# fifo_rd_stream

### Register map, names as in the netlist, fifo_rd_stream

Scale bar: 20 um. Other sequential cells in the stronger grey, the rest of the logic in the fainter grey.
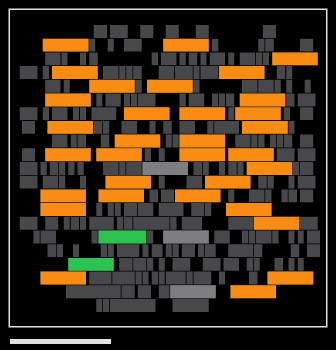

## config.mk

```make
export PLATFORM = sky130hd
export DESIGN_NAME = fifo_rd_stream
export DESIGN_NICKNAME = d
export VERILOG_FILES = /design/src/rtl/fifo_rd_pkg.sv /design/src/rtl/fifo_rd_skid_buf.sv /design/src/rtl/fifo_rd_stream.sv
export SDC_FILE = /design/constraint.sdc
export NUM_CORES = 1
export LEC_CHECK = 0
export ABC_AREA = 1
export CORE_UTILIZATION = 50
export DETAILED_ROUTE_END_ITERATION = 10
export GPL_ROUTABILITY_DRIVEN = 0
export PLACE_DENSITY = 0.78
export SETUP_SLACK_MARGIN = 0.05
export SYNTH_ARGS = -nofsm -noshare
export SYNTH_HDL_FRONTEND = slang
export SYNTH_HIERARCHICAL = 1
export SYNTH_SLANG_ARGS = --single-unit
```

## constraint.sdc

```tcl
create_clock -name rd_clk -period 2.8 [get_ports rd_clk]
set_input_delay 0.42 -clock rd_clk [delete_from_list [all_inputs] [get_ports rd_clk]]
set_output_delay 0.42 -clock rd_clk [all_outputs]
set_load 0.1 [all_outputs]
```

## src/rtl/fifo_rd_pkg.sv

```systemverilog
// Shared constants and index helpers for the FIFO read-side stream.
// Latency: n/a. Backpressure: n/a.
package fifo_rd_pkg;

    localparam int DEF_BUF_DEPTH = 2;

    // Wide enough to hold 0..depth inclusive.
    function automatic int cnt_width(input int depth);
        return $clog2(depth + 1);
    endfunction

    function automatic int idx_width(input int depth);
        return (depth > 1) ? $clog2(depth) : 1;
    endfunction

    // Explicit wrap keeps non-power-of-two depths correct.
    function automatic int unsigned idx_inc(input int unsigned idx, input int unsigned depth);
        return (idx >= depth - 1) ? 0 : idx + 1;
    endfunction

endpackage

```

## src/rtl/fifo_rd_skid_buf.sv

```systemverilog
// Prefetch buffer: BUF_DEPTH words captured from the FIFO memory, head shown directly.
// Latency: push visible at head_dat/count one cycle later. Backpressure: caller must not push when full.
// Storage, indices and occupancy count all reset to zero.
module fifo_rd_skid_buf
    import fifo_rd_pkg::*;
#(
    parameter int  WIDTH     = 16,
    parameter int  BUF_DEPTH = DEF_BUF_DEPTH,
    localparam int CW        = cnt_width(BUF_DEPTH)
) (
    input  logic             clk,
    input  logic             rst_n,
    input  logic             push,
    input  logic [WIDTH-1:0] push_dat,
    input  logic             pop,
    output logic [WIDTH-1:0] head_dat,
    output logic [CW-1:0]    count
);

    localparam int IW = idx_width(BUF_DEPTH);

    logic [WIDTH-1:0] mem [BUF_DEPTH];
    logic [IW-1:0]    wr_idx;
    logic [IW-1:0]    rd_idx;
    logic [CW-1:0]    count_next;

    assign count_next = count + CW'(push) - CW'(pop);
    assign head_dat   = mem[rd_idx];

    always_ff @(posedge clk or negedge rst_n) begin
        if (!rst_n) begin
            wr_idx <= '0;
            rd_idx <= '0;
            count  <= '0;
            for (int i = 0; i < BUF_DEPTH; i++) begin
                mem[i] <= '0;
            end
        end else begin
            assert (!(push && !pop && count == CW'(BUF_DEPTH)));
            assert (!(pop && !push && count == '0));
            if (push) begin
                mem[wr_idx] <= push_dat;
                wr_idx      <= IW'(idx_inc(32'(wr_idx), BUF_DEPTH));
            end
            if (pop) begin
                rd_idx <= IW'(idx_inc(32'(rd_idx), BUF_DEPTH));
            end
            count <= count_next;
        end
    end

endmodule

```

## src/rtl/fifo_rd_stream.sv

```systemverilog
// FWFT valid/ready stream from the async FIFO read port; optional rd_word_cnt via FIFO_RD_STREAM_WORD_CNT_EN.
// Latency: rd_en -> m_valid in 2 rd_clk cycles; 1 word/cycle sustained with BUF_DEPTH >= 2.
// Backpressure: reads stop once buffered + in-flight words reach BUF_DEPTH; m_valid/m_data hold until taken.
module fifo_rd_stream
    import fifo_rd_pkg::*;
#(
    parameter int WIDTH     = 16,
    parameter int BUF_DEPTH = DEF_BUF_DEPTH
) (
    input  logic             rd_clk,
    input  logic             rd_rst,
    input  logic             empty,
    input  logic [WIDTH-1:0] fifo_rdata,
    output logic             rd_en,
    output logic             m_valid,
    output logic [WIDTH-1:0] m_data,
    input  logic             m_ready
`ifdef FIFO_RD_STREAM_WORD_CNT_EN
    ,
    output logic [31:0]      rd_word_cnt
`endif
);

    localparam int CW = cnt_width(BUF_DEPTH);
    localparam int OW = CW + 1;

    logic          inflight;
    logic          pop;
    logic [CW-1:0] count;
    logic [OW-1:0] occupancy;

    assign m_valid = (count != '0);
    assign pop     = m_valid && m_ready;

    // Counts the word leaving this cycle as free space so a full buffer keeps streaming.
    assign occupancy = {1'b0, count} + OW'(inflight) - OW'(pop);
    assign rd_en     = rd_rst && !empty && (occupancy < OW'(BUF_DEPTH));

    always_ff @(posedge rd_clk or negedge rd_rst) begin
        if (!rd_rst) begin
            inflight <= 1'b0;
        end else begin
            inflight <= rd_en;
        end
    end

    fifo_rd_skid_buf #(
        .WIDTH     (WIDTH),
        .BUF_DEPTH (BUF_DEPTH)
    ) u_skid_buf (
        .clk      (rd_clk),
        .rst_n    (rd_rst),
        .push     (inflight),
        .push_dat (fifo_rdata),
        .pop      (pop),
        .head_dat (m_data),
        .count    (count)
    );

`ifdef FIFO_RD_STREAM_WORD_CNT_EN
    always_ff @(posedge rd_clk or negedge rd_rst) begin
        if (!rd_rst) begin
            rd_word_cnt <= '0;
        end else if (pop) begin
            rd_word_cnt <= rd_word_cnt + 32'd1;
        end
    end
`endif

endmodule

```

# abc_producer

### src/rtl/abc_producer.sv
// Initiator end of the dav_/rfd four-phase operand handshake.
// Takes operand pairs from a local valid/ready port and returns the consumer's result.
module abc_producer #(
  parameter int unsigned W       = 4,
  parameter int unsigned TIMEOUT = 16,
  parameter int unsigned CW      = 8
) (
  input  logic          clock,
  input  logic          reset,
  input  logic          in_valid,
  input  logic [W-1:0]  in_a,
  input  logic [W-1:0]  in_b,
  output logic          in_ready,
  output logic [W-1:0]  a,
  output logic [W-1:0]  b,
  output logic          dav_,
  input  logic          rfd,
  input  logic [W+1:0]  p,
  output logic          res_valid,
  output logic [W+1:0]  res_p,
  output logic          res_err,
  output logic          busy,
  output logic [CW-1:0] count
);

  localparam int unsigned TmoW = $clog2(TIMEOUT);
  localparam logic [TmoW-1:0] TmoMax = TmoW'(TIMEOUT - 1);

  typedef enum logic [1:0] {StIdle, StSetup, StDrive, StRelease} state_e;

  state_e          state_q, state_d;
  logic [TmoW-1:0] tmo_q;
  logic            transfer;

  always_ff @(posedge clock or posedge reset) begin
    if (reset) begin
      state_q <= StIdle;
    end else begin
      state_q <= state_d;
    end
  end

  always_comb begin
    state_d = state_q;
    unique case (state_q)
      StIdle:    if (transfer) state_d = StSetup;
      StSetup:   state_d = StDrive;
      StDrive:   if (!rfd || (tmo_q == TmoMax)) state_d = StRelease;
      StRelease: if (rfd) state_d = StIdle;
      default:   state_d = StIdle;
    endcase
  end

  always_comb begin
    in_ready = (state_q == StIdle) && rfd;
    busy     = (state_q != StIdle);
    transfer = in_valid && in_ready;
  end

  // Handshake datapath; res_valid/res_err are single-cycle pulses.
  always_ff @(posedge clock or posedge reset) begin
    if (reset) begin
      a         <= '0;
      b         <= '0;
      dav_      <= 1'b1;
      res_p     <= '0;
      res_valid <= 1'b0;
      res_err   <= 1'b0;
      count     <= '0;
      tmo_q     <= '0;
    end else begin
      res_valid <= 1'b0;
      res_err   <= 1'b0;
      unique case (state_q)
        StIdle: begin
          if (transfer) begin
            a <= in_a;
            b <= in_b;
          end
        end
        StSetup: begin
          dav_  <= 1'b0;
          tmo_q <= '0;
        end
        StDrive: begin
          // Success takes priority over a coincident timeout.
          if (!rfd) begin
            res_p     <= p;
            res_valid <= 1'b1;
            count     <= count + 1'b1;
            dav_      <= 1'b1;
          end else if (tmo_q == TmoMax) begin
            res_valid <= 1'b1;
            res_err   <= 1'b1;
            dav_      <= 1'b1;
          end else begin
            tmo_q <= tmo_q + 1'b1;
          end
        end
        default: ;
      endcase
    end
  end

endmodule

### config.mk
export PLATFORM = sky130hd
export DESIGN_NAME = abc_producer
export DESIGN_NICKNAME = d
export VERILOG_FILES = /design/src/rtl/abc_producer.sv
export SDC_FILE = /design/constraint.sdc
export NUM_CORES = 1
export LEC_CHECK = 0
export CORE_MARGIN = 4
export CORE_UTILIZATION = 30
export DETAILED_ROUTE_END_ITERATION = 10
export GPL_TIMING_DRIVEN = 0
export PLACE_DENSITY_LB_ADDON = 0.15
export SLEW_MARGIN = 10
export SYNTH_ARGS = -nofsm -noshare
export SYNTH_HDL_FRONTEND = slang
export SYNTH_SLANG_ARGS = --single-unit
### constraint.sdc
create_clock -name clock -period 4.6 [get_ports clock]
set_input_delay 0.92 -clock clock [delete_from_list [all_inputs] [get_ports clock]]
set_output_delay 0.92 -clock clock [all_outputs]
set_load 0.03 [all_outputs]
# pwm_softstart_ctrl

File: src/rtl/pwm_softstart_ctrl.sv
// pwm_softstart_ctrl: fixed-frequency PWM generator with soft-start/soft-stop.
// Owns the period counter (0..TOP). The applied duty ramps toward the goal in
// steps of at most STEP counts, changing only at period boundaries.
// Ports:
//   clk          system clock, rising edge
//   rst_n        asynchronous active-low reset
//   en           1 = run / ramp up, 0 = ramp down to zero and stop
//   duty_target  requested high time in counts, clamped to TOP+1
//   pwm          registered PWM output
//   duty_cur     duty currently applied
//   ramping      1 while ramping up/retargeting or ramping down
//   at_target    1 while holding the clamped target
//   period_tick  1 in the cycle where the counter wraps TOP->0
module pwm_softstart_ctrl #(
  parameter int unsigned CNT_W    = 16,
  parameter int unsigned TOP      = 5000,
  parameter int unsigned STEP     = 50,
  parameter int unsigned RAMP_DIV = 1
) (
  input  logic             clk,
  input  logic             rst_n,
  input  logic             en,
  input  logic [CNT_W-1:0] duty_target,
  output logic             pwm,
  output logic [CNT_W-1:0] duty_cur,
  output logic             ramping,
  output logic             at_target,
  output logic             period_tick
);

  localparam int unsigned W1    = CNT_W + 1;
  localparam int unsigned DIV_W = (RAMP_DIV > 1) ? $clog2(RAMP_DIV) : 1;

  localparam logic [CNT_W-1:0] TOP_C    = CNT_W'(TOP);
  localparam logic [W1-1:0]    FULL_X   = W1'(TOP + 1);
  localparam logic [W1-1:0]    STEP_X   = W1'(STEP);
  localparam logic [DIV_W-1:0] DIV_LAST = DIV_W'(RAMP_DIV - 1);

  typedef enum logic [1:0] {
    ST_OFF,
    ST_RAMP,
    ST_HOLD,
    ST_STOP
  } state_t;

  state_t r_state, w_state_nxt;

  logic [CNT_W-1:0] r_cnt, w_cnt_nxt;
  logic [CNT_W-1:0] r_duty, w_duty_nxt;
  logic [DIV_W-1:0] r_div, w_div_nxt;
  logic             r_pwm, r_ramping, r_at_target, r_period_tick;

  logic             w_tick, w_step, w_up;
  logic [W1-1:0]    w_duty_x, w_tgt_x, w_tgt_clamp, w_goal;
  logic [W1-1:0]    w_gap, w_delta, w_duty_step;

  // Goal and bounded step, computed one bit wider so TOP+1 and duty+STEP never wrap
  assign w_duty_x    = {1'b0, r_duty};
  assign w_tgt_x     = {1'b0, duty_target};
  assign w_tgt_clamp = (w_tgt_x > FULL_X) ? FULL_X : w_tgt_x;
  assign w_goal      = (r_state == ST_STOP) ? '0 : w_tgt_clamp;
  assign w_up        = (w_goal >= w_duty_x);
  assign w_gap       = w_up ? (w_goal - w_duty_x) : (w_duty_x - w_goal);
  assign w_delta     = (w_gap > STEP_X) ? STEP_X : w_gap;
  assign w_duty_step = w_up ? (w_duty_x + w_delta) : (w_duty_x - w_delta);

  // Wrap cycle of a running counter; a step happens on every RAMP_DIV-th wrap
  assign w_tick = (r_state != ST_OFF) && (r_cnt == TOP_C);
  assign w_step = w_tick && (r_div == DIV_LAST);

  // State register
  always_ff @(posedge clk or negedge rst_n) begin
    if (!rst_n) begin
      r_state <= ST_OFF;
    end else begin
      r_state <= w_state_nxt;
    end
  end

  // Next state; en is honoured every cycle, duty only moves on w_step
  always_comb begin
    w_state_nxt = r_state;
    case (r_state)
      ST_OFF: begin
        if (en) w_state_nxt = ST_RAMP;
      end
      ST_RAMP: begin
        if (!en) w_state_nxt = ST_STOP;
        else if (w_step && (w_duty_step == w_goal)) w_state_nxt = ST_HOLD;
      end
      ST_HOLD: begin
        if (!en) w_state_nxt = ST_STOP;
        else if (w_tgt_clamp != w_duty_x) w_state_nxt = ST_RAMP;
      end
      ST_STOP: begin
        if (en) w_state_nxt = ST_RAMP;
        else if (w_tick && (r_duty == '0)) w_state_nxt = ST_OFF;
      end
      default: w_state_nxt = ST_OFF;
    endcase
  end

  // Counter, duty and divider next values
  always_comb begin
    w_cnt_nxt  = r_cnt + CNT_W'(1);
    w_duty_nxt = r_duty;
    w_div_nxt  = r_div;
    if ((r_state == ST_OFF) || w_tick) w_cnt_nxt = '0;
    if (r_state == ST_OFF) begin
      w_div_nxt = '0;
    end else if (w_step) begin
      w_duty_nxt = CNT_W'(w_duty_step);
      w_div_nxt  = '0;
    end else if (w_tick) begin
      w_div_nxt = r_div + DIV_W'(1);
    end
  end

  // Datapath and output registers; period_tick is looked ahead so it lines up with cnt==TOP
  always_ff @(posedge clk or negedge rst_n) begin
    if (!rst_n) begin
      r_cnt         <= '0;
      r_duty        <= '0;
      r_div         <= '0;
      r_pwm         <= 1'b0;
      r_ramping     <= 1'b0;
      r_at_target   <= 1'b0;
      r_period_tick <= 1'b0;
    end else begin
      r_cnt         <= w_cnt_nxt;
      r_duty        <= w_duty_nxt;
      r_div         <= w_div_nxt;
      r_pwm         <= (r_state != ST_OFF) && (r_cnt < r_duty);
      r_ramping     <= (w_state_nxt == ST_RAMP) || (w_state_nxt == ST_STOP);
      r_at_target   <= (w_state_nxt == ST_HOLD);
      r_period_tick <= (w_state_nxt != ST_OFF) && (w_cnt_nxt == TOP_C);
    end
  end

  assign pwm         = r_pwm;
  assign duty_cur    = r_duty;
  assign ramping     = r_ramping;
  assign at_target   = r_at_target;
  assign period_tick = r_period_tick;

endmodule

File: config.mk
export PLATFORM = sky130hd
export DESIGN_NAME = pwm_softstart_ctrl
export DESIGN_NICKNAME = d
export VERILOG_FILES = /design/src/rtl/pwm_softstart_ctrl.sv
export SDC_FILE = /design/constraint.sdc
export NUM_CORES = 1
export LEC_CHECK = 0
export CAP_MARGIN = 20
export CORE_MARGIN = 2
export CORE_UTILIZATION = 47
export DETAILED_ROUTE_END_ITERATION = 16
export PLACE_DENSITY = 0.66
export SYNTH_ARGS = -nofsm -noshare
export SYNTH_HDL_FRONTEND = slang
export SYNTH_SLANG_ARGS = --single-unit
File: constraint.sdc
create_clock -name clk -period 16.76 [get_ports clk]
set_input_delay 1.676 -clock clk [delete_from_list [all_inputs] [get_ports clk]]
set_output_delay 1.676 -clock clk [all_outputs]
set_load 0.05 [all_outputs]
# rr_arb8

[config.mk]
export PLATFORM = sky130hd
export DESIGN_NAME = rr_arb8
export DESIGN_NICKNAME = d
export VERILOG_FILES = /design/src/rtl/rr_arb8.sv
export SDC_FILE = /design/constraint.sdc
export NUM_CORES = 1
export LEC_CHECK = 0
export CAP_MARGIN = 0
export CORE_ASPECT_RATIO = 2
export CORE_MARGIN = 5
export CORE_UTILIZATION = 40
export CTS_CLUSTER_DIAMETER = 30
export DETAILED_ROUTE_END_ITERATION = 10
export HOLD_SLACK_MARGIN = 0.12
export PLACE_DENSITY = 0.68
export SYNTH_ARGS = -nofsm -noshare
export SYNTH_HDL_FRONTEND = slang
export SYNTH_SLANG_ARGS = --single-unit
[constraint.sdc]
create_clock -name clk -period 3.95 [get_ports clk]
set_clock_uncertainty 0.1 [all_clocks]
set_input_delay 0.5925 -clock clk [delete_from_list [all_inputs] [get_ports clk]]
set_output_delay 0.5925 -clock clk [all_outputs]
set_load 0.1 [all_outputs]
[src/rtl/rr_arb8.sv]
// rr_arb8 - eight-way round-robin arbiter with a hold-limit timeout.
//
// One requester owns the shared resource at a time. Ownership is chosen by
// scanning req upward from a rotating priority pointer. The pointer moves to
// the slot after the last owner, which keeps arbitration fair. A grant ends
// when the owner signals done, when it drops its request, or when it has held
// the grant for MAX_HOLD cycles. At least one idle cycle separates two grants.
//
// Parameters:
//   MAX_HOLD  maximum consecutive grant cycles (1..255), default 8
// Ports:
//   clk      in   system clock, rising edge
//   rst      in   synchronous active-high reset
//   req      in   [7:0] request vector, bit k = requester k
//   done     in   owner releases the resource (looked at only while granted)
//   gnt      out  [7:0] one-hot grant, bit k set iff gnt_vld and gnt_idx == k
//   gnt_idx  out  [2:0] current owner; keeps its last value while idle
//   gnt_vld  out  a grant is active
//   timeout  out  one-cycle pulse after a grant was forced off by the hold limit
module rr_arb8 #(
  parameter int MAX_HOLD = 8
) (
  input  logic       clk,
  input  logic       rst,
  input  logic [7:0] req,
  input  logic       done,
  output logic [7:0] gnt,
  output logic [2:0] gnt_idx,
  output logic       gnt_vld,
  output logic       timeout
);

  typedef enum logic {IDLE, GRANT} state_e;

  localparam logic [7:0] HOLD_LIM = 8'(MAX_HOLD);

  state_e     state_q, state_d;
  logic [2:0] ptr_q, ptr_d;
  logic [7:0] hold_cnt_q, hold_cnt_d;
  logic [2:0] gnt_idx_q, gnt_idx_d;
  logic       gnt_vld_q, gnt_vld_d;
  logic       timeout_q, timeout_d;

  // First set bit of r, scanning from p upward with wrap 7->0.
  // Bit 3 of the result flags that something was found.
  function automatic logic [3:0] pick_first(input logic [7:0] r, input logic [2:0] p);
    logic       found;
    logic [2:0] sel;
    logic [2:0] idx;
    found = 1'b0;
    sel   = 3'd0;
    for (int i = 0; i < 8; i++) begin
      idx = p + 3'(i);
      if (!found && r[idx]) begin
        found = 1'b1;
        sel   = idx;
      end
    end
    return {found, sel};
  endfunction

  logic [3:0] pick;
  logic       rel_done, rel_drop, rel_lim, release_now;

  assign pick        = pick_first(req, ptr_q);
  assign rel_done    = done;
  assign rel_drop    = ~req[gnt_idx_q];
  assign rel_lim     = (hold_cnt_q == HOLD_LIM);
  assign release_now = rel_done | rel_drop | rel_lim;

  always_comb begin
    state_d    = state_q;
    ptr_d      = ptr_q;
    hold_cnt_d = hold_cnt_q;
    gnt_idx_d  = gnt_idx_q;
    gnt_vld_d  = gnt_vld_q;
    timeout_d  = 1'b0;
    case (state_q)
      IDLE: begin
        if (pick[3]) begin
          state_d    = GRANT;
          gnt_idx_d  = pick[2:0];
          gnt_vld_d  = 1'b1;
          hold_cnt_d = 8'd1;
        end
      end
      GRANT: begin
        if (release_now) begin
          state_d    = IDLE;
          gnt_vld_d  = 1'b0;
          ptr_d      = gnt_idx_q + 3'd1;
          hold_cnt_d = 8'd0;
          // A limit hit that coincides with done or a request drop is an
          // ordinary release, so the pulse is reserved for a pure timeout.
          timeout_d  = rel_lim & ~rel_done & ~rel_drop;
        end else begin
          hold_cnt_d = hold_cnt_q + 8'd1;
        end
      end
      default: state_d = IDLE;
    endcase
  end

  always_ff @(posedge clk) begin
    if (rst) begin
      state_q    <= IDLE;
      ptr_q      <= 3'd0;
      hold_cnt_q <= 8'd0;
      gnt_idx_q  <= 3'd0;
      gnt_vld_q  <= 1'b0;
      timeout_q  <= 1'b0;
    end else begin
      state_q    <= state_d;
      ptr_q      <= ptr_d;
      hold_cnt_q <= hold_cnt_d;
      gnt_idx_q  <= gnt_idx_d;
      gnt_vld_q  <= gnt_vld_d;
      timeout_q  <= timeout_d;
    end
  end

  // Decoded only from registered state, so there is no path from req to gnt.
  assign gnt     = gnt_vld_q ? (8'b1 << gnt_idx_q) : 8'h00;
  assign gnt_idx = gnt_idx_q;
  assign gnt_vld = gnt_vld_q;
  assign timeout = timeout_q;

endmodule

# uart_tx_fifo

$ cat src/rtl/uart_tx_fifo.sv
// Byte FIFO feeding uart_tx: buffers write strobes and launches one byte per
// frame, waiting for the transmitter's done pulse before releasing the next.
module uart_tx_fifo #(
  parameter int DEPTH  = 16,
  parameter int ADDR_W = 4
) (
  input  logic              osc_clk,
  input  logic              Reset,
  input  logic              i_Wr_DV,
  input  logic [7:0]        i_Wr_Byte,
  output logic              o_Tx_DV,
  output logic [7:0]        o_Tx_Byte,
  input  logic              i_Tx_Active,
  input  logic              i_Tx_Done,
  output logic [ADDR_W:0]   o_Count,
  output logic              o_Full,
  output logic              o_Empty,
  output logic              o_Overflow,
  input  logic              i_Clr_Ovf,
  output logic [1:0]        dbg_state
);

  typedef enum logic [1:0] {
    S_IDLE      = 2'd0,
    S_WAIT_DONE = 2'd1,
    S_GAP       = 2'd2
  } state_t;

  localparam logic [ADDR_W:0] FULL_CNT = (ADDR_W+1)'(DEPTH);
  localparam logic [ADDR_W:0] ONE_CNT  = (ADDR_W+1)'(1);

  state_t            state;
  state_t            state_nxt;
  logic              launch;
  logic              wr_acc;
  logic [ADDR_W:0]   count_nxt;
  logic [ADDR_W-1:0] wr_ptr;
  logic [ADDR_W-1:0] rd_ptr;
  logic [7:0]        mem [DEPTH];

  // State register.
  always_ff @(posedge osc_clk or posedge Reset) begin
    if (Reset) state <= S_IDLE;
    else       state <= state_nxt;
  end

  // Next-state logic.
  always_comb begin
    state_nxt = state;
    case (state)
      S_IDLE:      if (launch)    state_nxt = S_WAIT_DONE;
      S_WAIT_DONE: if (i_Tx_Done) state_nxt = S_GAP;
      S_GAP:                      state_nxt = S_IDLE;
      default:                    state_nxt = S_IDLE;
    endcase
  end

  // Output logic: the launch decision is also the pop for this cycle.
  always_comb begin
    launch    = (state == S_IDLE) && !o_Empty && !i_Tx_Active;
    dbg_state = state;
  end

  // A write into a full FIFO still fits when the same edge pops the head entry.
  always_comb begin
    wr_acc    = i_Wr_DV && (!o_Full || launch);
    count_nxt = o_Count;
    case ({wr_acc, launch})
      2'b10:   count_nxt = o_Count + ONE_CNT;
      2'b01:   count_nxt = o_Count - ONE_CNT;
      default: count_nxt = o_Count;
    endcase
  end

  always_ff @(posedge osc_clk or posedge Reset) begin
    if (Reset) begin
      wr_ptr     <= '0;
      rd_ptr     <= '0;
      o_Count    <= '0;
      o_Full     <= 1'b0;
      o_Empty    <= 1'b1;
      o_Overflow <= 1'b0;
      o_Tx_DV    <= 1'b0;
      o_Tx_Byte  <= 8'h00;
    end else begin
      o_Count <= count_nxt;
      o_Full  <= (count_nxt == FULL_CNT);
      o_Empty <= (count_nxt == '0);
      o_Tx_DV <= launch;
      if (wr_acc) wr_ptr <= wr_ptr + 1'b1;
      if (launch) begin
        rd_ptr    <= rd_ptr + 1'b1;
        o_Tx_Byte <= mem[rd_ptr];
      end
      // A dropped write wins over a simultaneous clear.
      if (i_Wr_DV && !wr_acc) o_Overflow <= 1'b1;
      else if (i_Clr_Ovf)     o_Overflow <= 1'b0;
    end
  end

  always_ff @(posedge osc_clk) begin
    if (wr_acc) mem[wr_ptr] <= i_Wr_Byte;
  end

endmodule
$ cat config.mk
export PLATFORM = sky130hd
export DESIGN_NAME = uart_tx_fifo
export DESIGN_NICKNAME = d
export VERILOG_FILES = /design/src/rtl/uart_tx_fifo.sv
export SDC_FILE = /design/constraint.sdc
export NUM_CORES = 1
export LEC_CHECK = 0
export CORE_ASPECT_RATIO = 1.4
export CORE_MARGIN = 2
export CORE_UTILIZATION = 56
export CTS_BUF_LIST = sky130_fd_sc_hd__clkbuf_4
export DETAILED_ROUTE_END_ITERATION = 6
export PLACE_DENSITY_LB_ADDON = 0.15
export SLEW_MARGIN = 10
export SYNTH_ARGS = -nofsm -noshare
export SYNTH_HDL_FRONTEND = slang
export SYNTH_SLANG_ARGS = --single-unit
$ cat constraint.sdc
create_clock -name osc_clk -period 3.4 [get_ports osc_clk]
set_input_delay 0.68 -clock osc_clk [delete_from_list [all_inputs] [get_ports osc_clk]]
set_output_delay 0.68 -clock osc_clk [all_outputs]
set_load 0.02 [all_outputs]

==> gallery <==
Routing congestion map.
panel A
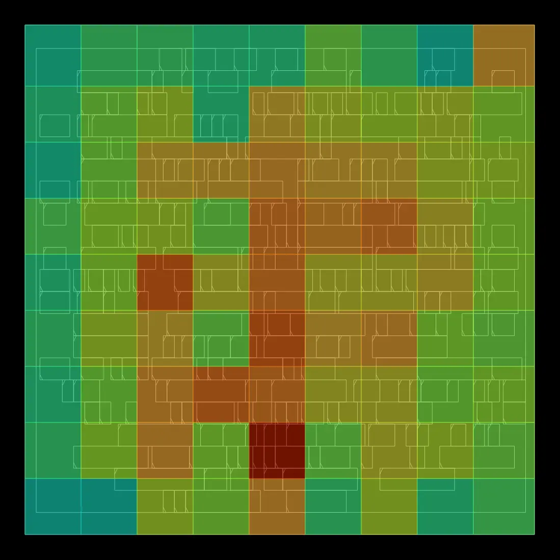
panel B
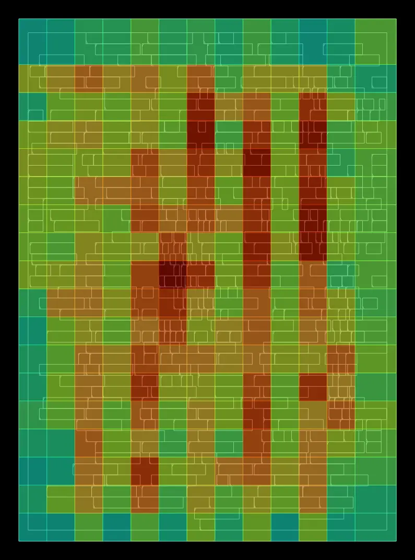
panel C
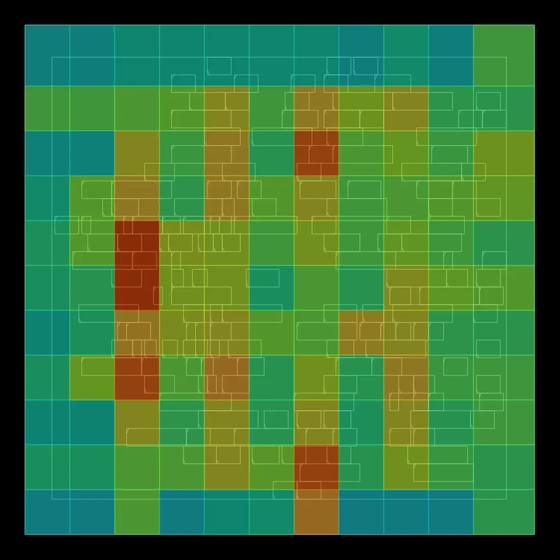
panel D
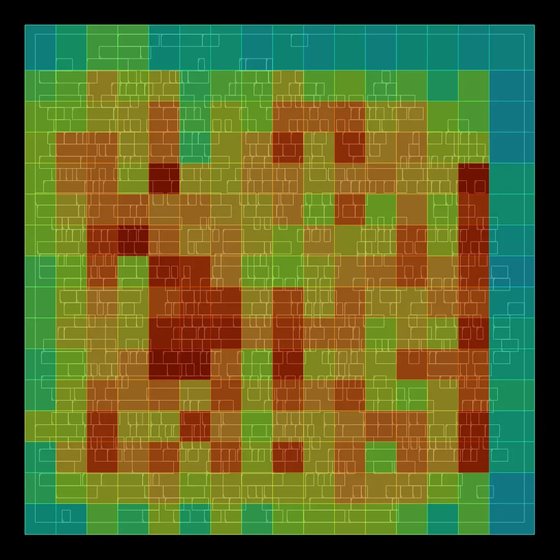
fifo_rd_stream is panel A.
pwm_softstart_ctrl is panel D.
abc_producer is panel C.
uart_tx_fifo is panel B.

### Selected gate families, pwm_softstart_ctrl

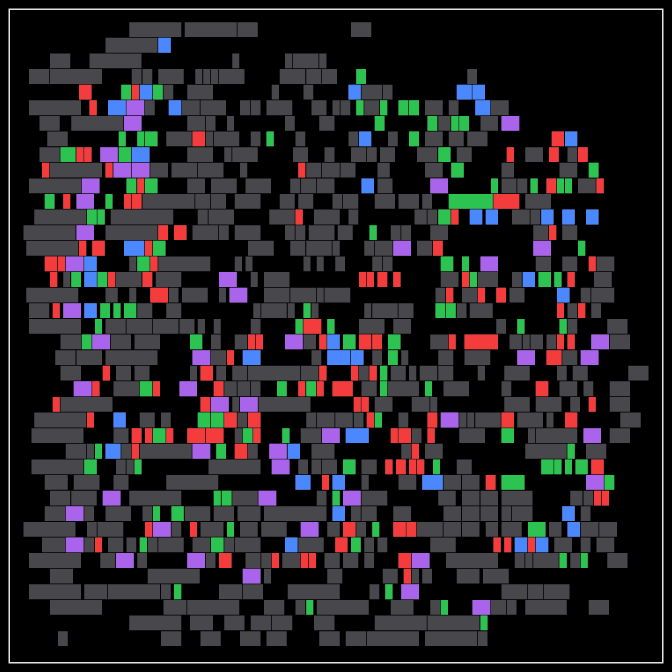
- red: nor cells (cells 122)
- green: nand cells (cells 104; where all over the die)
- blue: and/or cells (cells 40; where all over the die)
- purple: xor and xnor cells (cells 47)
logic share of the area: 0.7041
Cell Count, Final, Fillers Out: 908

==> impl_metrics.tcl, pwm_softstart_ctrl <==
# place-and-route summary
set metrics [dict create \
    status "completed" \
    async_reset_ff_frac 1.000 \
    n_antenna_cell 0 \
    seq_area_um2 950.9 \
    yosys.area.top_type "dfrtp_1" \
    rows 40 \
    worstMarginPinSlew_ns 0.9828 \
    antenna_found_initial 0 \
    final_cell_mix "76 x nor2_1, 64 x ha_1, 53 x a21oi_1, 48 x nand2_1, 44 x o21ai_0" \
    synth.mux.area_fraction 0.02705 \
    grt_usage 0.2871 \
    crit_buf_inv 2 \
    cts_tree "done" \
    cts_root_buffer "clkbuf_16" \
    post-place-ws_ns 4.882 \
    ioPinCount 39 \
    hold_viol_final 0 \
    final.setup.tns_ns 0 \
    crit_path_start "duty_target[8]" \
    final.setup.worst_slack_ns 4.924 \
    cts-resized-gates 0 \
    startpoint_type "primary input" \
    cts_htree_levels 2 \
    mi_logic_area_um2 4439 \
    hold_depth 2 \
    lay_top_count "nor2_1" \
    cpPeakStageDelay_ns 0.70 \
    grtUsageMet1 0.4134 \
    critPathKind "primary input to flip-flop" \
    postSynthCellCount 739 \
    yosysMostFrequentCell "nor2_1" \
    nFillCells 1132 \
    ys_cells 739 \
    placedInstanceArea_um2 6111 \
    fin_nets 846 \
]
## pwm_softstart_ctrl: flip-flops by register name, summed over array words and instances, names as in the netlist
register	count
duty_cur	16
r_cnt	16
at_target	1
period_tick	1
pwm	1
r_div	1
r_state	1
ramping	1
## pwm_softstart_ctrl: cell type report
cell class / instances / area share
well taps: 147 / 0.02917
flip-flops and latches: 38 / 0.1508
clock inverters: 3 / 0.01091
inverters: 41 / 0.02441
clock buffers: 5 / 0.01985
repair buffers: 39 / 0.06073
multi-input cells: 635 / 0.7041
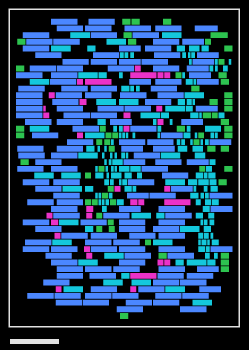
*Cells coloured by class, uart_tx_fifo*
Scale bar: 20 um.
- green: remaining buffers and delay cells (cells 58)
- cyan: remaining logic cells (cells 167)
- magenta: clock drivers and dummy loads (cells 32)
- blue: registers (cells 155)
Rows: 45
Layout Cell Area excl Fill: 7166 um2
final core occ: 0.6628

==> impl_metrics.tcl, uart_tx_fifo <==
# place-and-route summary
set metrics [dict create \
    r2r_slack_ns 0.38 \
    critPathKind "flip-flop to flip-flop" \
    placed_cells 521 \
    fp_util 0.5738 \
    lay_top_count "edfxtp_1" \
    cts_setup_buffers 0 \
    setup_violations 0 \
    edf_count 128 \
    core-area_um2 10810 \
    use_met3 0.04567 \
    n_antenna_cell 1 \
    ant_nets 0 \
    use_met2 0.3602 \
    synth_chip_area_um2 6203 \
    end_kind "flip-flop" \
    maxSlewViolCount 0 \
    final.setup.worst_slack_ns 0.3819 \
    vias 3189 \
    top_regs "mem: 128 flops, o_Tx_Byte: 8 flops, o_Count: 5 flops" \
    startpoint_type "flip-flop" \
    gp_routability_congestion 0.7942 \
    cts_tree "done" \
    fin_cells 554 \
    status "completed" \
    die_height_um 128.5 \
]
[uart_tx_fifo: cells by family after synthesis]
kind of cell / share of synthesized area
buf+inv: 0.01694
simple gates: 0.04821
flops: 0.7287
xor+xnor: 0.01553
compound gates: 0.03046
fa+ha+maj: 0.01614
mux: 0.1440
[uart_tx_fifo: critical path: stages (launching register included)]
cell and delay, ns:
dfrtp_1 0.42, or4_1 0.60, buf_4 0.23, inv_1 0.09, ha_1 0.18, xor2_1 0.14
ha_1 0.22, o21ai_0 0.09, a221oi_1 0.28, o211ai_1 0.16, xnor2_1 0.25, nor3b_1 0.26
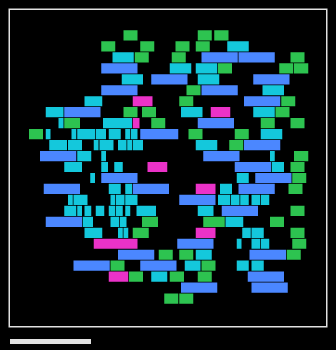
*Cells coloured by class, abc_producer*
Scale bar: 20 um.
- magenta: clock drivers and dummy loads (cells 8)
- blue: registers (cells 31)
- cyan: remaining logic cells (cells 77)
- green: remaining buffers and delay cells (cells 48)
core box area: 4755 um2
final core occ: 0.4476
Rows: 25
Layout Cell Area excl Fill: 2128 um2
Seq area share: 0.3651

==> impl_metrics.tcl, abc_producer <==
# place-and-route summary
set metrics [dict create \
    max_clock_freq_mhz 293.0 \
    cp_top_family "buffers and inverters" \
    cts_sinks 31 \
    mi_logic_area_um2 634.4 \
    end_kind "primary output" \
    num-nonclk-buffers 48 \
    detail_route.iter0.violations 30 \
    status "completed" \
    fin_cells 231 \
    synth_area_per_cell_um2 13.27 \
    rr_startpoint "state_q[0]$_DFFE_PP0P_" \
    synth_seq_share 0.5227 \
    rsz0062_at_grt "no" \
    post-place-ws_ns 1.174 \
]
## abc_producer: layer usage
metal  global-route usage  routed length [um]
met1               0.1218                1271
met2               0.1695                1511
met3              0.03784                 172
met4              0.05769                  67
met5                    0                   0
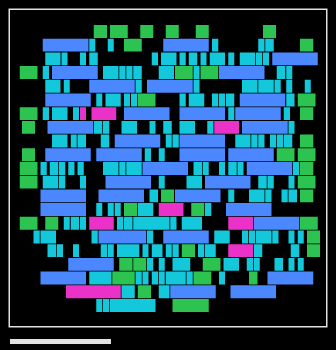
*Cells coloured by class, fifo_rd_stream*
Scale bar: 20 um.
- cyan: remaining logic cells (cells 162)
- blue: registers (cells 37)
- magenta: clock drivers and dummy loads (cells 8)
- green: remaining buffers and delay cells (cells 42)
Layout Cell Area excl Fill: 2330 um2
Rows: 21

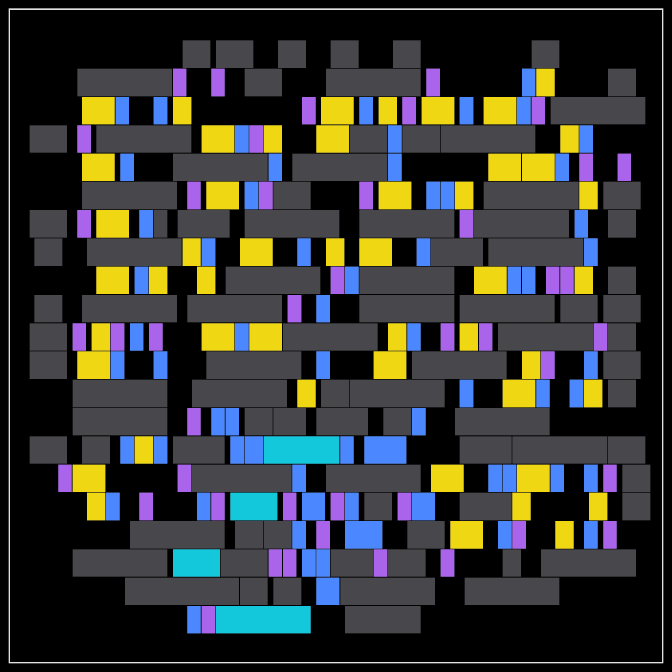
*Selected gate families, fifo_rd_stream*
- blue: nand cells (cells 64; where all over the die)
- cyan: fa/ha/maj cells (cells 4)
- yellow: aoi and oai cells (cells 48)
- purple: inv cells (cells 43; where all over the die)
Commonest Layout Cell: nand2_1
logic share of the area: 0.2981
Cell Count, Final, Fillers Out: 295

About 'Register map, names as in the netlist' of fifo_rd_stream:
- orange: `u_skid_buf/mem` (sequential cells 32)
- green: `u_skid_buf/count` (sequential cells 2)
register area: 927.1 um2
Seq area share: 0.3980

==> impl_metrics.tcl, fifo_rd_stream <==
# place-and-route summary
set metrics [dict create \
    crit_buf_inv 2 \
    grt_pass1_vias 1279 \
    hold_buffers 0 \
    top_usage_layer "met2" \
    met3_length_um 144 \
    wirelength_um 3244 \
    overflow 0 \
    edf_count 0 \
    maxSlewViolCount 0 \
    core-area_um2 3442 \
    timing.final.crit_share 0.9352 \
    top_layer "met4" \
    nWellTaps 46 \
    log.warning_count 27 \
    final.setup.tns_ns 0 \
    crit_arrival_ns 2.20 \
    top_cells_by_count "59 x nand2_1, 42 x inv_1, 37 x dfrtp_1, 25 x o21ai_2, 16 x o21ai_0" \
    max_clock_freq_mhz 381.9 \
    use_met2 0.2962 \
    die_w_um 62.74 \
    cts.reportedPaths.clkPinSlew_ns 0.07 \
    status "completed" \
    fp_util 0.5358 \
    hold_ws_ns 0.2102 \
]
## fifo_rd_stream: logic make-up (layout without fill, tap and decap cells)
kind of cell | after synthesis | after routing | synth area share
AOI/OAI and AO/OA | 49 | 49 | 0.1852
xor gates and xnor gates | 1 | 1 | 0.004750
adders and majority gates | 4 | 4 | 0.03121
buffers and inverters | 53 | 93 | 0.1350
DFF | 37 | 37 | 0.5020
and+or+nand+nor | 65 | 65 | 0.1418
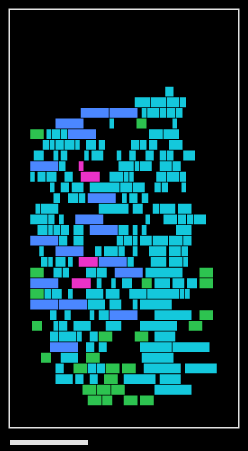
*Cells coloured by class, rr_arb8*
Scale bar: 20 um.
- green: remaining buffers and delay cells (cells 25)
- cyan: remaining logic cells (cells 175)
- magenta: clock drivers and dummy loads (cells 4)
- blue: registers (cells 17)
core box area: 4554 um2
Rows: 35
Seq area share: 0.1601

==> impl_metrics.tcl, rr_arb8 <==
# place-and-route summary
set metrics [dict create \
    status "completed" \
    timing.final.crit_share 0.8901 \
    max-cap-violations 0 \
    wl_met2_um 2843 \
    clock.latency.late_pin_ns 0.25 \
    rr_startpoint "ptr_q[1]$_SDFFE_PP0P_" \
    synth_area_per_cell_um2 9.315 \
    final_cell_mix "20 x clkdlybuf4s50_1, 17 x dfxtp_1, 14 x a21oi_1, 13 x inv_1, 13 x nand2_1" \
    cts_tree "done" \
    max_slew_margin 0.3459 \
    route.layer.met1.wl_um 1786 \
    cp_max_fo 12 \
    die-area_um2 6205 \
    drive_above_1_share 0.1538 \
    post-place-ws_ns 0.4385 \
    hold_depth 2 \
    grt_pass1_vias 1631 \
    cts_setup_buffers 0 \
    min_period_ns 3.516 \
    final.setup.tns_ns 0 \
    grt_max_degree 18 \
    hold-path-endpoint "hold_cnt_q[7]$_SDFFE_PP0P_" \
    synth.mux.area_fraction 0.2599 \
    max_clock_freq_mhz 284.4 \
    rsz0062_at_grt "no" \
    cts_root_buffer "clkbuf_8" \
    r2r_slack_ns 0.43 \
    synth_seq_share 0.1827 \
    critPathKind "flip-flop to flip-flop" \
    ys_warn_count 0 \
    synth-xor-area-share 0.01410 \
    log.warning_count 32 \
    hp-class "flip-flop to flip-flop" \
    cts-resized-gates 0 \
    ys_cells 200 \
    largest_reg_flops 8 \
    fin_nets 243 \
    use_met3 0.01458 \
]
## rr_arb8: cell type report
type	count	area (um2)	share of cell area
timing repair buffer	25	237.7	0.1118
inverter	13	48.80	0.02295
tap	55	68.82	0.03237
clock buffer	4	45.04	0.02119
multi-input combinational	162	1385	0.6516
sequential	17	340.3	0.1601

# mem_port_arbiter

### Selected gate families, mem_port_arbiter

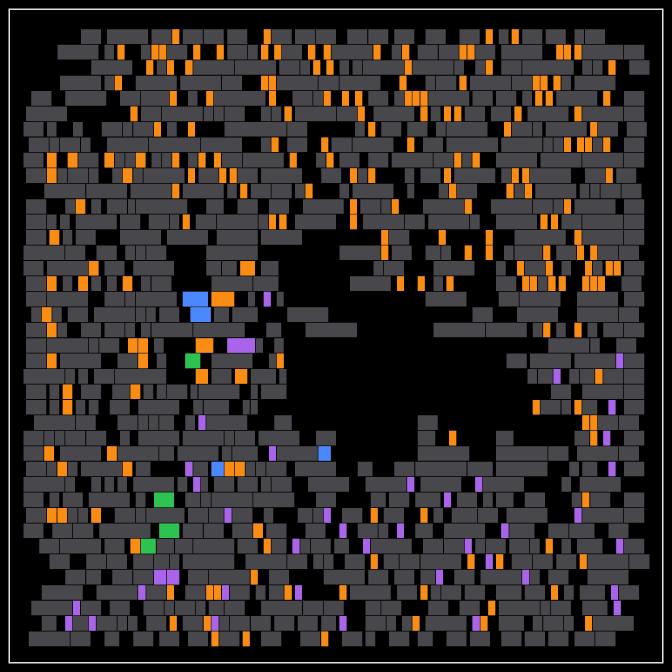

$ cat config.mk
export PLATFORM = sky130hd
export DESIGN_NAME = mem_port_arbiter
export DESIGN_NICKNAME = d
export VERILOG_FILES = /design/src/rtl/mem_port_arbiter_pkg.sv /design/src/rtl/mem_port_arbiter_lat_counter.sv /design/src/rtl/mem_port_arbiter.sv
export SDC_FILE = /design/constraint.sdc
export NUM_CORES = 1
export LEC_CHECK = 0
export CAP_MARGIN = 0
export CORE_MARGIN = 2
export CORE_UTILIZATION = 43
export DETAILED_ROUTE_END_ITERATION = 10
export PLACE_DENSITY = 0.87
export RECOVER_POWER = 50
export SETUP_SLACK_MARGIN = 0.5
export SYNTH_ARGS = -nofsm -noshare
export SYNTH_HDL_FRONTEND = slang
export SYNTH_HIERARCHICAL = 1
export SYNTH_SLANG_ARGS = --single-unit
$ cat constraint.sdc
create_clock -name clk -period 4.8 [get_ports clk]
set_clock_uncertainty 0.1 [all_clocks]
set_input_delay 0.48 -clock clk [delete_from_list [all_inputs] [get_ports clk]]
set_output_delay 0.48 -clock clk [all_outputs]
set_load 0.005 [all_outputs]
$ cat src/rtl/mem_port_arbiter_pkg.sv
// Shared constants for the memory port arbiter: FSM state codes, owner
// codes and the port selection rule used in IDLE.
package mem_port_arbiter_pkg;

    localparam logic [1:0] ST_IDLE  = 2'd0;
    localparam logic [1:0] ST_ISSUE = 2'd1;
    localparam logic [1:0] ST_WAIT  = 2'd2;
    localparam logic [1:0] ST_RESP  = 2'd3;

    localparam logic OWNER_IF = 1'b0;
    localparam logic OWNER_DM = 1'b1;

    // A lone requester wins; on a tie the port not served last wins.
    function automatic logic pick_owner(
        input logic if_req,
        input logic dm_req,
        input logic last_owner
    );
        if (if_req && dm_req) begin
            return (last_owner == OWNER_IF) ? OWNER_DM : OWNER_IF;
        end else if (dm_req) begin
            return OWNER_DM;
        end else begin
            return OWNER_IF;
        end
    endfunction

endpackage

$ cat src/rtl/mem_port_arbiter_lat_counter.sv
// Memory latency down-counter. Loaded when the access is issued and
// decremented while waiting; the zero flag marks the cycle in which the
// memory read data is valid.
module mem_lat_counter #(
    parameter int CNT_W = 2
) (
    input  logic             clk,
    input  logic             rst,
    input  logic             i_load,
    input  logic [CNT_W-1:0] i_load_val,
    input  logic             i_dec,
    output logic             o_zero
);

    logic [CNT_W-1:0] r_cnt;

    // Load has priority over decrement; the count saturates at zero.
    always_ff @(posedge clk) begin
        if (rst) begin
            r_cnt <= '0;
        end else if (i_load) begin
            r_cnt <= i_load_val;
        end else if (i_dec && (r_cnt != '0)) begin
            r_cnt <= r_cnt - CNT_W'(1);
        end
    end

    assign o_zero = (r_cnt == '0);

endmodule

$ cat src/rtl/mem_port_arbiter.sv
// Shares one fixed-latency single-port memory between the instruction-fetch
// port and the data-memory port. One access is in flight at a time; the
// request fields are latched at grant so later changes on the ports are
// ignored until the next grant.
//
//  state | meaning
//  IDLE  | wait for a request; arbitrate and latch the winner's fields
//  ISSUE | one-cycle mem_en strobe; latency counter loaded with MEM_LAT-1
//  WAIT  | count down; at zero mem_rdata is valid and reads are captured
//  RESP  | owner's valid pulse, last_owner updated, requests ignored
module mem_port_arbiter
    import mem_port_arbiter_pkg::*;
#(
    parameter int ADDR_W  = 32,
    parameter int DATA_W  = 32,
    parameter int MEM_LAT = 2
) (
    input  logic              clk,
    input  logic              rst,
    input  logic              if_req,
    input  logic [ADDR_W-1:0] if_addr,
    output logic [DATA_W-1:0] if_rdata,
    output logic              if_valid,
    output logic              if_stall,
    input  logic              dm_req,
    input  logic              dm_we,
    input  logic [ADDR_W-1:0] dm_addr,
    input  logic [DATA_W-1:0] dm_wdata,
    output logic [DATA_W-1:0] dm_rdata,
    output logic              dm_valid,
    output logic              dm_stall,
    output logic              mem_en,
    output logic              mem_we,
    output logic [ADDR_W-1:0] mem_addr,
    output logic [DATA_W-1:0] mem_wdata,
    input  logic [DATA_W-1:0] mem_rdata
);

    localparam int               CNT_W    = $clog2(MEM_LAT + 1);
    localparam logic [CNT_W-1:0] LAT_LOAD = CNT_W'(MEM_LAT - 1);

    logic [1:0]        r_state;
    logic              r_owner;
    logic              r_last_owner;
    logic              r_we;
    logic [ADDR_W-1:0] r_addr;
    logic [DATA_W-1:0] r_wdata;
    logic [DATA_W-1:0] r_if_rdata;
    logic [DATA_W-1:0] r_dm_rdata;

    logic w_any_req;
    logic w_grant;
    logic w_idle;
    logic w_issue;
    logic w_wait;
    logic w_resp;
    logic w_cnt_zero;
    logic w_capture;

    assign w_any_req = if_req | dm_req;
    assign w_grant   = pick_owner(if_req, dm_req, r_last_owner);
    assign w_idle    = (r_state == ST_IDLE);
    assign w_issue   = (r_state == ST_ISSUE);
    assign w_wait    = (r_state == ST_WAIT);
    assign w_resp    = (r_state == ST_RESP);
    assign w_capture = w_wait & w_cnt_zero;

    mem_lat_counter #(
        .CNT_W(CNT_W)
    ) u_lat_cnt (
        .clk       (clk),
        .rst       (rst),
        .i_load    (w_issue),
        .i_load_val(LAT_LOAD),
        .i_dec     (w_wait),
        .o_zero    (w_cnt_zero)
    );

    // Access sequencing: grant, strobe, latency wait, response.
    always_ff @(posedge clk) begin
        if (rst) begin
            r_state      <= ST_IDLE;
            r_last_owner <= OWNER_IF;
        end else begin
            case (r_state)
                ST_IDLE: begin
                    if (w_any_req) begin
                        r_state <= ST_ISSUE;
                    end
                end
                ST_ISSUE: r_state <= ST_WAIT;
                ST_WAIT: begin
                    if (w_cnt_zero) begin
                        r_state <= ST_RESP;
                    end
                end
                ST_RESP: begin
                    r_last_owner <= r_owner;
                    r_state      <= ST_IDLE;
                end
                default: r_state <= ST_IDLE;
            endcase
        end
    end

    // Latch the winner's request fields at grant; IF is always a read, and
    // the write-data latch only follows the data port.
    always_ff @(posedge clk) begin
        if (rst) begin
            r_owner <= OWNER_IF;
            r_we    <= 1'b0;
            r_addr  <= '0;
            r_wdata <= '0;
        end else if (w_idle && w_any_req) begin
            r_owner <= w_grant;
            if (w_grant == OWNER_DM) begin
                r_we    <= dm_we;
                r_addr  <= dm_addr;
                r_wdata <= dm_wdata;
            end else begin
                r_we    <= 1'b0;
                r_addr  <= if_addr;
            end
        end
    end

    // Capture read data into the owner's register on the valid cycle.
    always_ff @(posedge clk) begin
        if (rst) begin
            r_if_rdata <= '0;
            r_dm_rdata <= '0;
        end else if (w_capture && !r_we) begin
            if (r_owner == OWNER_DM) begin
                r_dm_rdata <= mem_rdata;
            end else begin
                r_if_rdata <= mem_rdata;
            end
        end
    end

    assign mem_en    = w_issue;
    assign mem_we    = w_issue & r_we;
    assign mem_addr  = r_addr;
    assign mem_wdata = r_wdata;

    assign if_valid  = w_resp & (r_owner == OWNER_IF);
    assign dm_valid  = w_resp & (r_owner == OWNER_DM);
    assign if_rdata  = r_if_rdata;
    assign dm_rdata  = r_dm_rdata;
    assign if_stall  = if_req & ~if_valid;
    assign dm_stall  = dm_req & ~dm_valid;

endmodule

# decrypt_pipe_unscramble_unshift

===== config.mk =====
export PLATFORM = sky130hd
export DESIGN_NAME = decrypt_pipe_unscramble_unshift
export DESIGN_NICKNAME = d
export VERILOG_FILES = /design/src/rtl/encrypt_config.sv /design/src/rtl/decrypt_unshift_alpha.sv /design/src/rtl/decrypt_pipe_unscramble_unshift.sv
export SDC_FILE = /design/constraint.sdc
export NUM_CORES = 1
export LEC_CHECK = 0
export ABC_AREA = 1
export CAP_MARGIN = 10
export CORE_MARGIN = 10
export CORE_UTILIZATION = 40
export DETAILED_ROUTE_END_ITERATION = 10
export GPL_ROUTABILITY_DRIVEN = 0
export PLACE_DENSITY = 0.77
export SYNTH_ARGS = -nofsm -noshare
export SYNTH_HDL_FRONTEND = slang
export SYNTH_SLANG_ARGS = --single-unit

===== constraint.sdc =====
create_clock -name clk -period 2.8 [get_ports clk]
set_clock_uncertainty 0.05 [all_clocks]
set_input_delay 0.84 -clock clk [delete_from_list [all_inputs] [get_ports clk]]
set_output_delay 0.84 -clock clk [all_outputs]
set_load 0.01 [all_outputs]

===== src/rtl/encrypt_config.sv =====
// rtl/encrypt_config.sv - shared encrypt/decrypt constants, bit permutation and sideband bundle
`ifndef PERM_0
`define PERM_0 3
`define PERM_1 6
`define PERM_2 0
`define PERM_3 5
`define PERM_4 1
`define PERM_5 7
`define PERM_6 2
`define PERM_7 4
`endif

package encrypt_config;

  localparam logic [7:0] ASCII_UPPER_BASE = 8'h41;
  localparam logic [7:0] ASCII_LOWER_BASE = 8'h61;
  localparam int         ALPHA_LEN        = 26;

  // Sidebands that ride alongside each byte to the next decrypt stage
  typedef struct packed {
    logic [7:0] k1;
    logic [7:0] k2;
    logic [7:0] k3;
    logic [2:0] rot_freq;
    logic       mode;
  } sideband_t;

  // Inverse of scramble: bit i of the scrambled byte returns to position PERM_i
  function automatic logic [7:0] unscramble(input logic [7:0] b);
    logic [7:0] u;
    u = '0;
    u[`PERM_0] = b[0];
    u[`PERM_1] = b[1];
    u[`PERM_2] = b[2];
    u[`PERM_3] = b[3];
    u[`PERM_4] = b[4];
    u[`PERM_5] = b[5];
    u[`PERM_6] = b[6];
    u[`PERM_7] = b[7];
    return u;
  endfunction

  // Encrypt-direction permutation: scrambled bit i is taken from plaintext bit PERM_i
  function automatic logic [7:0] scramble(input logic [7:0] b);
    logic [7:0] s;
    s = '0;
    s[0] = b[`PERM_0];
    s[1] = b[`PERM_1];
    s[2] = b[`PERM_2];
    s[3] = b[`PERM_3];
    s[4] = b[`PERM_4];
    s[5] = b[`PERM_5];
    s[6] = b[`PERM_6];
    s[7] = b[`PERM_7];
    return s;
  endfunction

endpackage


===== src/rtl/decrypt_unshift_alpha.sv =====
// rtl/decrypt_unshift_alpha.sv - combinational mod-26 inverse Caesar shift on one byte
module decrypt_unshift_alpha
  import encrypt_config::*;
#(
  parameter int SHIFT_W = 4
) (
  input  logic [7:0]         din,
  input  logic               is_upper,
  input  logic               is_lower,
  input  logic               shift_en,
  input  logic [SHIFT_W-1:0] shift_amt,
  output logic [7:0]         dout
);

  logic [7:0]        base;
  logic [7:0]        offs;
  logic signed [5:0] idx;
  logic signed [5:0] r;

  // idx is 0..25 and shift_amt 0..15, so the difference fits 6-bit signed and one +26 lands it in range
  always_comb begin
    base = is_upper ? ASCII_UPPER_BASE : ASCII_LOWER_BASE;
    offs = din - base;
    idx  = $signed(offs[5:0]);
    r    = idx - $signed(6'(shift_amt));
    if (r < 0) begin
      r = r + 6'sd26;
    end
    if (shift_en && (is_upper || is_lower)) begin
      dout = base + {2'b00, r[5:0]};
    end else begin
      dout = din;
    end
  end

endmodule


===== src/rtl/decrypt_pipe_unscramble_unshift.sv =====
// rtl/decrypt_pipe_unscramble_unshift.sv - 2-stage unscramble + inverse shift pipe; DECRYPT_STATS_EN adds alpha_cnt
module decrypt_pipe_unscramble_unshift
  import encrypt_config::*;
#(
  parameter int SHIFT_W = 4
`ifdef DECRYPT_STATS_EN
  ,
  parameter int CNT_W = 16
`endif
) (
  input  logic               clk,
  input  logic               rst,
  input  logic               in_valid,
  output logic               in_ready,
  input  logic [7:0]         din,
  input  logic [7:0]         k1,
  input  logic [7:0]         k2,
  input  logic [7:0]         k3,
  input  logic [2:0]         rot_freq,
  input  logic               shift_en,
  input  logic [SHIFT_W-1:0] shift_amt,
  input  logic               mode,
  output logic               out_valid,
  input  logic               out_ready,
  output logic [7:0]         data_out,
  output logic [7:0]         k1_out,
  output logic [7:0]         k2_out,
  output logic [7:0]         k3_out,
  output logic [2:0]         rot_freq_out,
  output logic               mode_out
`ifdef DECRYPT_STATS_EN
  ,
  output logic [CNT_W-1:0]   alpha_cnt
`endif
);

  logic               s1_valid;
  logic               s2_valid;
  logic               adv2;
  logic               in_fire;
  logic [7:0]         u;
  logic               u_upper;
  logic               u_lower;
  logic [7:0]         s1_data;
  logic               s1_upper;
  logic               s1_lower;
  logic               s1_shift_en;
  logic [SHIFT_W-1:0] s1_shift_amt;
  sideband_t          s1_sb;
  sideband_t          s2_sb;
  logic [7:0]         unshift_out;

  assign adv2     = !s2_valid || out_ready;
  assign in_ready = !s1_valid || adv2;
  assign in_fire  = in_valid && in_ready;

  // Bypass bytes skip the permutation so they reach data_out untouched
  assign u       = mode ? din : unscramble(din);
  assign u_upper = (u >= ASCII_UPPER_BASE) && (u <= ASCII_UPPER_BASE + 8'(ALPHA_LEN - 1));
  assign u_lower = (u >= ASCII_LOWER_BASE) && (u <= ASCII_LOWER_BASE + 8'(ALPHA_LEN - 1));

  // Stage 1: capture the unscrambled byte, its class and all controls on input transfer
  always_ff @(posedge clk or negedge rst) begin
    if (!rst) begin
      s1_valid     <= 1'b0;
      s1_data      <= '0;
      s1_upper     <= 1'b0;
      s1_lower     <= 1'b0;
      s1_shift_en  <= 1'b0;
      s1_shift_amt <= '0;
      s1_sb        <= '0;
    end else begin
      s1_valid <= in_fire || (s1_valid && !adv2);
      if (in_fire) begin
        s1_data      <= u;
        s1_upper     <= u_upper;
        s1_lower     <= u_lower;
        s1_shift_en  <= shift_en;
        s1_shift_amt <= shift_amt;
        s1_sb        <= '{k1: k1, k2: k2, k3: k3, rot_freq: rot_freq, mode: mode};
      end
    end
  end

  // Bypass mode suppresses the shift, so only decrypt-mode alpha bytes get modified
  decrypt_unshift_alpha #(
    .SHIFT_W (SHIFT_W)
  ) u_unshift (
    .din       (s1_data),
    .is_upper  (s1_upper),
    .is_lower  (s1_lower),
    .shift_en  (s1_shift_en && !s1_sb.mode),
    .shift_amt (s1_shift_amt),
    .dout      (unshift_out)
  );

  // Stage 2: load the shifted byte and forwarded sidebands whenever the output slot frees up
  always_ff @(posedge clk or negedge rst) begin
    if (!rst) begin
      s2_valid <= 1'b0;
      data_out <= '0;
      s2_sb    <= '0;
    end else if (adv2) begin
      s2_valid <= s1_valid;
      if (s1_valid) begin
        data_out <= unshift_out;
        s2_sb    <= s1_sb;
      end
    end
  end

  assign out_valid    = s2_valid;
  assign k1_out       = s2_sb.k1;
  assign k2_out       = s2_sb.k2;
  assign k3_out       = s2_sb.k3;
  assign rot_freq_out = s2_sb.rot_freq;
  assign mode_out     = s2_sb.mode;

`ifdef DECRYPT_STATS_EN
  logic s2_applied;

  // Track alongside stage 2 whether the held byte was actually shifted
  always_ff @(posedge clk or negedge rst) begin
    if (!rst) begin
      s2_applied <= 1'b0;
    end else if (adv2 && s1_valid) begin
      s2_applied <= s1_shift_en && !s1_sb.mode && (s1_upper || s1_lower);
    end
  end

  // Saturating count of output transfers carrying a shifted letter
  always_ff @(posedge clk or negedge rst) begin
    if (!rst) begin
      alpha_cnt <= '0;
    end else if (out_valid && out_ready && s2_applied && (alpha_cnt != {CNT_W{1'b1}})) begin
      alpha_cnt <= alpha_cnt + 1'b1;
    end
  end
`endif

endmodule


# spi_top

$ cat config.mk
export PLATFORM = sky130hd
export DESIGN_NAME = spi_top
export DESIGN_NICKNAME = d
export VERILOG_FILES = /design/src/rtl/spi_top.sv
export SDC_FILE = /design/constraint.sdc
export NUM_CORES = 1
export LEC_CHECK = 0
export CORE_ASPECT_RATIO = 0.5
export CORE_UTILIZATION = 41
export CTS_BUF_LIST = sky130_fd_sc_hd__clkbuf_4
export DETAILED_ROUTE_END_ITERATION = 8
export PLACE_DENSITY_LB_ADDON = 0.25
export SETUP_SLACK_MARGIN = 0.1
export SLEW_MARGIN = 10
export SYNTH_ARGS = -nofsm -noshare
export SYNTH_HDL_FRONTEND = slang
export SYNTH_SLANG_ARGS = --single-unit
$ cat constraint.sdc
create_clock -name clock_i -period 2.3 [get_ports clock_i]
set_input_delay 0.46 -clock clock_i [delete_from_list [all_inputs] [get_ports clock_i]]
set_output_delay 0.46 -clock clock_i [all_outputs]
set_load 0.05 [all_outputs]
$ cat src/rtl/spi_top.sv
// ADS1256 SPI master (mode 1, MSB first) plus command sequencer.
// One start strobe runs a complete ADC transaction, including DRDY_L sync and t6/t11 waits.
module spi_top #(
    parameter int unsigned CLKS_PER_HALF_SCLK = 8,
    parameter int unsigned T6_CYCLES          = 650,
    parameter int unsigned T11_CYCLES         = 400
) (
    input  logic        clock_i,
    input  logic        reset_i,
    input  logic        DRDY_L_i,
    input  logic        transaction_start_i,
    input  logic [23:0] cmd_i,
    output logic        transaction_done_o,
    input  logic        MISO_i,
    output logic        MOSI_o,
    output logic        SCLK_o,
    output logic        auto_CS_o,
    output logic        CS_L_o,
    output logic [23:0] data_o
);

    localparam int unsigned HalfW  = (CLKS_PER_HALF_SCLK > 1) ? $clog2(CLKS_PER_HALF_SCLK) : 1;
    localparam int unsigned CntMax = (T6_CYCLES > T11_CYCLES) ? T6_CYCLES : T11_CYCLES;
    localparam int unsigned CntW   = $clog2(CntMax + 1);

    typedef enum logic [3:0] {
        StIdle, StWaitDrdy, StSendByte, StWaitT6, StReadByte,
        StWaitT11, StRdatacWaitDrdy, StSendSdatac, StFinish
    } state_t;

    // DRDY_L synchroniser
    logic drdy_meta_q, drdy_q;
    always_ff @(posedge clock_i or negedge reset_i) begin
        if (!reset_i) begin
            drdy_meta_q <= 1'b1;
            drdy_q      <= 1'b1;
        end else begin
            drdy_meta_q <= DRDY_L_i;
            drdy_q      <= drdy_meta_q;
        end
    end

    // Byte engine
    logic             eng_start;
    logic [7:0]       eng_tx;
    logic             eng_busy_q, eng_done_q, sclk_q, mosi_q;
    logic [HalfW-1:0] half_q;
    logic [2:0]       bit_q;
    logic [7:0]       tx_sr_q, rx_sr_q;

    always_ff @(posedge clock_i or negedge reset_i) begin
        if (!reset_i) begin
            eng_busy_q <= 1'b0;
            eng_done_q <= 1'b0;
            sclk_q     <= 1'b0;
            mosi_q     <= 1'b0;
            half_q     <= '0;
            bit_q      <= '0;
            tx_sr_q    <= '0;
            rx_sr_q    <= '0;
        end else begin
            eng_done_q <= 1'b0;
            if (eng_start) begin
                eng_busy_q <= 1'b1;
                half_q     <= '0;
                bit_q      <= '0;
                sclk_q     <= 1'b0;
                tx_sr_q    <= eng_tx;
            end else if (eng_busy_q) begin
                if (half_q == HalfW'(CLKS_PER_HALF_SCLK - 1)) begin
                    half_q <= '0;
                    sclk_q <= ~sclk_q;
                    if (!sclk_q) begin
                        // Rising edge: present next bit
                        mosi_q  <= tx_sr_q[7];
                        tx_sr_q <= {tx_sr_q[6:0], 1'b0};
                    end else begin
                        rx_sr_q <= {rx_sr_q[6:0], MISO_i};
                        if (bit_q == 3'd7) begin
                            eng_busy_q <= 1'b0;
                            eng_done_q <= 1'b1;
                        end else begin
                            bit_q <= bit_q + 3'd1;
                        end
                    end
                end else begin
                    half_q <= half_q + HalfW'(1);
                end
            end
        end
    end

    assign SCLK_o    = sclk_q;
    assign MOSI_o    = mosi_q;
    assign auto_CS_o = ~eng_busy_q;

    // Sequencer
    state_t          state_q, state_d;
    logic [23:0]     cmd_q, cmd_d, data_q, data_d;
    logic [15:0]     acc_q, acc_d;
    logic [1:0]      idx_q, idx_d;
    logic [CntW-1:0] cnt_q, cnt_d;
    logic            cs_q, cs_d, done_q, done_d;
    logic            launched_q, launched_d, wait_high_q, wait_high_d, sdatac_q, sdatac_d;

    logic [7:0] op;
    logic       op_rdatac, op_sdatac, op_rreg, op_wreg, op_selfcal, op_read;
    logic [1:0] n_tx;

    assign op         = cmd_q[23:16];
    assign op_rdatac  = (op == 8'h03);
    assign op_sdatac  = (op == 8'h0F);
    assign op_rreg    = (op[7:4] == 4'h1);
    assign op_wreg    = (op[7:4] == 4'h5);
    assign op_selfcal = (op == 8'hF0);
    assign op_read    = (op == 8'h01) || op_rdatac || op_rreg;
    assign n_tx       = op_wreg ? 2'd3 : (op_rreg ? 2'd2 : 2'd1);

    always_comb begin
        state_d     = state_q;
        cmd_d       = cmd_q;
        data_d      = data_q;
        acc_d       = acc_q;
        idx_d       = idx_q;
        cnt_d       = cnt_q;
        cs_d        = cs_q;
        done_d      = 1'b0;
        launched_d  = launched_q;
        wait_high_d = wait_high_q;
        sdatac_d    = sdatac_q;
        eng_start   = 1'b0;
        eng_tx      = cmd_q[23:16];
        case (idx_q)
            2'd0:    eng_tx = cmd_q[23:16];
            2'd1:    eng_tx = cmd_q[15:8];
            default: eng_tx = cmd_q[7:0];
        endcase

        case (state_q)
            StIdle: begin
                if (transaction_start_i) begin
                    cmd_d       = cmd_i;
                    idx_d       = 2'd0;
                    launched_d  = 1'b0;
                    wait_high_d = 1'b0;
                    sdatac_d    = 1'b0;
                    if (cmd_i[23:16] == 8'h01 || cmd_i[23:16] == 8'h03) begin
                        state_d = StWaitDrdy;
                    end else begin
                        cs_d    = 1'b0;
                        state_d = StSendByte;
                    end
                end
            end
            StWaitDrdy: begin
                if (wait_high_q) begin
                    if (drdy_q) wait_high_d = 1'b0;
                end else if (!drdy_q) begin
                    if (op_selfcal) begin
                        state_d = StFinish;
                    end else begin
                        cs_d    = 1'b0;
                        state_d = StSendByte;
                    end
                end
            end
            StSendByte: begin
                if (!launched_q) begin
                    eng_start  = 1'b1;
                    launched_d = 1'b1;
                end else if (eng_done_q) begin
                    launched_d = 1'b0;
                    if (idx_q == n_tx - 2'd1) begin
                        idx_d = 2'd0;
                        cnt_d = '0;
                        if (op_read) begin
                            state_d = StWaitT6;
                        end else if (op_selfcal) begin
                            wait_high_d = 1'b1;
                            state_d     = StWaitDrdy;
                        end else if (op_sdatac) begin
                            state_d = StFinish;
                        end else begin
                            state_d = StWaitT11;
                        end
                    end else begin
                        idx_d = idx_q + 2'd1;
                    end
                end
            end
            StWaitT6: begin
                if (cnt_q == CntW'(T6_CYCLES - 1)) state_d = StReadByte;
                else cnt_d = cnt_q + CntW'(1);
            end
            StReadByte: begin
                eng_tx = 8'h00;
                if (!launched_q) begin
                    eng_start  = 1'b1;
                    launched_d = 1'b1;
                end else if (eng_done_q) begin
                    launched_d = 1'b0;
                    acc_d      = {acc_q[7:0], rx_sr_q};
                    if (op_rreg) begin
                        data_d  = {16'h0000, rx_sr_q};
                        state_d = StFinish;
                    end else if (idx_q == 2'd2) begin
                        // Whole word lands at once so data_o never shows a partial result
                        data_d = {acc_q, rx_sr_q};
                        idx_d  = 2'd0;
                        if (op_rdatac) begin
                            wait_high_d = 1'b1;
                            state_d     = StRdatacWaitDrdy;
                        end else begin
                            state_d = StFinish;
                        end
                    end else begin
                        idx_d = idx_q + 2'd1;
                    end
                end
            end
            StRdatacWaitDrdy: begin
                if (cmd_i[23:16] == 8'h0F) sdatac_d = 1'b1;
                if (wait_high_q) begin
                    if (drdy_q) wait_high_d = 1'b0;
                end else if (!drdy_q) begin
                    idx_d      = 2'd0;
                    launched_d = 1'b0;
                    if (sdatac_q || cmd_i[23:16] == 8'h0F) state_d = StSendSdatac;
                    else state_d = StReadByte;
                end
            end
            StSendSdatac: begin
                eng_tx = 8'h0F;
                if (!launched_q) begin
                    eng_start  = 1'b1;
                    launched_d = 1'b1;
                end else if (eng_done_q) begin
                    launched_d = 1'b0;
                    state_d    = StFinish;
                end
            end
            StWaitT11: begin
                if (cnt_q == CntW'(T11_CYCLES - 1)) state_d = StFinish;
                else cnt_d = cnt_q + CntW'(1);
            end
            StFinish: begin
                cs_d    = 1'b1;
                done_d  = 1'b1;
                state_d = StIdle;
            end
            default: state_d = StIdle;
        endcase
    end

    always_ff @(posedge clock_i or negedge reset_i) begin
        if (!reset_i) begin
            state_q     <= StIdle;
            cmd_q       <= '0;
            data_q      <= '0;
            acc_q       <= '0;
            idx_q       <= '0;
            cnt_q       <= '0;
            cs_q        <= 1'b1;
            done_q      <= 1'b0;
            launched_q  <= 1'b0;
            wait_high_q <= 1'b0;
            sdatac_q    <= 1'b0;
        end else begin
            state_q     <= state_d;
            cmd_q       <= cmd_d;
            data_q      <= data_d;
            acc_q       <= acc_d;
            idx_q       <= idx_d;
            cnt_q       <= cnt_d;
            cs_q        <= cs_d;
            done_q      <= done_d;
            launched_q  <= launched_d;
            wait_high_q <= wait_high_d;
            sdatac_q    <= sdatac_d;
        end
    end

    assign CS_L_o             = cs_q;
    assign transaction_done_o = done_q;
    assign data_o             = data_q;

endmodule

# nlfsr_search_ctrl

File: src/rtl/nlfsr_pkg.sv
// Shared types and helpers for the NLFSR tap-set search controller.
// A candidate packs three tap indices {a,b,c}, with a in the most significant field.
package nlfsr_pkg;

  typedef enum logic [2:0] {
    IDLE,
    CLEAR,
    RUN,
    REPORT,
    NEXT,
    DONE
  } state_e;

  function automatic int unsigned idx_width(input int unsigned size);
    return (size < 2) ? 1 : $clog2(size);
  endfunction

  function automatic int unsigned cand_width(input int unsigned size);
    return 3 * idx_width(size);
  endfunction

  // pos selects the field counted from the LSB end: 2 = a, 1 = b, 0 = c.
  function automatic int unsigned tap_field(input logic [31:0] cand,
                                            input int unsigned idxw,
                                            input int unsigned pos);
    return (cand >> (pos * idxw)) & ((32'd1 << idxw) - 32'd1);
  endfunction

  function automatic int unsigned tap_a(input logic [31:0] cand, input int unsigned idxw);
    return tap_field(cand, idxw, 2);
  endfunction

  function automatic int unsigned tap_b(input logic [31:0] cand, input int unsigned idxw);
    return tap_field(cand, idxw, 1);
  endfunction

  function automatic int unsigned tap_c(input logic [31:0] cand, input int unsigned idxw);
    return tap_field(cand, idxw, 0);
  endfunction

endpackage

File: src/rtl/nlfsr_fb_func.sv
// Combinational NLFSR feedback: s[SIZE-1] ^ s[a] ^ (s[b] & s[c]) for candidate {a,b,c}.
// Tap indices wrap modulo SIZE; degenerate tap sets are evaluated as written.
module nlfsr_fb_func
  import nlfsr_pkg::*;
#(
  parameter  int unsigned SIZE = 16,
  localparam int unsigned IDXW = idx_width(SIZE),
  localparam int unsigned CW   = 3 * IDXW
) (
  input  logic [CW-1:0]   cand_i,
  input  logic [SIZE-1:0] state_i,
  output logic            feedback_o
);

  logic [31:0]     cand_ext;
  logic [IDXW-1:0] idx_a;
  logic [IDXW-1:0] idx_b;
  logic [IDXW-1:0] idx_c;

  assign cand_ext = 32'(cand_i);
  assign idx_a    = IDXW'(tap_a(cand_ext, IDXW) % SIZE);
  assign idx_b    = IDXW'(tap_b(cand_ext, IDXW) % SIZE);
  assign idx_c    = IDXW'(tap_c(cand_ext, IDXW) % SIZE);

  assign feedback_o = state_i[SIZE-1] ^ state_i[idx_a] ^ (state_i[idx_b] & state_i[idx_c]);

endmodule

File: src/rtl/nlfsr_search_ctrl.sv
// Sweeps every NLFSR tap candidate through one external shift stage and streams full-period hits.
// Optional hit/failure/timeout counters are built when SEARCH_STATS_EN is defined.
module nlfsr_search_ctrl
  import nlfsr_pkg::*;
#(
  parameter  int unsigned SIZE = 16,
  localparam int unsigned CW   = cand_width(SIZE)
) (
  input  logic            clk,
  input  logic            res,
  input  logic            start,
  output logic            busy,
  output logic            done,
  input  logic [SIZE-1:0] nlfsr_state,
  input  logic            nlfsr_found,
  input  logic            nlfsr_failure,
  output logic            nlfsr_res,
  output logic            nlfsr_ena,
  output logic            nlfsr_feedback,
`ifdef SEARCH_STATS_EN
  output logic [CW:0]     hit_cnt,
  output logic [CW:0]     fail_cnt,
  output logic [CW:0]     tmo_cnt,
`endif
  output logic            hit_valid,
  input  logic            hit_ready,
  output logic [CW-1:0]   hit_taps
);

  localparam int unsigned     CNTW    = SIZE + 1;
  // One cycle beyond the longest legal period lets a registered found flag still win.
  localparam logic [CNTW-1:0] TIMEOUT = CNTW'((64'd1 << SIZE) + 64'd1);

  state_e          state_q, state_d;
  logic [CW-1:0]   cand_q, cand_d;
  logic [CNTW-1:0] cyc_q, cyc_d;
  logic [CNTW-1:0] cyc_inc;
  logic            start_acc;

  assign cyc_inc   = (cyc_q == TIMEOUT) ? cyc_q : cyc_q + CNTW'(1);
  assign start_acc = start && ((state_q == IDLE) || (state_q == DONE));

  // NOTE: sequential state uses non-blocking assignments so every register samples pre-edge values.
  always_ff @(posedge clk or negedge res) begin
    if (!res) begin
      state_q <= IDLE;
      cand_q  <= '0;
      cyc_q   <= '0;
    end else begin
      state_q <= state_d;
      cand_q  <= cand_d;
      cyc_q   <= cyc_d;
    end
  end

  // NOTE: every next-state value gets a default first so no path infers a latch.
  always_comb begin
    state_d = state_q;
    cand_d  = cand_q;
    cyc_d   = cyc_q;
    case (state_q)
      IDLE, DONE: begin
        if (start_acc) begin
          state_d = CLEAR;
          cand_d  = '0;
        end
      end
      CLEAR: begin
        cyc_d   = '0;
        state_d = RUN;
      end
      RUN: begin
        cyc_d = cyc_inc;
        if (nlfsr_found)            state_d = REPORT;
        else if (nlfsr_failure)     state_d = NEXT;
        else if (cyc_inc == TIMEOUT) state_d = NEXT;
      end
      REPORT: begin
        if (hit_ready) state_d = NEXT;
      end
      NEXT: begin
        if (cand_q == '1) begin
          state_d = DONE;
        end else begin
          cand_d  = cand_q + CW'(1);
          state_d = CLEAR;
        end
      end
      default: state_d = IDLE;
    endcase
  end

  assign busy      = (state_q == CLEAR) || (state_q == RUN) ||
                     (state_q == REPORT) || (state_q == NEXT);
  assign done      = (state_q == DONE);
  assign nlfsr_res = (state_q == CLEAR);
  assign nlfsr_ena = (state_q == RUN);
  assign hit_valid = (state_q == REPORT);
  assign hit_taps  = hit_valid ? cand_q : '0;

  nlfsr_fb_func #(.SIZE(SIZE)) u_fb (
    .cand_i    (cand_q),
    .state_i   (nlfsr_state),
    .feedback_o(nlfsr_feedback)
  );

`ifdef SEARCH_STATS_EN
  logic          in_run;
  logic          hit_evt, fail_evt, tmo_evt;
  logic [CW:0]   hit_cnt_q, fail_cnt_q, tmo_cnt_q;

  // Mirrors the RUN exit priority: found, then failure, then timeout.
  assign in_run   = (state_q == RUN);
  assign hit_evt  = in_run && nlfsr_found;
  assign fail_evt = in_run && !nlfsr_found && nlfsr_failure;
  assign tmo_evt  = in_run && !nlfsr_found && !nlfsr_failure && (cyc_inc == TIMEOUT);

  always_ff @(posedge clk or negedge res) begin
    if (!res) begin
      hit_cnt_q  <= '0;
      fail_cnt_q <= '0;
      tmo_cnt_q  <= '0;
    end else if (start_acc) begin
      hit_cnt_q  <= '0;
      fail_cnt_q <= '0;
      tmo_cnt_q  <= '0;
    end else begin
      if (hit_evt)  hit_cnt_q  <= hit_cnt_q + (CW+1)'(1);
      if (fail_evt) fail_cnt_q <= fail_cnt_q + (CW+1)'(1);
      if (tmo_evt)  tmo_cnt_q  <= tmo_cnt_q + (CW+1)'(1);
    end
  end

  assign hit_cnt  = hit_cnt_q;
  assign fail_cnt = fail_cnt_q;
  assign tmo_cnt  = tmo_cnt_q;
`endif

endmodule

File: config.mk
export PLATFORM = sky130hd
export DESIGN_NAME = nlfsr_search_ctrl
export DESIGN_NICKNAME = d
export VERILOG_FILES = /design/src/rtl/nlfsr_pkg.sv /design/src/rtl/nlfsr_fb_func.sv /design/src/rtl/nlfsr_search_ctrl.sv
export SDC_FILE = /design/constraint.sdc
export NUM_CORES = 1
export LEC_CHECK = 0
export CAP_MARGIN = 5
export CORE_MARGIN = 1
export CORE_UTILIZATION = 25
export CTS_BUF_LIST = sky130_fd_sc_hd__clkbuf_4 sky130_fd_sc_hd__clkbuf_8
export DETAILED_ROUTE_END_ITERATION = 6
export SLEW_MARGIN = 20
export SYNTH_ARGS = -nofsm -noshare
export SYNTH_HDL_FRONTEND = slang
export SYNTH_HIERARCHICAL = 1
export SYNTH_SLANG_ARGS = --single-unit
File: constraint.sdc
create_clock -name clk -period 2.8 [get_ports clk]
set_clock_uncertainty 0.05 [all_clocks]
set_input_delay 0.56 -clock clk [delete_from_list [all_inputs] [get_ports clk]]
set_output_delay 0.56 -clock clk [all_outputs]
set_load 0.005 [all_outputs]

==> screenshots <==
Cells coloured by class.
(a)
Scale bar: 20 um.
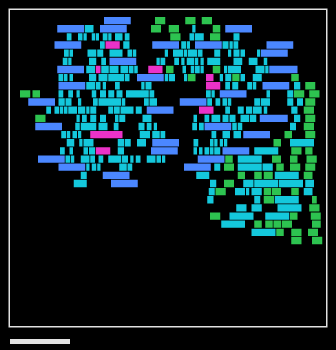
(b)
Scale bar: 20 um.
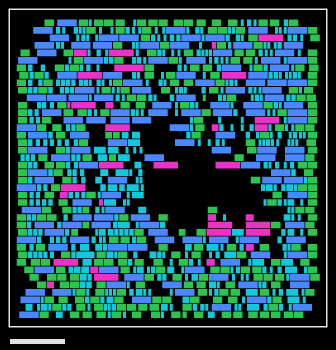
(c)
Scale bar: 50 um.
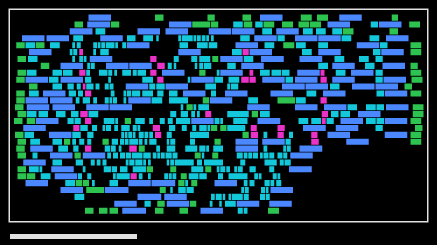
(d)
Scale bar: 20 um.
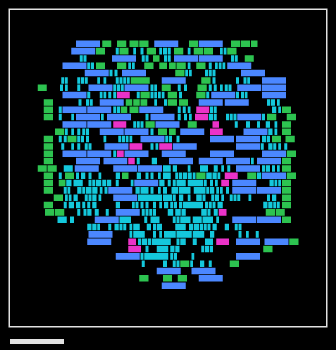
Of these, smallest die: (a)
Of these, lowest utilization: (a)
(c) -> spi_top
(d) -> decrypt_pipe_unscramble_unshift
(a) -> nlfsr_search_ctrl
(b) -> mem_port_arbiter

### Routing congestion map, mem_port_arbiter

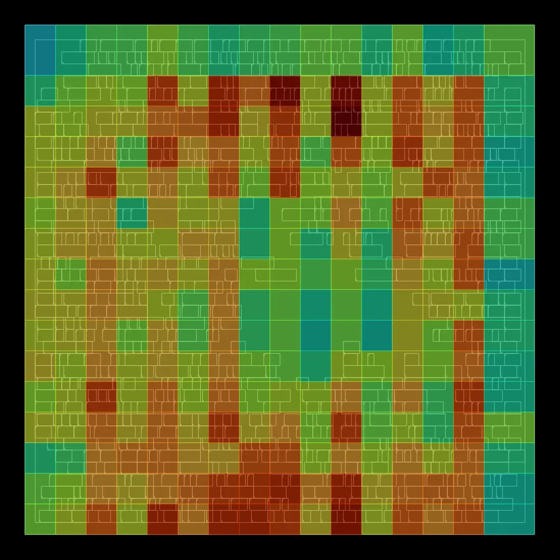
GR Util met1: 0.2909
Routed wire per std cell: 15.87 um
total track usage: 0.2498
GRT busiest layer: met2
grt met2 use: 0.4165

## Picture notes: 'Selected gate families' of mem_port_arbiter
- orange: nand cells (cells 198; where all over the die)
- blue: and/or cells (cells 4)
- purple: nor cells (cells 40)
- green: non-inverting ao/oa cells (cells 4; where lower left)
logic share of the area: 0.2703
Cell Count, Final, Fillers Out: 1052
Commonest Layout Cell: clkdlybuf4s50_1

==> impl_metrics.tcl, mem_port_arbiter <==
# place-and-route summary
set metrics [dict create \
    seq-cell-share 0.3179 \
    timing.final.crit_share 0.7118 \
    max_clock_freq_mhz 292.7 \
    largest_class "non-clock buffers" \
    final_util 0.7078 \
    maxSlewViolCount 139 \
    ys_ff 135 \
    syn_to_final_growth_pct 60.90 \
    die-area_um2 13190 \
    seq_power_mw 1.45 \
    p_int_mw 2.714 \
    top_cells_by_count "161 x nand2_1, 135 x dfxtp_1, 131 x a21oi_1, 37 x nor2_1" \
    synth_seq_share 0.5115 \
    violations "capacitance limit, slew limit" \
    max-cap-violations 2 \
    clock_buffers 20 \
    edf_count 0 \
    crit_end "if_rdata[24]$_SDFFE_PP0P_" \
    comb_cells 456 \
    status "finished with violations" \
    power.switching_mw 1.264 \
    ys_cells 656 \
    rows 40 \
    hold_depth 2 \
    p_leak_nw 3.326 \
    seq_cell_count 135 \
    placed_cells 1020 \
    num-nonclk-inverters 8 \
    cts_setup_buffers 0 \
    aoi_share 0.2266 \
    viasPerCell 5.222 \
    clk_path_buf_depth 2 \
    ys_sh_adder 0.01184 \
    async_reset_ff_frac 0 \
    n_antenna_cell 0 \
    final-clk-cell-share 0.06740 \
    ff2ff_path_depth 5 \
    end_kind "flip-flop" \
    hold_buffers 0 \
    combPwrFrac 0.323 \
    placedInstanceArea_um2 7935 \
    grt_pass1_vias 5298 \
]
mem_port_arbiter: critical path: cells and delay by family:
kind                   cells  cell delay [ns]
AND-OR/OR-AND              1             0.10
buffers and inverters      2             2.87
mem_port_arbiter: layer usage:
layer / global-route usage / part of all wire / routed length (um) / vias to the layer above
met3: 0.07644 / 0.068 / 1131 / 35
met4: 0.1261 / 0.030 / 494 / 0
li1: - / - / - / 2696
met5: 0 / 0 / 0 / -
met2: 0.4165 / 0.49 / 8261 / 201
met1: 0.2909 / 0.41 / 6805 / 2562
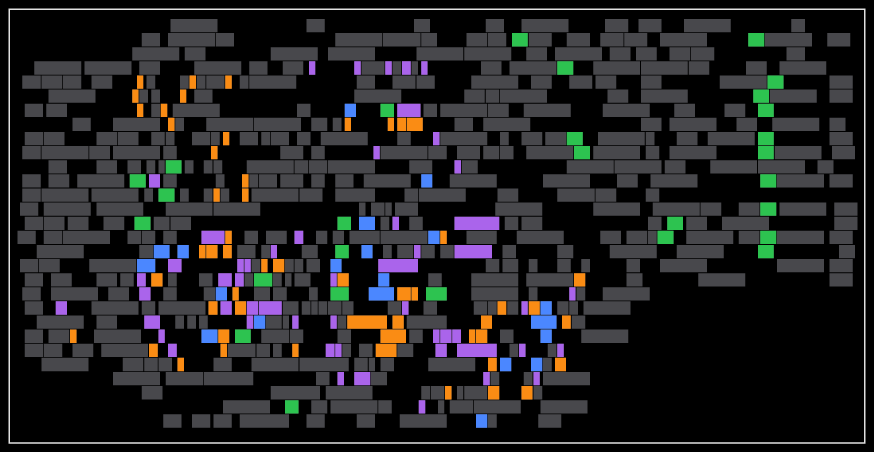
*Selected gate families, spi_top*
- blue: and/or cells (cells 20)
- green: non-inverting ao/oa cells (cells 28)
- purple: nor cells (cells 53)
- orange: nand cells (cells 53)
Cell Count, Final, Fillers Out: 735
logic share of the area: 0.3740
Commonest Layout Cell: dfrtp_1

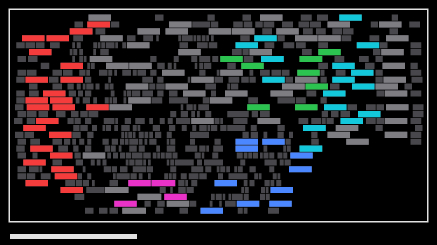
*Register map, names as in the netlist, spi_top*
Scale bar: 50 um. Other sequential cells in the stronger grey, the rest of the logic in the fainter grey.
- green: `rx_sr_q` (sequential cells 8)
- red: `cmd_q` (sequential cells 24)
- cyan: `acc_q` (sequential cells 16)
- blue: `cnt_q` (sequential cells 10; where bottom centre)
- magenta: `state_q` (sequential cells 4)
register area: 2833 um2
sequential cell power: 1.99 mW
Seq area share: 0.4223
final core occ: 0.5252

==> impl_metrics.tcl, spi_top <==
# place-and-route summary
set metrics [dict create \
    edf_count 0 \
    grt_pass1_vias 3899 \
    logic_family "multiplexers" \
    die_w_um 164.5 \
    p_sw_frac 0.2673 \
    startpoint_type "flip-flop" \
    max-cap-violations 0 \
    core-area_um2 12770 \
    cp_top_family "simple AND/OR/NAND/NOR gates" \
    pg_comb_mw 0.103 \
    clock.latency.late_pin_ns 0.52 \
    async_reset_ff_frac 1.000 \
    status "completed" \
    yosys.area.top_type "dfrtp_1" \
    crit_slowest_cell "or4b_4" \
    viasPerCell 5.306 \
    crit_path_start "cnt_q[4]$_DFFE_PN0P_" \
    use_met3 0.03946 \
    hp-start "DRDY_L_i" \
    ys_warn_count 0 \
    cts_buffers 17 \
    crit_buf_inv 0 \
    fp_util 0.4238 \
    yosys.cell_types.count 65 \
    comb_cells 321 \
    ys_sh_adder 0.02312 \
    ioPinCount 58 \
    crit_arrival_ns 2.53 \
    grt_pass1_wl_um 19310 \
    required_ns 2.69 \
    synth-xor-area-share 0.003236 \
    hold_buffers 1 \
    placedInstanceArea_um2 6347 \
    final-clk-cell-share 0.03525 \
    aoi_share 0.1345 \
]
[spi_top: flip-flops by register name, indices dropped and copies added, names as in the netlist]
signal and cells:
launched_q 1, transaction_done_o 1, CS_L_o 1, bit_q 3
eng_done_q 1, half_q 3, cmd_q 24, sdatac_q 1
MOSI_o 1, rx_sr_q 8, SCLK_o 1, wait_high_q 1
idx_q 2, data_o 24, cnt_q 10, drdy_meta_q 1
state_q 4, tx_sr_q 8, drdy_q 1, acc_q 16
eng_busy_q 1
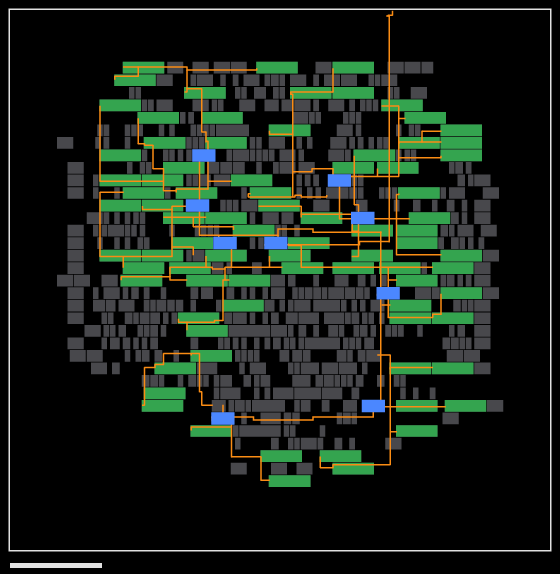
*Routed clock nets over the placement, decrypt_pipe_unscramble_unshift*
Scale bar: 20 um.
- green: flip-flops (count 81)
- orange: clock wires (length 982 um)
- blue: clock-net drivers (count 9)
- routed clock nets: 10
clk latency late pin: 0.35 ns
Clk. pwr: 0.799 mW
Clk network pwr share: 0.215

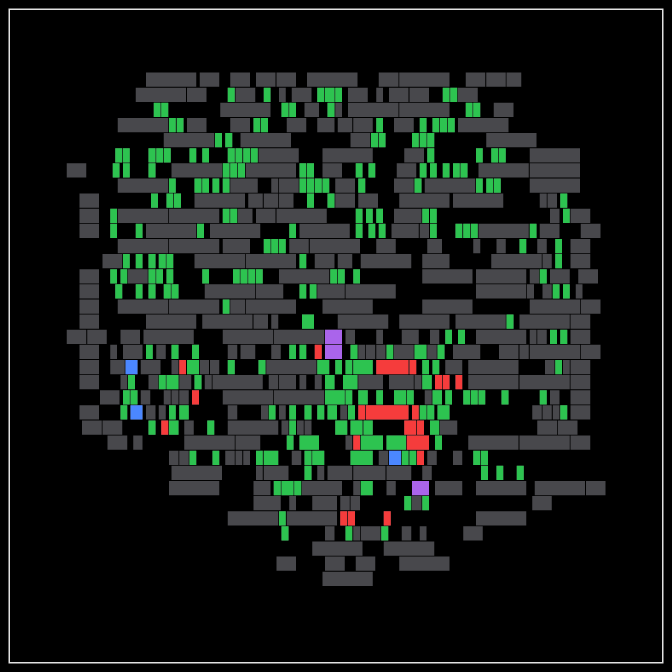
*Selected gate families, decrypt_pipe_unscramble_unshift*
- purple: xor and xnor cells (cells 3)
- green: nand cells (cells 235)
- red: nor cells (cells 20)
- blue: and/or cells (cells 3)
logic share of the area: 0.3168
Commonest Layout Cell: nand2_1
Cell Count, Final, Fillers Out: 682

==> impl_metrics.tcl, decrypt_pipe_unscramble_unshift <==
# place-and-route summary
set metrics [dict create \
    p_int_mw 2.352 \
    log.warning_count 26 \
    hp-start "s1_sb[5]$_DFFE_PN0P_" \
    maxSlewViolCount 0 \
    grt_pass1_wl_um 15370 \
    cts-resized-gates 1 \
    cts_tree "done" \
    top_layer "met4" \
    top_cells_by_count "207 x nand2_1, 81 x dfrtp_1, 37 x inv_1, 35 x o21ai_0, 16 x nor2_1" \
    clock_buffers 10 \
    overflow 0 \
    status "completed" \
    r2r_slack_ns 0.19 \
    synth.mux.area_fraction 0.007937 \
    seq_area_um2 2027 \
]
decrypt_pipe_unscramble_unshift: state kept, by name (all words and copies together), names as in the netlist, 3 cells and up:
name	count
k3_out	8
k1_out	8
rot_freq_out	3
s1_data	8
k2_out	8
s1_shift_amt	4
data_out	8
s1_sb	28
decrypt_pipe_unscramble_unshift: kinds of logic after synthesis:
logic type,after synthesis
DFF,81
muxes,3
AOI/OAI and AO/OA,50
buffers and inverters,56
and+or+nand+nor,258
xor gates and xnor gates,3
adders and majority gates,10
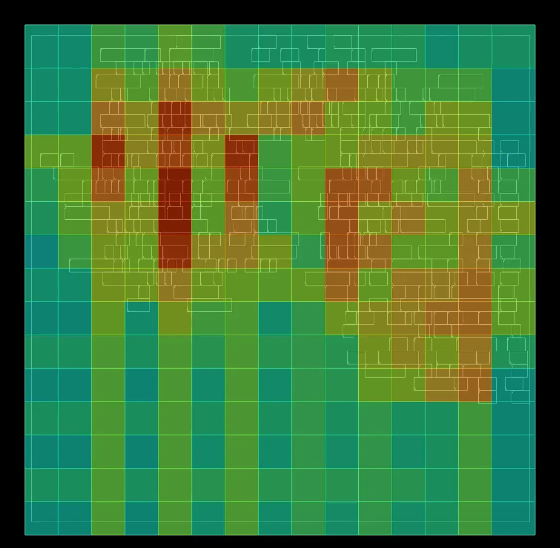
*Routing congestion map, nlfsr_search_ctrl*
Routed wire per std cell: 13.55 um
final core occ: 0.3211

==> impl_metrics.tcl, nlfsr_search_ctrl <==
# place-and-route summary
set metrics [dict create \
    yosysMostFrequentCell "o21ai_0" \
    final_area_um2 3329 \
    crit_slowest_cell "mux4_2" \
    num-nonclk-inverters 5 \
    grt_usage 0.1187 \
    synth_area_per_cell_um2 9.054 \
    crit_buf_inv 2 \
    hold_depth 1 \
    top_area_frac 0.2988 \
    max_clock_freq_mhz 362.3 \
    placedInstanceArea_um2 3242 \
    met3_length_um 317 \
    r2r_slack_ns 0.48 \
    synth_chip_area_um2 2680 \
    status "completed" \
    largest_class "combinational gates" \
    drtPass1Iterations 4 \
    power.switching_mw 0.7193 \
    rows 37 \
    placed_cells 473 \
    log.warning_count 28 \
    crit_chain "dlygate4sd2_1, mux4_2, mux4_2, xor2_1, xnor2_1, buf_2" \
    hold_viol_final 0 \
    nFillCells 1103 \
    hp-start "cyc_q[15]$_DFFE_PN0P_" \
    end_kind "primary output" \
    die_height_um 105.5 \
    fin_cells 481 \
    p_leak_nw 1.315 \
    final-clk-cell-share 0.03345 \
    top_usage_layer "met2" \
]
[nlfsr_search_ctrl: logic make-up (layout without fill, tap and decap cells)]
family / count (synthesis) / in the layout / synth area share
buffers and inverters: 25 / 74 / 0.06815
adder cells (fa/ha/maj): 3 / 3 / 0.01401
flip-flops: 32 / 32 / 0.2988
AND-OR/OR-AND: 62 / 62 / 0.1419
XOR/XNOR: 17 / 17 / 0.05556
multiplexers: 20 / 20 / 0.1410
AND/OR/NAND/NOR: 137 / 137 / 0.2806
[nlfsr_search_ctrl: sequential cells by signal (all words and copies together), names as in the netlist]
name / flops
cand_q: 12
cyc_q: 17
state_q: 3

# hazard_control_unit_flat

### Cells coloured by class, hazard_control_unit_flat

Scale bar: 20 um.
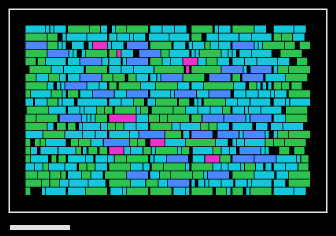

**src/rtl/hazard_control_unit_if.sv**
```systemverilog
// Hazard control bundle: hazard/miss inputs from the pipeline and the
// per-stage stall/flush and PC redirect outputs produced by the hazard unit.
// master = the hazard_control_unit, slave = the pipeline side.
interface hazard_control_unit_if #(
    parameter int ADDR_WIDTH     = 32,
    parameter int REG_ADDR_WIDTH = 5
);
    logic                      i_ic_miss;
    logic                      i_dc_miss;
    logic                      i_ex_valid;
    logic                      i_ex_is_load;
    logic [REG_ADDR_WIDTH-1:0] i_ex_rw_addr;
    logic                      i_dec_uses_rs;
    logic [REG_ADDR_WIDTH-1:0] i_dec_rs_addr;
    logic                      i_dec_uses_rt;
    logic [REG_ADDR_WIDTH-1:0] i_dec_rt_addr;
    logic                      i_ex_mispredict;
    logic [ADDR_WIDTH-1:0]     i_ex_recovery_target;

    logic                      o_pc_stall;
    logic                      o_pc_flush;
    logic                      o_i2d_stall;
    logic                      o_i2d_flush;
    logic                      o_d2e_stall;
    logic                      o_d2e_flush;
    logic                      o_e2m_stall;
    logic                      o_e2m_flush;
    logic                      o_m2w_stall;
    logic                      o_m2w_flush;
    logic                      o_pc_redirect;
    logic [ADDR_WIDTH-1:0]     o_redirect_target;
    logic [1:0]                o_state;

    modport master (
        input  i_ic_miss, i_dc_miss, i_ex_valid, i_ex_is_load, i_ex_rw_addr,
               i_dec_uses_rs, i_dec_rs_addr, i_dec_uses_rt, i_dec_rt_addr,
               i_ex_mispredict, i_ex_recovery_target,
        output o_pc_stall, o_pc_flush, o_i2d_stall, o_i2d_flush,
               o_d2e_stall, o_d2e_flush, o_e2m_stall, o_e2m_flush,
               o_m2w_stall, o_m2w_flush, o_pc_redirect, o_redirect_target,
               o_state
    );

    modport slave (
        output i_ic_miss, i_dc_miss, i_ex_valid, i_ex_is_load, i_ex_rw_addr,
               i_dec_uses_rs, i_dec_rs_addr, i_dec_uses_rt, i_dec_rt_addr,
               i_ex_mispredict, i_ex_recovery_target,
        input  o_pc_stall, o_pc_flush, o_i2d_stall, o_i2d_flush,
               o_d2e_stall, o_d2e_flush, o_e2m_stall, o_e2m_flush,
               o_m2w_stall, o_m2w_flush, o_pc_redirect, o_redirect_target,
               o_state
    );
endinterface

```
**src/rtl/hazard_control_unit.sv**
```systemverilog
// Central hazard controller: per-stage stall/flush generation, load-use
// detection, and sequencing of a mispredict redirect that arrives during a
// d-cache miss so that it is issued exactly once, when the miss releases.
// Optional macro HAZARD_PERF_COUNTERS_EN adds 32-bit event counters.
module hazard_control_unit #(
    parameter int ADDR_WIDTH     = 32,
    parameter int REG_ADDR_WIDTH = 5
) (
    input  logic                  clk,
    input  logic                  rst_n,
    hazard_control_unit_if.master hc
`ifdef HAZARD_PERF_COUNTERS_EN
    ,
    output logic [31:0]           o_cnt_dmiss,
    output logic [31:0]           o_cnt_imiss,
    output logic [31:0]           o_cnt_load_use,
    output logic [31:0]           o_cnt_redirect
`endif
);

    typedef enum logic [1:0] {
        ST_RUN     = 2'd0,
        ST_DMISS   = 2'd1,
        ST_RPEND   = 2'd2,
        ST_ILLEGAL = 2'd3
    } state_t;

    typedef enum logic [2:0] {
        ACT_NONE     = 3'd0,
        ACT_DMISS    = 3'd1,
        ACT_REDIRECT = 3'd2,
        ACT_LOAD_USE = 3'd3,
        ACT_IMISS    = 3'd4
    } action_t;

    state_t                state_q;
    state_t                state_d;
    logic [ADDR_WIDTH-1:0] pend_target_q;
    logic [ADDR_WIDTH-1:0] pend_target_d;
    logic [ADDR_WIDTH-1:0] redirect_target_s;
    action_t               act_s;
    logic                  load_use_s;
    logic [9:0]            sf_s;

    // Load-use: a load in EX writes a non-zero register that decode reads.
    always_comb begin
        load_use_s = hc.i_ex_valid & hc.i_ex_is_load &
                     (hc.i_ex_rw_addr != {REG_ADDR_WIDTH{1'b0}}) &
                     ((hc.i_dec_uses_rs & (hc.i_dec_rs_addr == hc.i_ex_rw_addr)) |
                      (hc.i_dec_uses_rt & (hc.i_dec_rt_addr == hc.i_ex_rw_addr)));
    end

    // Select the action for this cycle and the next FSM state / pending target.
    always_comb begin
        act_s             = ACT_NONE;
        state_d           = ST_RUN;
        pend_target_d     = pend_target_q;
        redirect_target_s = hc.i_ex_recovery_target;
        if (!rst_n) begin
            act_s             = ACT_NONE;
            state_d           = ST_RUN;
            pend_target_d     = {ADDR_WIDTH{1'b0}};
            redirect_target_s = {ADDR_WIDTH{1'b0}};
        end else begin
            case (state_q)
                // RUN and DMISS share one rule set: a DMISS whose miss has
                // dropped is evaluated exactly like RUN in the same cycle.
                ST_RUN, ST_DMISS: begin
                    if (hc.i_dc_miss) begin
                        act_s = ACT_DMISS;
                        if (hc.i_ex_mispredict) begin
                            state_d       = ST_RPEND;
                            pend_target_d = hc.i_ex_recovery_target;
                        end else begin
                            state_d = ST_DMISS;
                        end
                    end else if (hc.i_ex_mispredict) begin
                        act_s = ACT_REDIRECT;
                    end else if (load_use_s) begin
                        act_s = ACT_LOAD_USE;
                    end else if (hc.i_ic_miss) begin
                        act_s = ACT_IMISS;
                    end else begin
                        act_s = ACT_NONE;
                    end
                end
                // Latched target wins; new mispredicts and load-use are
                // wrong-path and therefore ignored here.
                ST_RPEND: begin
                    redirect_target_s = pend_target_q;
                    if (hc.i_dc_miss) begin
                        act_s   = ACT_DMISS;
                        state_d = ST_RPEND;
                    end else begin
                        act_s   = ACT_REDIRECT;
                        state_d = ST_RUN;
                    end
                end
                default: begin
                    act_s   = ACT_NONE;
                    state_d = ST_RUN;
                end
            endcase
        end
    end

    // Decode the action into stall/flush pairs, stage order pc..m2w.
    always_comb begin
        sf_s = 10'b00_00_00_00_00;
        case (act_s)
            ACT_DMISS:    sf_s = 10'b10_10_10_10_01;
            ACT_REDIRECT: sf_s = 10'b00_01_01_00_00;
            ACT_LOAD_USE: sf_s = 10'b10_10_01_00_00;
            ACT_IMISS:    sf_s = 10'b10_01_00_00_00;
            default:      sf_s = 10'b00_00_00_00_00;
        endcase
    end

    assign {hc.o_pc_stall,  hc.o_pc_flush,
            hc.o_i2d_stall, hc.o_i2d_flush,
            hc.o_d2e_stall, hc.o_d2e_flush,
            hc.o_e2m_stall, hc.o_e2m_flush,
            hc.o_m2w_stall, hc.o_m2w_flush} = sf_s;
    assign hc.o_pc_redirect     = (act_s == ACT_REDIRECT);
    assign hc.o_redirect_target = redirect_target_s;
    assign hc.o_state           = rst_n ? state_q : ST_RUN;

    // FSM state and pending redirect target, synchronous active-low reset.
    always_ff @(posedge clk) begin
        if (!rst_n) begin
            state_q       <= ST_RUN;
            pend_target_q <= {ADDR_WIDTH{1'b0}};
        end else begin
            state_q       <= state_d;
            pend_target_q <= pend_target_d;
        end
    end

`ifdef HAZARD_PERF_COUNTERS_EN
    logic [31:0] cnt_dmiss_q;
    logic [31:0] cnt_imiss_q;
    logic [31:0] cnt_load_use_q;
    logic [31:0] cnt_redirect_q;

    // Event counters: one increment per cycle the matching action is applied.
    always_ff @(posedge clk) begin
        if (!rst_n) begin
            cnt_dmiss_q    <= 32'd0;
            cnt_imiss_q    <= 32'd0;
            cnt_load_use_q <= 32'd0;
            cnt_redirect_q <= 32'd0;
        end else begin
            if (act_s == ACT_DMISS)    cnt_dmiss_q    <= cnt_dmiss_q + 32'd1;
            if (act_s == ACT_IMISS)    cnt_imiss_q    <= cnt_imiss_q + 32'd1;
            if (act_s == ACT_LOAD_USE) cnt_load_use_q <= cnt_load_use_q + 32'd1;
            if (act_s == ACT_REDIRECT) cnt_redirect_q <= cnt_redirect_q + 32'd1;
        end
    end

    assign o_cnt_dmiss    = cnt_dmiss_q;
    assign o_cnt_imiss    = cnt_imiss_q;
    assign o_cnt_load_use = cnt_load_use_q;
    assign o_cnt_redirect = cnt_redirect_q;
`endif

endmodule

```
**src/flat_wrapper.sv**
```systemverilog
// flat-port wrapper written by rule: the top's interface ports become plain ports
module hazard_control_unit_flat 
#(
    parameter int ADDR_WIDTH     = 32,
    parameter int REG_ADDR_WIDTH = 5
)
  (clk, rst_n, hc_i_ic_miss, hc_i_dc_miss, hc_i_ex_valid, hc_i_ex_is_load, hc_i_ex_rw_addr, hc_i_dec_uses_rs, hc_i_dec_rs_addr, hc_i_dec_uses_rt, hc_i_dec_rt_addr, hc_i_ex_mispredict, hc_i_ex_recovery_target, hc_o_pc_stall, hc_o_pc_flush, hc_o_i2d_stall, hc_o_i2d_flush, hc_o_d2e_stall, hc_o_d2e_flush, hc_o_e2m_stall, hc_o_e2m_flush, hc_o_m2w_stall, hc_o_m2w_flush, hc_o_pc_redirect, hc_o_redirect_target, hc_o_state);
  hazard_control_unit_if #(.ADDR_WIDTH(ADDR_WIDTH), .REG_ADDR_WIDTH(REG_ADDR_WIDTH)) hc_i ();
  input  logic clk;
  input  logic rst_n;
  input wire logic [$bits(hc_i.i_ic_miss)-1:0] hc_i_ic_miss;
  input wire logic [$bits(hc_i.i_dc_miss)-1:0] hc_i_dc_miss;
  input wire logic [$bits(hc_i.i_ex_valid)-1:0] hc_i_ex_valid;
  input wire logic [$bits(hc_i.i_ex_is_load)-1:0] hc_i_ex_is_load;
  input wire logic [$bits(hc_i.i_ex_rw_addr)-1:0] hc_i_ex_rw_addr;
  input wire logic [$bits(hc_i.i_dec_uses_rs)-1:0] hc_i_dec_uses_rs;
  input wire logic [$bits(hc_i.i_dec_rs_addr)-1:0] hc_i_dec_rs_addr;
  input wire logic [$bits(hc_i.i_dec_uses_rt)-1:0] hc_i_dec_uses_rt;
  input wire logic [$bits(hc_i.i_dec_rt_addr)-1:0] hc_i_dec_rt_addr;
  input wire logic [$bits(hc_i.i_ex_mispredict)-1:0] hc_i_ex_mispredict;
  input wire logic [$bits(hc_i.i_ex_recovery_target)-1:0] hc_i_ex_recovery_target;
  output wire logic [$bits(hc_i.o_pc_stall)-1:0] hc_o_pc_stall;
  output wire logic [$bits(hc_i.o_pc_flush)-1:0] hc_o_pc_flush;
  output wire logic [$bits(hc_i.o_i2d_stall)-1:0] hc_o_i2d_stall;
  output wire logic [$bits(hc_i.o_i2d_flush)-1:0] hc_o_i2d_flush;
  output wire logic [$bits(hc_i.o_d2e_stall)-1:0] hc_o_d2e_stall;
  output wire logic [$bits(hc_i.o_d2e_flush)-1:0] hc_o_d2e_flush;
  output wire logic [$bits(hc_i.o_e2m_stall)-1:0] hc_o_e2m_stall;
  output wire logic [$bits(hc_i.o_e2m_flush)-1:0] hc_o_e2m_flush;
  output wire logic [$bits(hc_i.o_m2w_stall)-1:0] hc_o_m2w_stall;
  output wire logic [$bits(hc_i.o_m2w_flush)-1:0] hc_o_m2w_flush;
  output wire logic [$bits(hc_i.o_pc_redirect)-1:0] hc_o_pc_redirect;
  output wire logic [$bits(hc_i.o_redirect_target)-1:0] hc_o_redirect_target;
  output wire logic [$bits(hc_i.o_state)-1:0] hc_o_state;
  assign hc_i.i_ic_miss = hc_i_ic_miss;
  assign hc_i.i_dc_miss = hc_i_dc_miss;
  assign hc_i.i_ex_valid = hc_i_ex_valid;
  assign hc_i.i_ex_is_load = hc_i_ex_is_load;
  assign hc_i.i_ex_rw_addr = hc_i_ex_rw_addr;
  assign hc_i.i_dec_uses_rs = hc_i_dec_uses_rs;
  assign hc_i.i_dec_rs_addr = hc_i_dec_rs_addr;
  assign hc_i.i_dec_uses_rt = hc_i_dec_uses_rt;
  assign hc_i.i_dec_rt_addr = hc_i_dec_rt_addr;
  assign hc_i.i_ex_mispredict = hc_i_ex_mispredict;
  assign hc_i.i_ex_recovery_target = hc_i_ex_recovery_target;
  assign hc_o_pc_stall = hc_i.o_pc_stall;
  assign hc_o_pc_flush = hc_i.o_pc_flush;
  assign hc_o_i2d_stall = hc_i.o_i2d_stall;
  assign hc_o_i2d_flush = hc_i.o_i2d_flush;
  assign hc_o_d2e_stall = hc_i.o_d2e_stall;
  assign hc_o_d2e_flush = hc_i.o_d2e_flush;
  assign hc_o_e2m_stall = hc_i.o_e2m_stall;
  assign hc_o_e2m_flush = hc_i.o_e2m_flush;
  assign hc_o_m2w_stall = hc_i.o_m2w_stall;
  assign hc_o_m2w_flush = hc_i.o_m2w_flush;
  assign hc_o_pc_redirect = hc_i.o_pc_redirect;
  assign hc_o_redirect_target = hc_i.o_redirect_target;
  assign hc_o_state = hc_i.o_state;
  hazard_control_unit #(.ADDR_WIDTH(ADDR_WIDTH), .REG_ADDR_WIDTH(REG_ADDR_WIDTH)) u_core (.clk(clk), .rst_n(rst_n), .hc(hc_i));
endmodule
```
**config.mk**
```make
export PLATFORM = sky130hd
export DESIGN_NAME = hazard_control_unit_flat
export DESIGN_NICKNAME = d
export VERILOG_FILES = /design/src/rtl/hazard_control_unit_if.sv /design/src/rtl/hazard_control_unit.sv /design/src/flat_wrapper.sv
export SDC_FILE = /design/constraint.sdc
export NUM_CORES = 1
export LEC_CHECK = 0
export CAP_MARGIN = 20
export CORE_ASPECT_RATIO = 0.6
export CORE_MARGIN = 5
export CORE_UTILIZATION = 37
export CTS_CLUSTER_DIAMETER = 40
export DETAILED_ROUTE_END_ITERATION = 10
export PLACE_DENSITY = 0.78
export SLEW_MARGIN = 20
export SYNTH_ARGS = -nofsm -noshare
export SYNTH_HDL_FRONTEND = slang
export SYNTH_SLANG_ARGS = --single-unit
```
**constraint.sdc**
```tcl
create_clock -name clk -period 1.3 [get_ports clk]
set_clock_uncertainty 0.15 [all_clocks]
set_input_delay 0.195 -clock clk [delete_from_list [all_inputs] [get_ports clk]]
set_output_delay 0.195 -clock clk [all_outputs]
set_load 0.05 [all_outputs]
```
# text_glyph_serializer

[src/rtl/text_glyph_serializer_pkg.sv]
// Shared text-render types: glyph geometry, attribute field offsets and the cell record
// handed from the look-ahead buffer to the pixel shifter.
package TextRenderPkg;

    localparam int GLYPH_WIDTH  = 8;
    localparam int GLYPH_HEIGHT = 16;

    localparam int FG_LSB    = 0;
    localparam int BG_LSB    = 4;
    localparam int BLINK_BIT = 7;

    typedef struct packed {
        logic [7:0] glyph;
        logic [3:0] fg;
        logic [3:0] bg;
        logic       blink;
    } glyph_cell_t;

    typedef enum logic {
        SHIFT_IDLE = 1'b0,
        SHIFT_RUN  = 1'b1
    } shift_state_t;

endpackage

[src/rtl/text_glyph_serializer_shift_reg.sv]
// Glyph row shifter: loads a cell, emits one colour index per clock MSB-first.
// Optional TEXT_BLINK_EN blanks blinking cells to background at load time.
module text_glyph_shift_reg
    import TextRenderPkg::*;
(
    input  logic        clock,
    input  logic        reset,
    input  logic        bufFull,
    input  logic        captureNow,
    input  logic        blinkPhase,
    input  glyph_cell_t bufCell,
    input  glyph_cell_t captureCell,
    output logic        take,
    output logic        active,
    output logic        pixelValid,
    output logic [3:0]  pixelColor
);

    localparam logic [2:0] LAST_BIT = 3'(GLYPH_WIDTH - 1);

    shift_state_t state;
    logic [7:0]   shiftBits;
    logic [3:0]   fgReg;
    logic [3:0]   bgReg;
    logic [2:0]   bitIndex;
    glyph_cell_t  src;
    logic [7:0]   srcGlyph;

    function automatic logic [3:0] pixel_mux(input logic bitVal, input logic [3:0] fg,
                                             input logic [3:0] bg);
        return bitVal ? fg : bg;
    endfunction

    // A capture landing in the last-pixel cycle is taken straight off the RAM bus.
    always_comb begin
        src      = bufFull ? bufCell : captureCell;
        srcGlyph = src.glyph;
`ifdef TEXT_BLINK_EN
        if (src.blink && blinkPhase)
            srcGlyph = '0;
`endif
        if (state == SHIFT_IDLE)
            take = bufFull;
        else
            take = (bitIndex == LAST_BIT) && (bufFull || captureNow);
    end

`ifndef TEXT_BLINK_EN
    logic unused_blink;
    assign unused_blink = blinkPhase ^ src.blink;
`endif

    assign active = (state == SHIFT_RUN);

    always_ff @(posedge clock) begin
        if (reset) begin
            state      <= SHIFT_IDLE;
            shiftBits  <= '0;
            fgReg      <= '0;
            bgReg      <= '0;
            bitIndex   <= '0;
            pixelValid <= 1'b0;
            pixelColor <= '0;
        end else if (take) begin
            state      <= SHIFT_RUN;
            shiftBits  <= {srcGlyph[6:0], 1'b0};
            fgReg      <= src.fg;
            bgReg      <= src.bg;
            bitIndex   <= '0;
            pixelValid <= 1'b1;
            pixelColor <= pixel_mux(srcGlyph[7], src.fg, src.bg);
        end else if (state == SHIFT_RUN) begin
            if (bitIndex == LAST_BIT) begin
                state      <= SHIFT_IDLE;
                bitIndex   <= '0;
                pixelValid <= 1'b0;
                pixelColor <= '0;
            end else begin
                bitIndex   <= bitIndex + 3'd1;
                shiftBits  <= {shiftBits[6:0], 1'b0};
                pixelColor <= pixel_mux(shiftBits[7], fgReg, bgReg);
            end
        end
    end

endmodule

[src/rtl/text_glyph_serializer.sv]
// Character-cell to pixel serializer: cell handshake, glyph RAM fetch, one-cell look-ahead.
// Optional feature macro: TEXT_BLINK_EN (blinking cells render as background).
module text_glyph_serializer
    import TextRenderPkg::*;
#(
    parameter int GLYPH_ADDR_WIDTH = 12,
    parameter int BLINK_ATTR_BIT   = 7
) (
    input  logic                        clock,
    input  logic                        reset,
    input  logic                        cellValid,
    output logic                        cellReady,
    input  logic [7:0]                  cellCode,
    input  logic [7:0]                  cellAttr,
    input  logic [3:0]                  cellRow,
    input  logic                        blinkPhase,
    output logic                        glyphEnable,
    output logic [GLYPH_ADDR_WIDTH-1:0] glyphAddress,
    input  logic [7:0]                  glyphData,
    output logic                        pixelValid,
    output logic [3:0]                  pixelColor,
    output logic                        busy
);

    logic        fetchPending;
    logic        nextFull;
    logic        accept;
    logic        take;
    logic        active;
    logic [7:0]  attrReg;
    glyph_cell_t bufCell;
    glyph_cell_t captureCell;

    assign cellReady    = !reset && !fetchPending && !nextFull;
    assign accept       = cellValid && cellReady;
    assign glyphEnable  = accept;
    assign glyphAddress = accept ? GLYPH_ADDR_WIDTH'({cellCode, cellRow}) : '0;
    assign busy         = fetchPending || nextFull || active;

    always_comb begin
        captureCell       = '0;
        captureCell.glyph = glyphData;
        captureCell.fg    = attrReg[FG_LSB +: 4];
        captureCell.bg    = {1'b0, attrReg[BG_LSB +: 3]};
        captureCell.blink = attrReg[BLINK_ATTR_BIT];
    end

    // RAM data is only meaningful the cycle after the fetch, so capture is keyed on fetchPending.
    always_ff @(posedge clock) begin
        if (reset) begin
            fetchPending <= 1'b0;
            nextFull     <= 1'b0;
            attrReg      <= '0;
            bufCell      <= '0;
        end else begin
            if (accept)
                attrReg <= cellAttr;
            fetchPending <= accept;
            if (fetchPending) begin
                bufCell  <= captureCell;
                nextFull <= !take;
            end else if (take) begin
                nextFull <= 1'b0;
            end
        end
    end

    text_glyph_shift_reg u_shift (
        .clock       (clock),
        .reset       (reset),
        .bufFull     (nextFull),
        .captureNow  (fetchPending),
        .blinkPhase  (blinkPhase),
        .bufCell     (bufCell),
        .captureCell (captureCell),
        .take        (take),
        .active      (active),
        .pixelValid  (pixelValid),
        .pixelColor  (pixelColor)
    );

endmodule

[config.mk]
export PLATFORM = sky130hd
export DESIGN_NAME = text_glyph_serializer
export DESIGN_NICKNAME = d
export VERILOG_FILES = /design/src/rtl/text_glyph_serializer_pkg.sv /design/src/rtl/text_glyph_serializer_shift_reg.sv /design/src/rtl/text_glyph_serializer.sv
export SDC_FILE = /design/constraint.sdc
export NUM_CORES = 1
export LEC_CHECK = 0
export CORE_MARGIN = 2
export CORE_UTILIZATION = 51
export CTS_CLUSTER_DIAMETER = 120
export CTS_CLUSTER_SIZE = 20
export DETAILED_ROUTE_END_ITERATION = 8
export HOLD_SLACK_MARGIN = 0.1
export PLACE_DENSITY = 0.83
export SLEW_MARGIN = 20
export SYNTH_ARGS = -nofsm -noshare
export SYNTH_HDL_FRONTEND = slang
export SYNTH_HIERARCHICAL = 1
export SYNTH_SLANG_ARGS = --single-unit
export TNS_END_PERCENT = 1
[constraint.sdc]
create_clock -name clock -period 1.9 [get_ports clock]
set_input_delay 0.57 -clock clock [delete_from_list [all_inputs] [get_ports clock]]
set_output_delay 0.57 -clock clock [all_outputs]
set_load 0.005 [all_outputs]
### Selected gate families, hazard_control_unit_flat

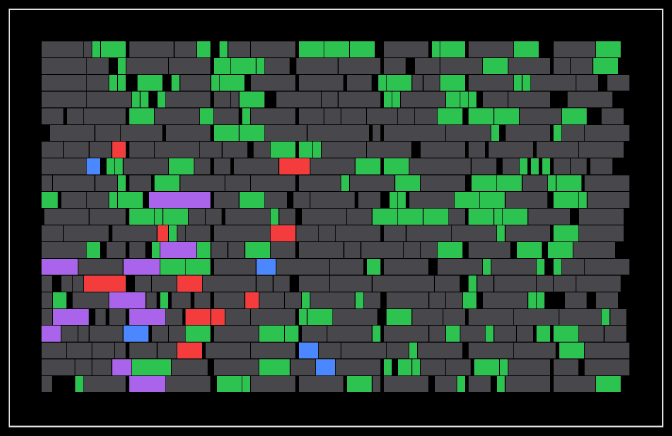
- blue: and/or cells (cells 5)
- green: nand cells (cells 139; where all over the die)
- purple: xor and xnor cells (cells 10)
- red: nor cells (cells 10)
Cell Count, Final, Fillers Out: 500
Commonest Layout Cell: nand2_1
logic share of the area: 0.4537

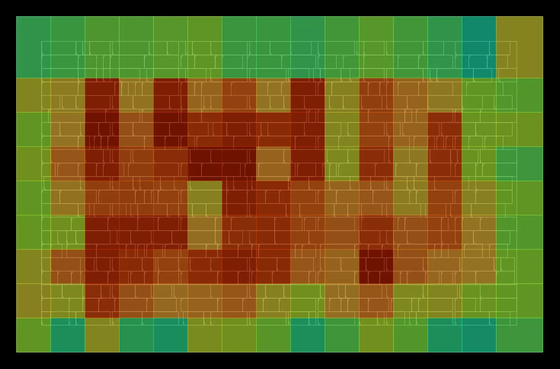
*Routing congestion map, hazard_control_unit_flat*
met3 Use GR: 0.08309
GRT busiest layer: met2
grt met2 use: 0.5397
GR Util met1: 0.3630

About 'Cells coloured by class' of hazard_control_unit_flat:
- green: remaining buffers and delay cells (cells 151)
- cyan: remaining logic cells (cells 238)
- blue: registers (cells 34)
- magenta: clock drivers and dummy loads (cells 8)
final core occ: 0.9512
core box area: 5465 um2
Layout Cell Area excl Fill: 5199 um2

==> impl_metrics.tcl, hazard_control_unit_flat <==
# place-and-route summary
set metrics [dict create \
    edf_count 0 \
    cp_top_family "buffers and inverters" \
    crit_arrival_ns 1.61 \
    n_antenna_cell 0 \
    antenna_found_initial 0 \
    final.setup.worst_slack_ns -0.6534 \
    seqPwrFrac 0.304 \
    status "finished with violations" \
    wl_met2_um 6142 \
    simple_gate_area_frac 0.3064 \
    detail_route.iter0.violations 277 \
    netlist_area_um2 2046 \
    timing.rr.end "u_core.pend_target_q[30]$_SDFFE_PN0P_" \
    route.layer.met1.wl_um 5184 \
    final-clk-cell-share 0.01949 \
    mi_logic_area_um2 2359 \
    combPwrFrac 0.456 \
    postSynthCellCount 296 \
    cp_max_fo 21 \
    vias 2942 \
    end_kind "primary output" \
    cpMostUsedCell "buf_12" \
    crit_end "hc_o_redirect_target[5]" \
    synth-xor-area-share 0.04281 \
    met3_length_um 1162 \
    top_power_group "combinational logic" \
    hold_ws_ns 0.2427 \
    rr_startpoint "u_core.state_q[1]$_SDFF_PN0_" \
    critPathKind "flip-flop to primary output" \
    die-area_um2 7165 \
    aoi_share 0.2532 \
    violations "setup timing" \
    placedInstanceArea_um2 4397 \
    grt_usage 0.3089 \
    hpwl_um 5776 \
    p_clk_mw 0.926 \
    clk_path_buf_depth 2 \
    setup_violations 74 \
    buffer_area_frac 0.3764 \
    cpPeakStageDelay_ns 0.37 \
]
==> hazard_control_unit_flat: timing repair <==
action,CTS,global route
pin swaps,57,28
endpoints found under the hold margin,0,0
buffers inserted,10,3
setup endpoints to repair,74,75
cloned,6,0
gates resized,111,124
==> hazard_control_unit_flat: sequential cells by signal, summed over array words and instances (netlist names) <==
| name | flops |
|---|---|
| u_core.state_q | 2 |
| u_core.pend_target_q | 32 |
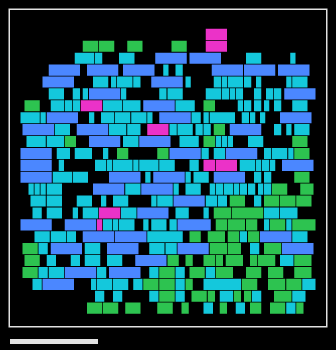
*Cells coloured by class, text_glyph_serializer*
Scale bar: 20 um.
- green: remaining buffers and delay cells (cells 72)
- cyan: remaining logic cells (cells 184)
- blue: registers (cells 48)
- magenta: clock drivers and dummy loads (cells 8)
Seq area share: 0.3103
Layout Cell Area excl Fill: 3100 um2

==> impl_metrics.tcl, text_glyph_serializer <==
# place-and-route summary
set metrics [dict create \
    violations "setup timing" \
    cts_setup_buffers 5 \
    largest_class "combinational gates" \
    rows 24 \
    status "finished with violations" \
    ff2ff_path_depth 7 \
    final.setup.worst_slack_ns -0.1713 \
    detail_route.iter0.violations 126 \
    power_mw 2.303 \
    setup_violations 13 \
    final_util 0.7024 \
    hpwl_um 3626 \
    place.port_buffers 49 \
    timing.rr.end "u_shift/fgReg[2]$_SDFFE_PP0P_" \
    wl_met2_um 2697 \
    hold_ws_ns 0.4792 \
    crit_buf_inv 4 \
    power.switching_mw 0.6273 \
    hold_depth 1 \
    hp-start "u_shift/shiftBits[3]$_SDFFE_PP0P_" \
]
## text_glyph_serializer: placed cells by master (no fill, tap or decap), types with 2 or more instances in the layout
cell             count
a211oi_2             7
clkdlybuf4s50_1     32
ha_1                 2
and2_4               4
buf_2               10
conb_1               2
dfxtp_1             47
a21oi_1             13
a221oi_1             4
nand2b_1            15
nor3_1              16
nor2b_1              2
and2_1               8
clkbuf_8             6
nor2_1              43
buf_6               12
a32o_1               5
buf_4               14
dlygate4sd2_1        2
mux2_2               5
mux2i_1             37
o21ai_0              5
nor3_2               3

## Gallery

Routed clock nets over the placement.
Scale bar: 20 um.
image #1
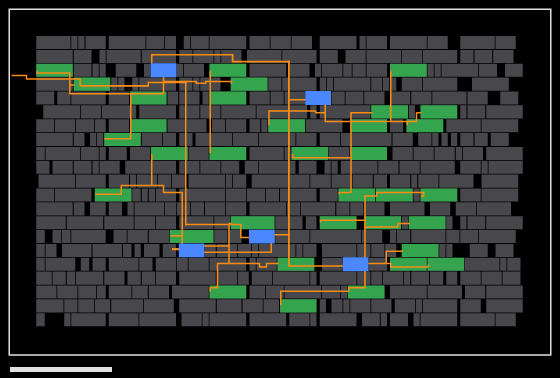
image #2
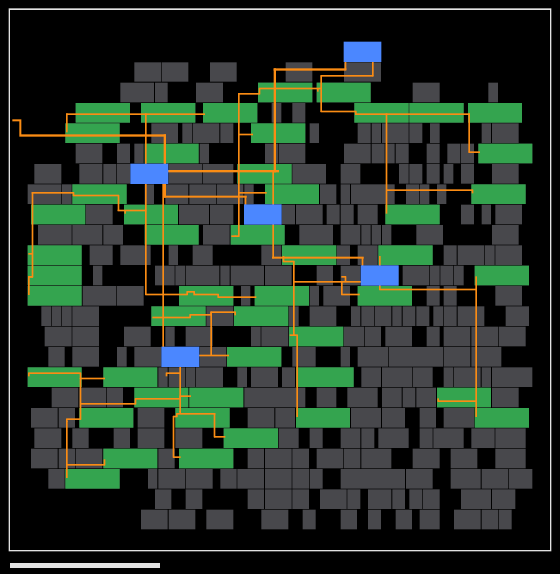
- image #1 = hazard_control_unit_flat
- image #2 = text_glyph_serializer
- most sequential cells: image #2

Key to image #2:
- orange: clock wires (length 521 um)
- blue: clock-net drivers (count 5)
- green: flip-flops (count 48)
- routed clock nets: 6



==> gallery <==
Selected gate families.
shot_01.png
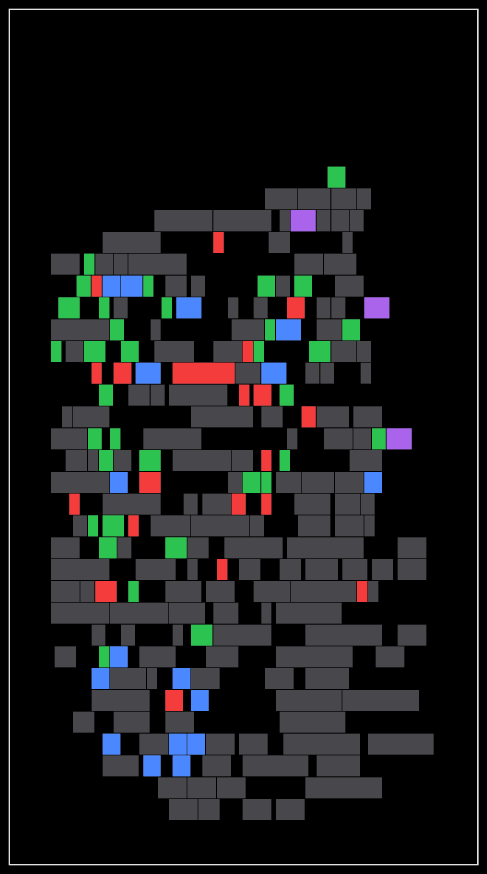
shot_02.png
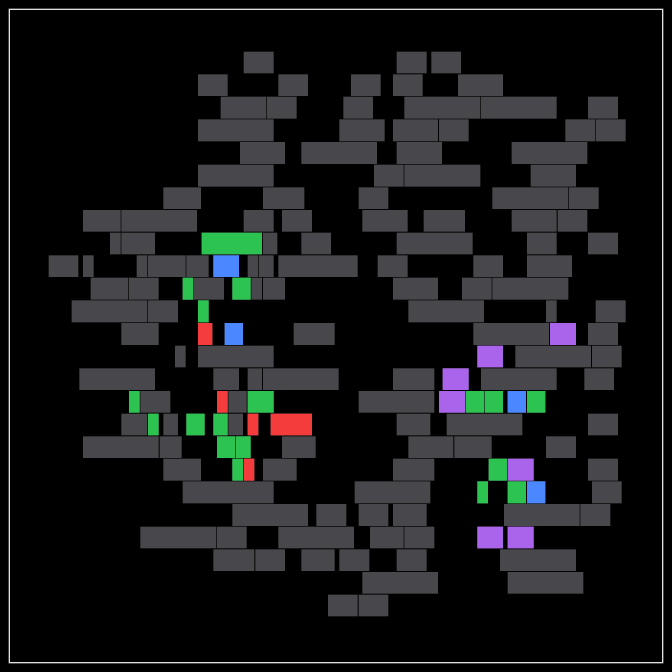
shot_03.png
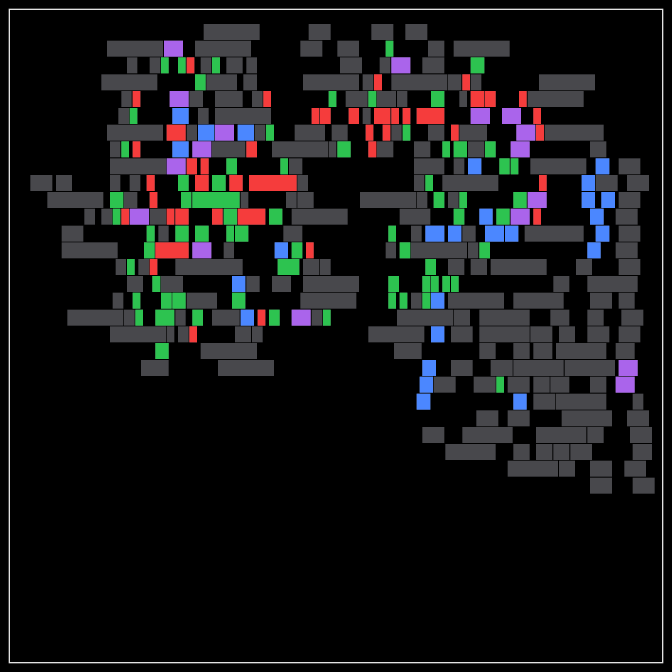
shot_04.png
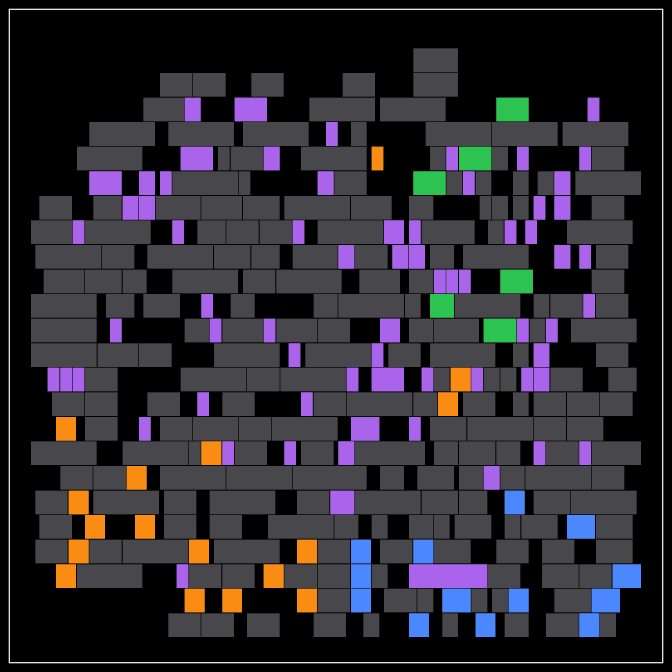
shot_05.png
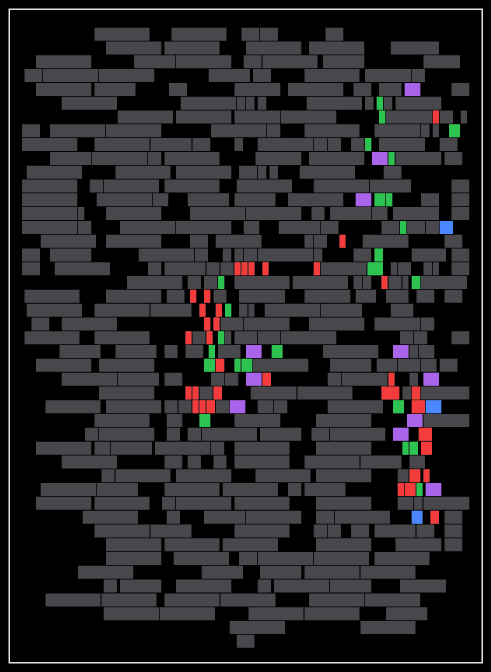
- abc_producer = shot_02.png
- nlfsr_search_ctrl = shot_03.png
- rr_arb8 = shot_01.png
- text_glyph_serializer = shot_04.png
- uart_tx_fifo = shot_05.png


==> screenshots <==
Register map, names as in the netlist.
Plate I
Scale bar: 20 um. Other sequential cells in the stronger grey, the rest of the logic in the fainter grey.
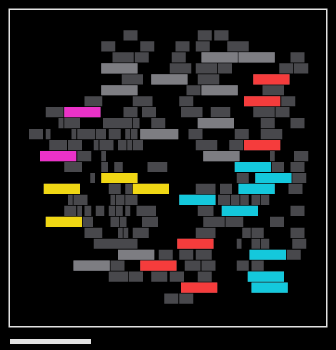
Plate II
Scale bar: 20 um. Other sequential cells in the stronger grey, the rest of the logic in the fainter grey.
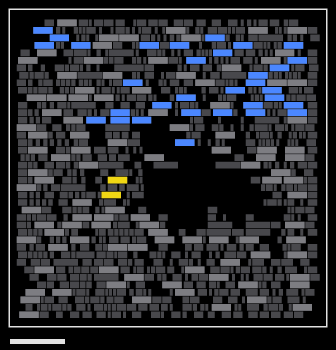
Plate III
Scale bar: 20 um. Other cells in grey.
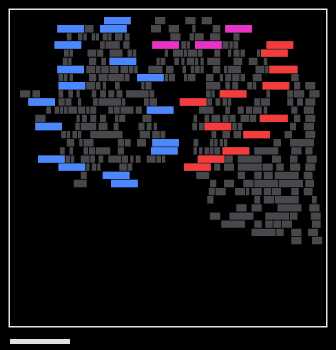
Plate IV
Scale bar: 20 um. Other sequential cells in the stronger grey, the rest of the logic in the fainter grey.
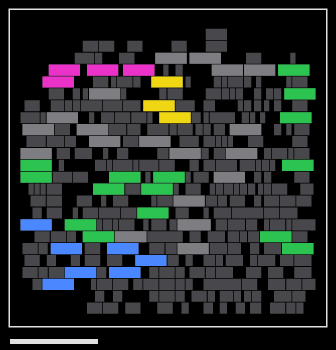
Plate V
Scale bar: 20 um. Other sequential cells in the stronger grey, the rest of the logic in the fainter grey.
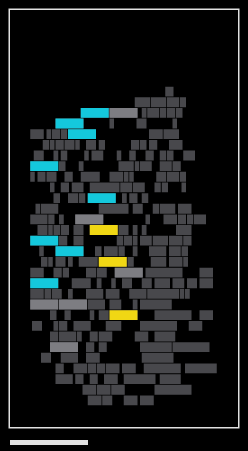
Plate VI
Scale bar: 20 um. Other sequential cells in the stronger grey, the rest of the logic in the fainter grey.
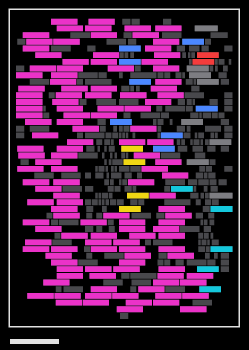
- Plate I = abc_producer
- Plate V = rr_arb8
- Plate III = nlfsr_search_ctrl
- Plate IV = text_glyph_serializer
- Plate VI = uart_tx_fifo
- Plate II = mem_port_arbiter

Key to Plate II:
- blue: `if_rdata` (sequential cells 32; where a horizontal strip, top)
- yellow: `r_state` (sequential cells 2)
- not coloured: 101

Power figures rest on the tool's default switching activity, not on a simulated workload.
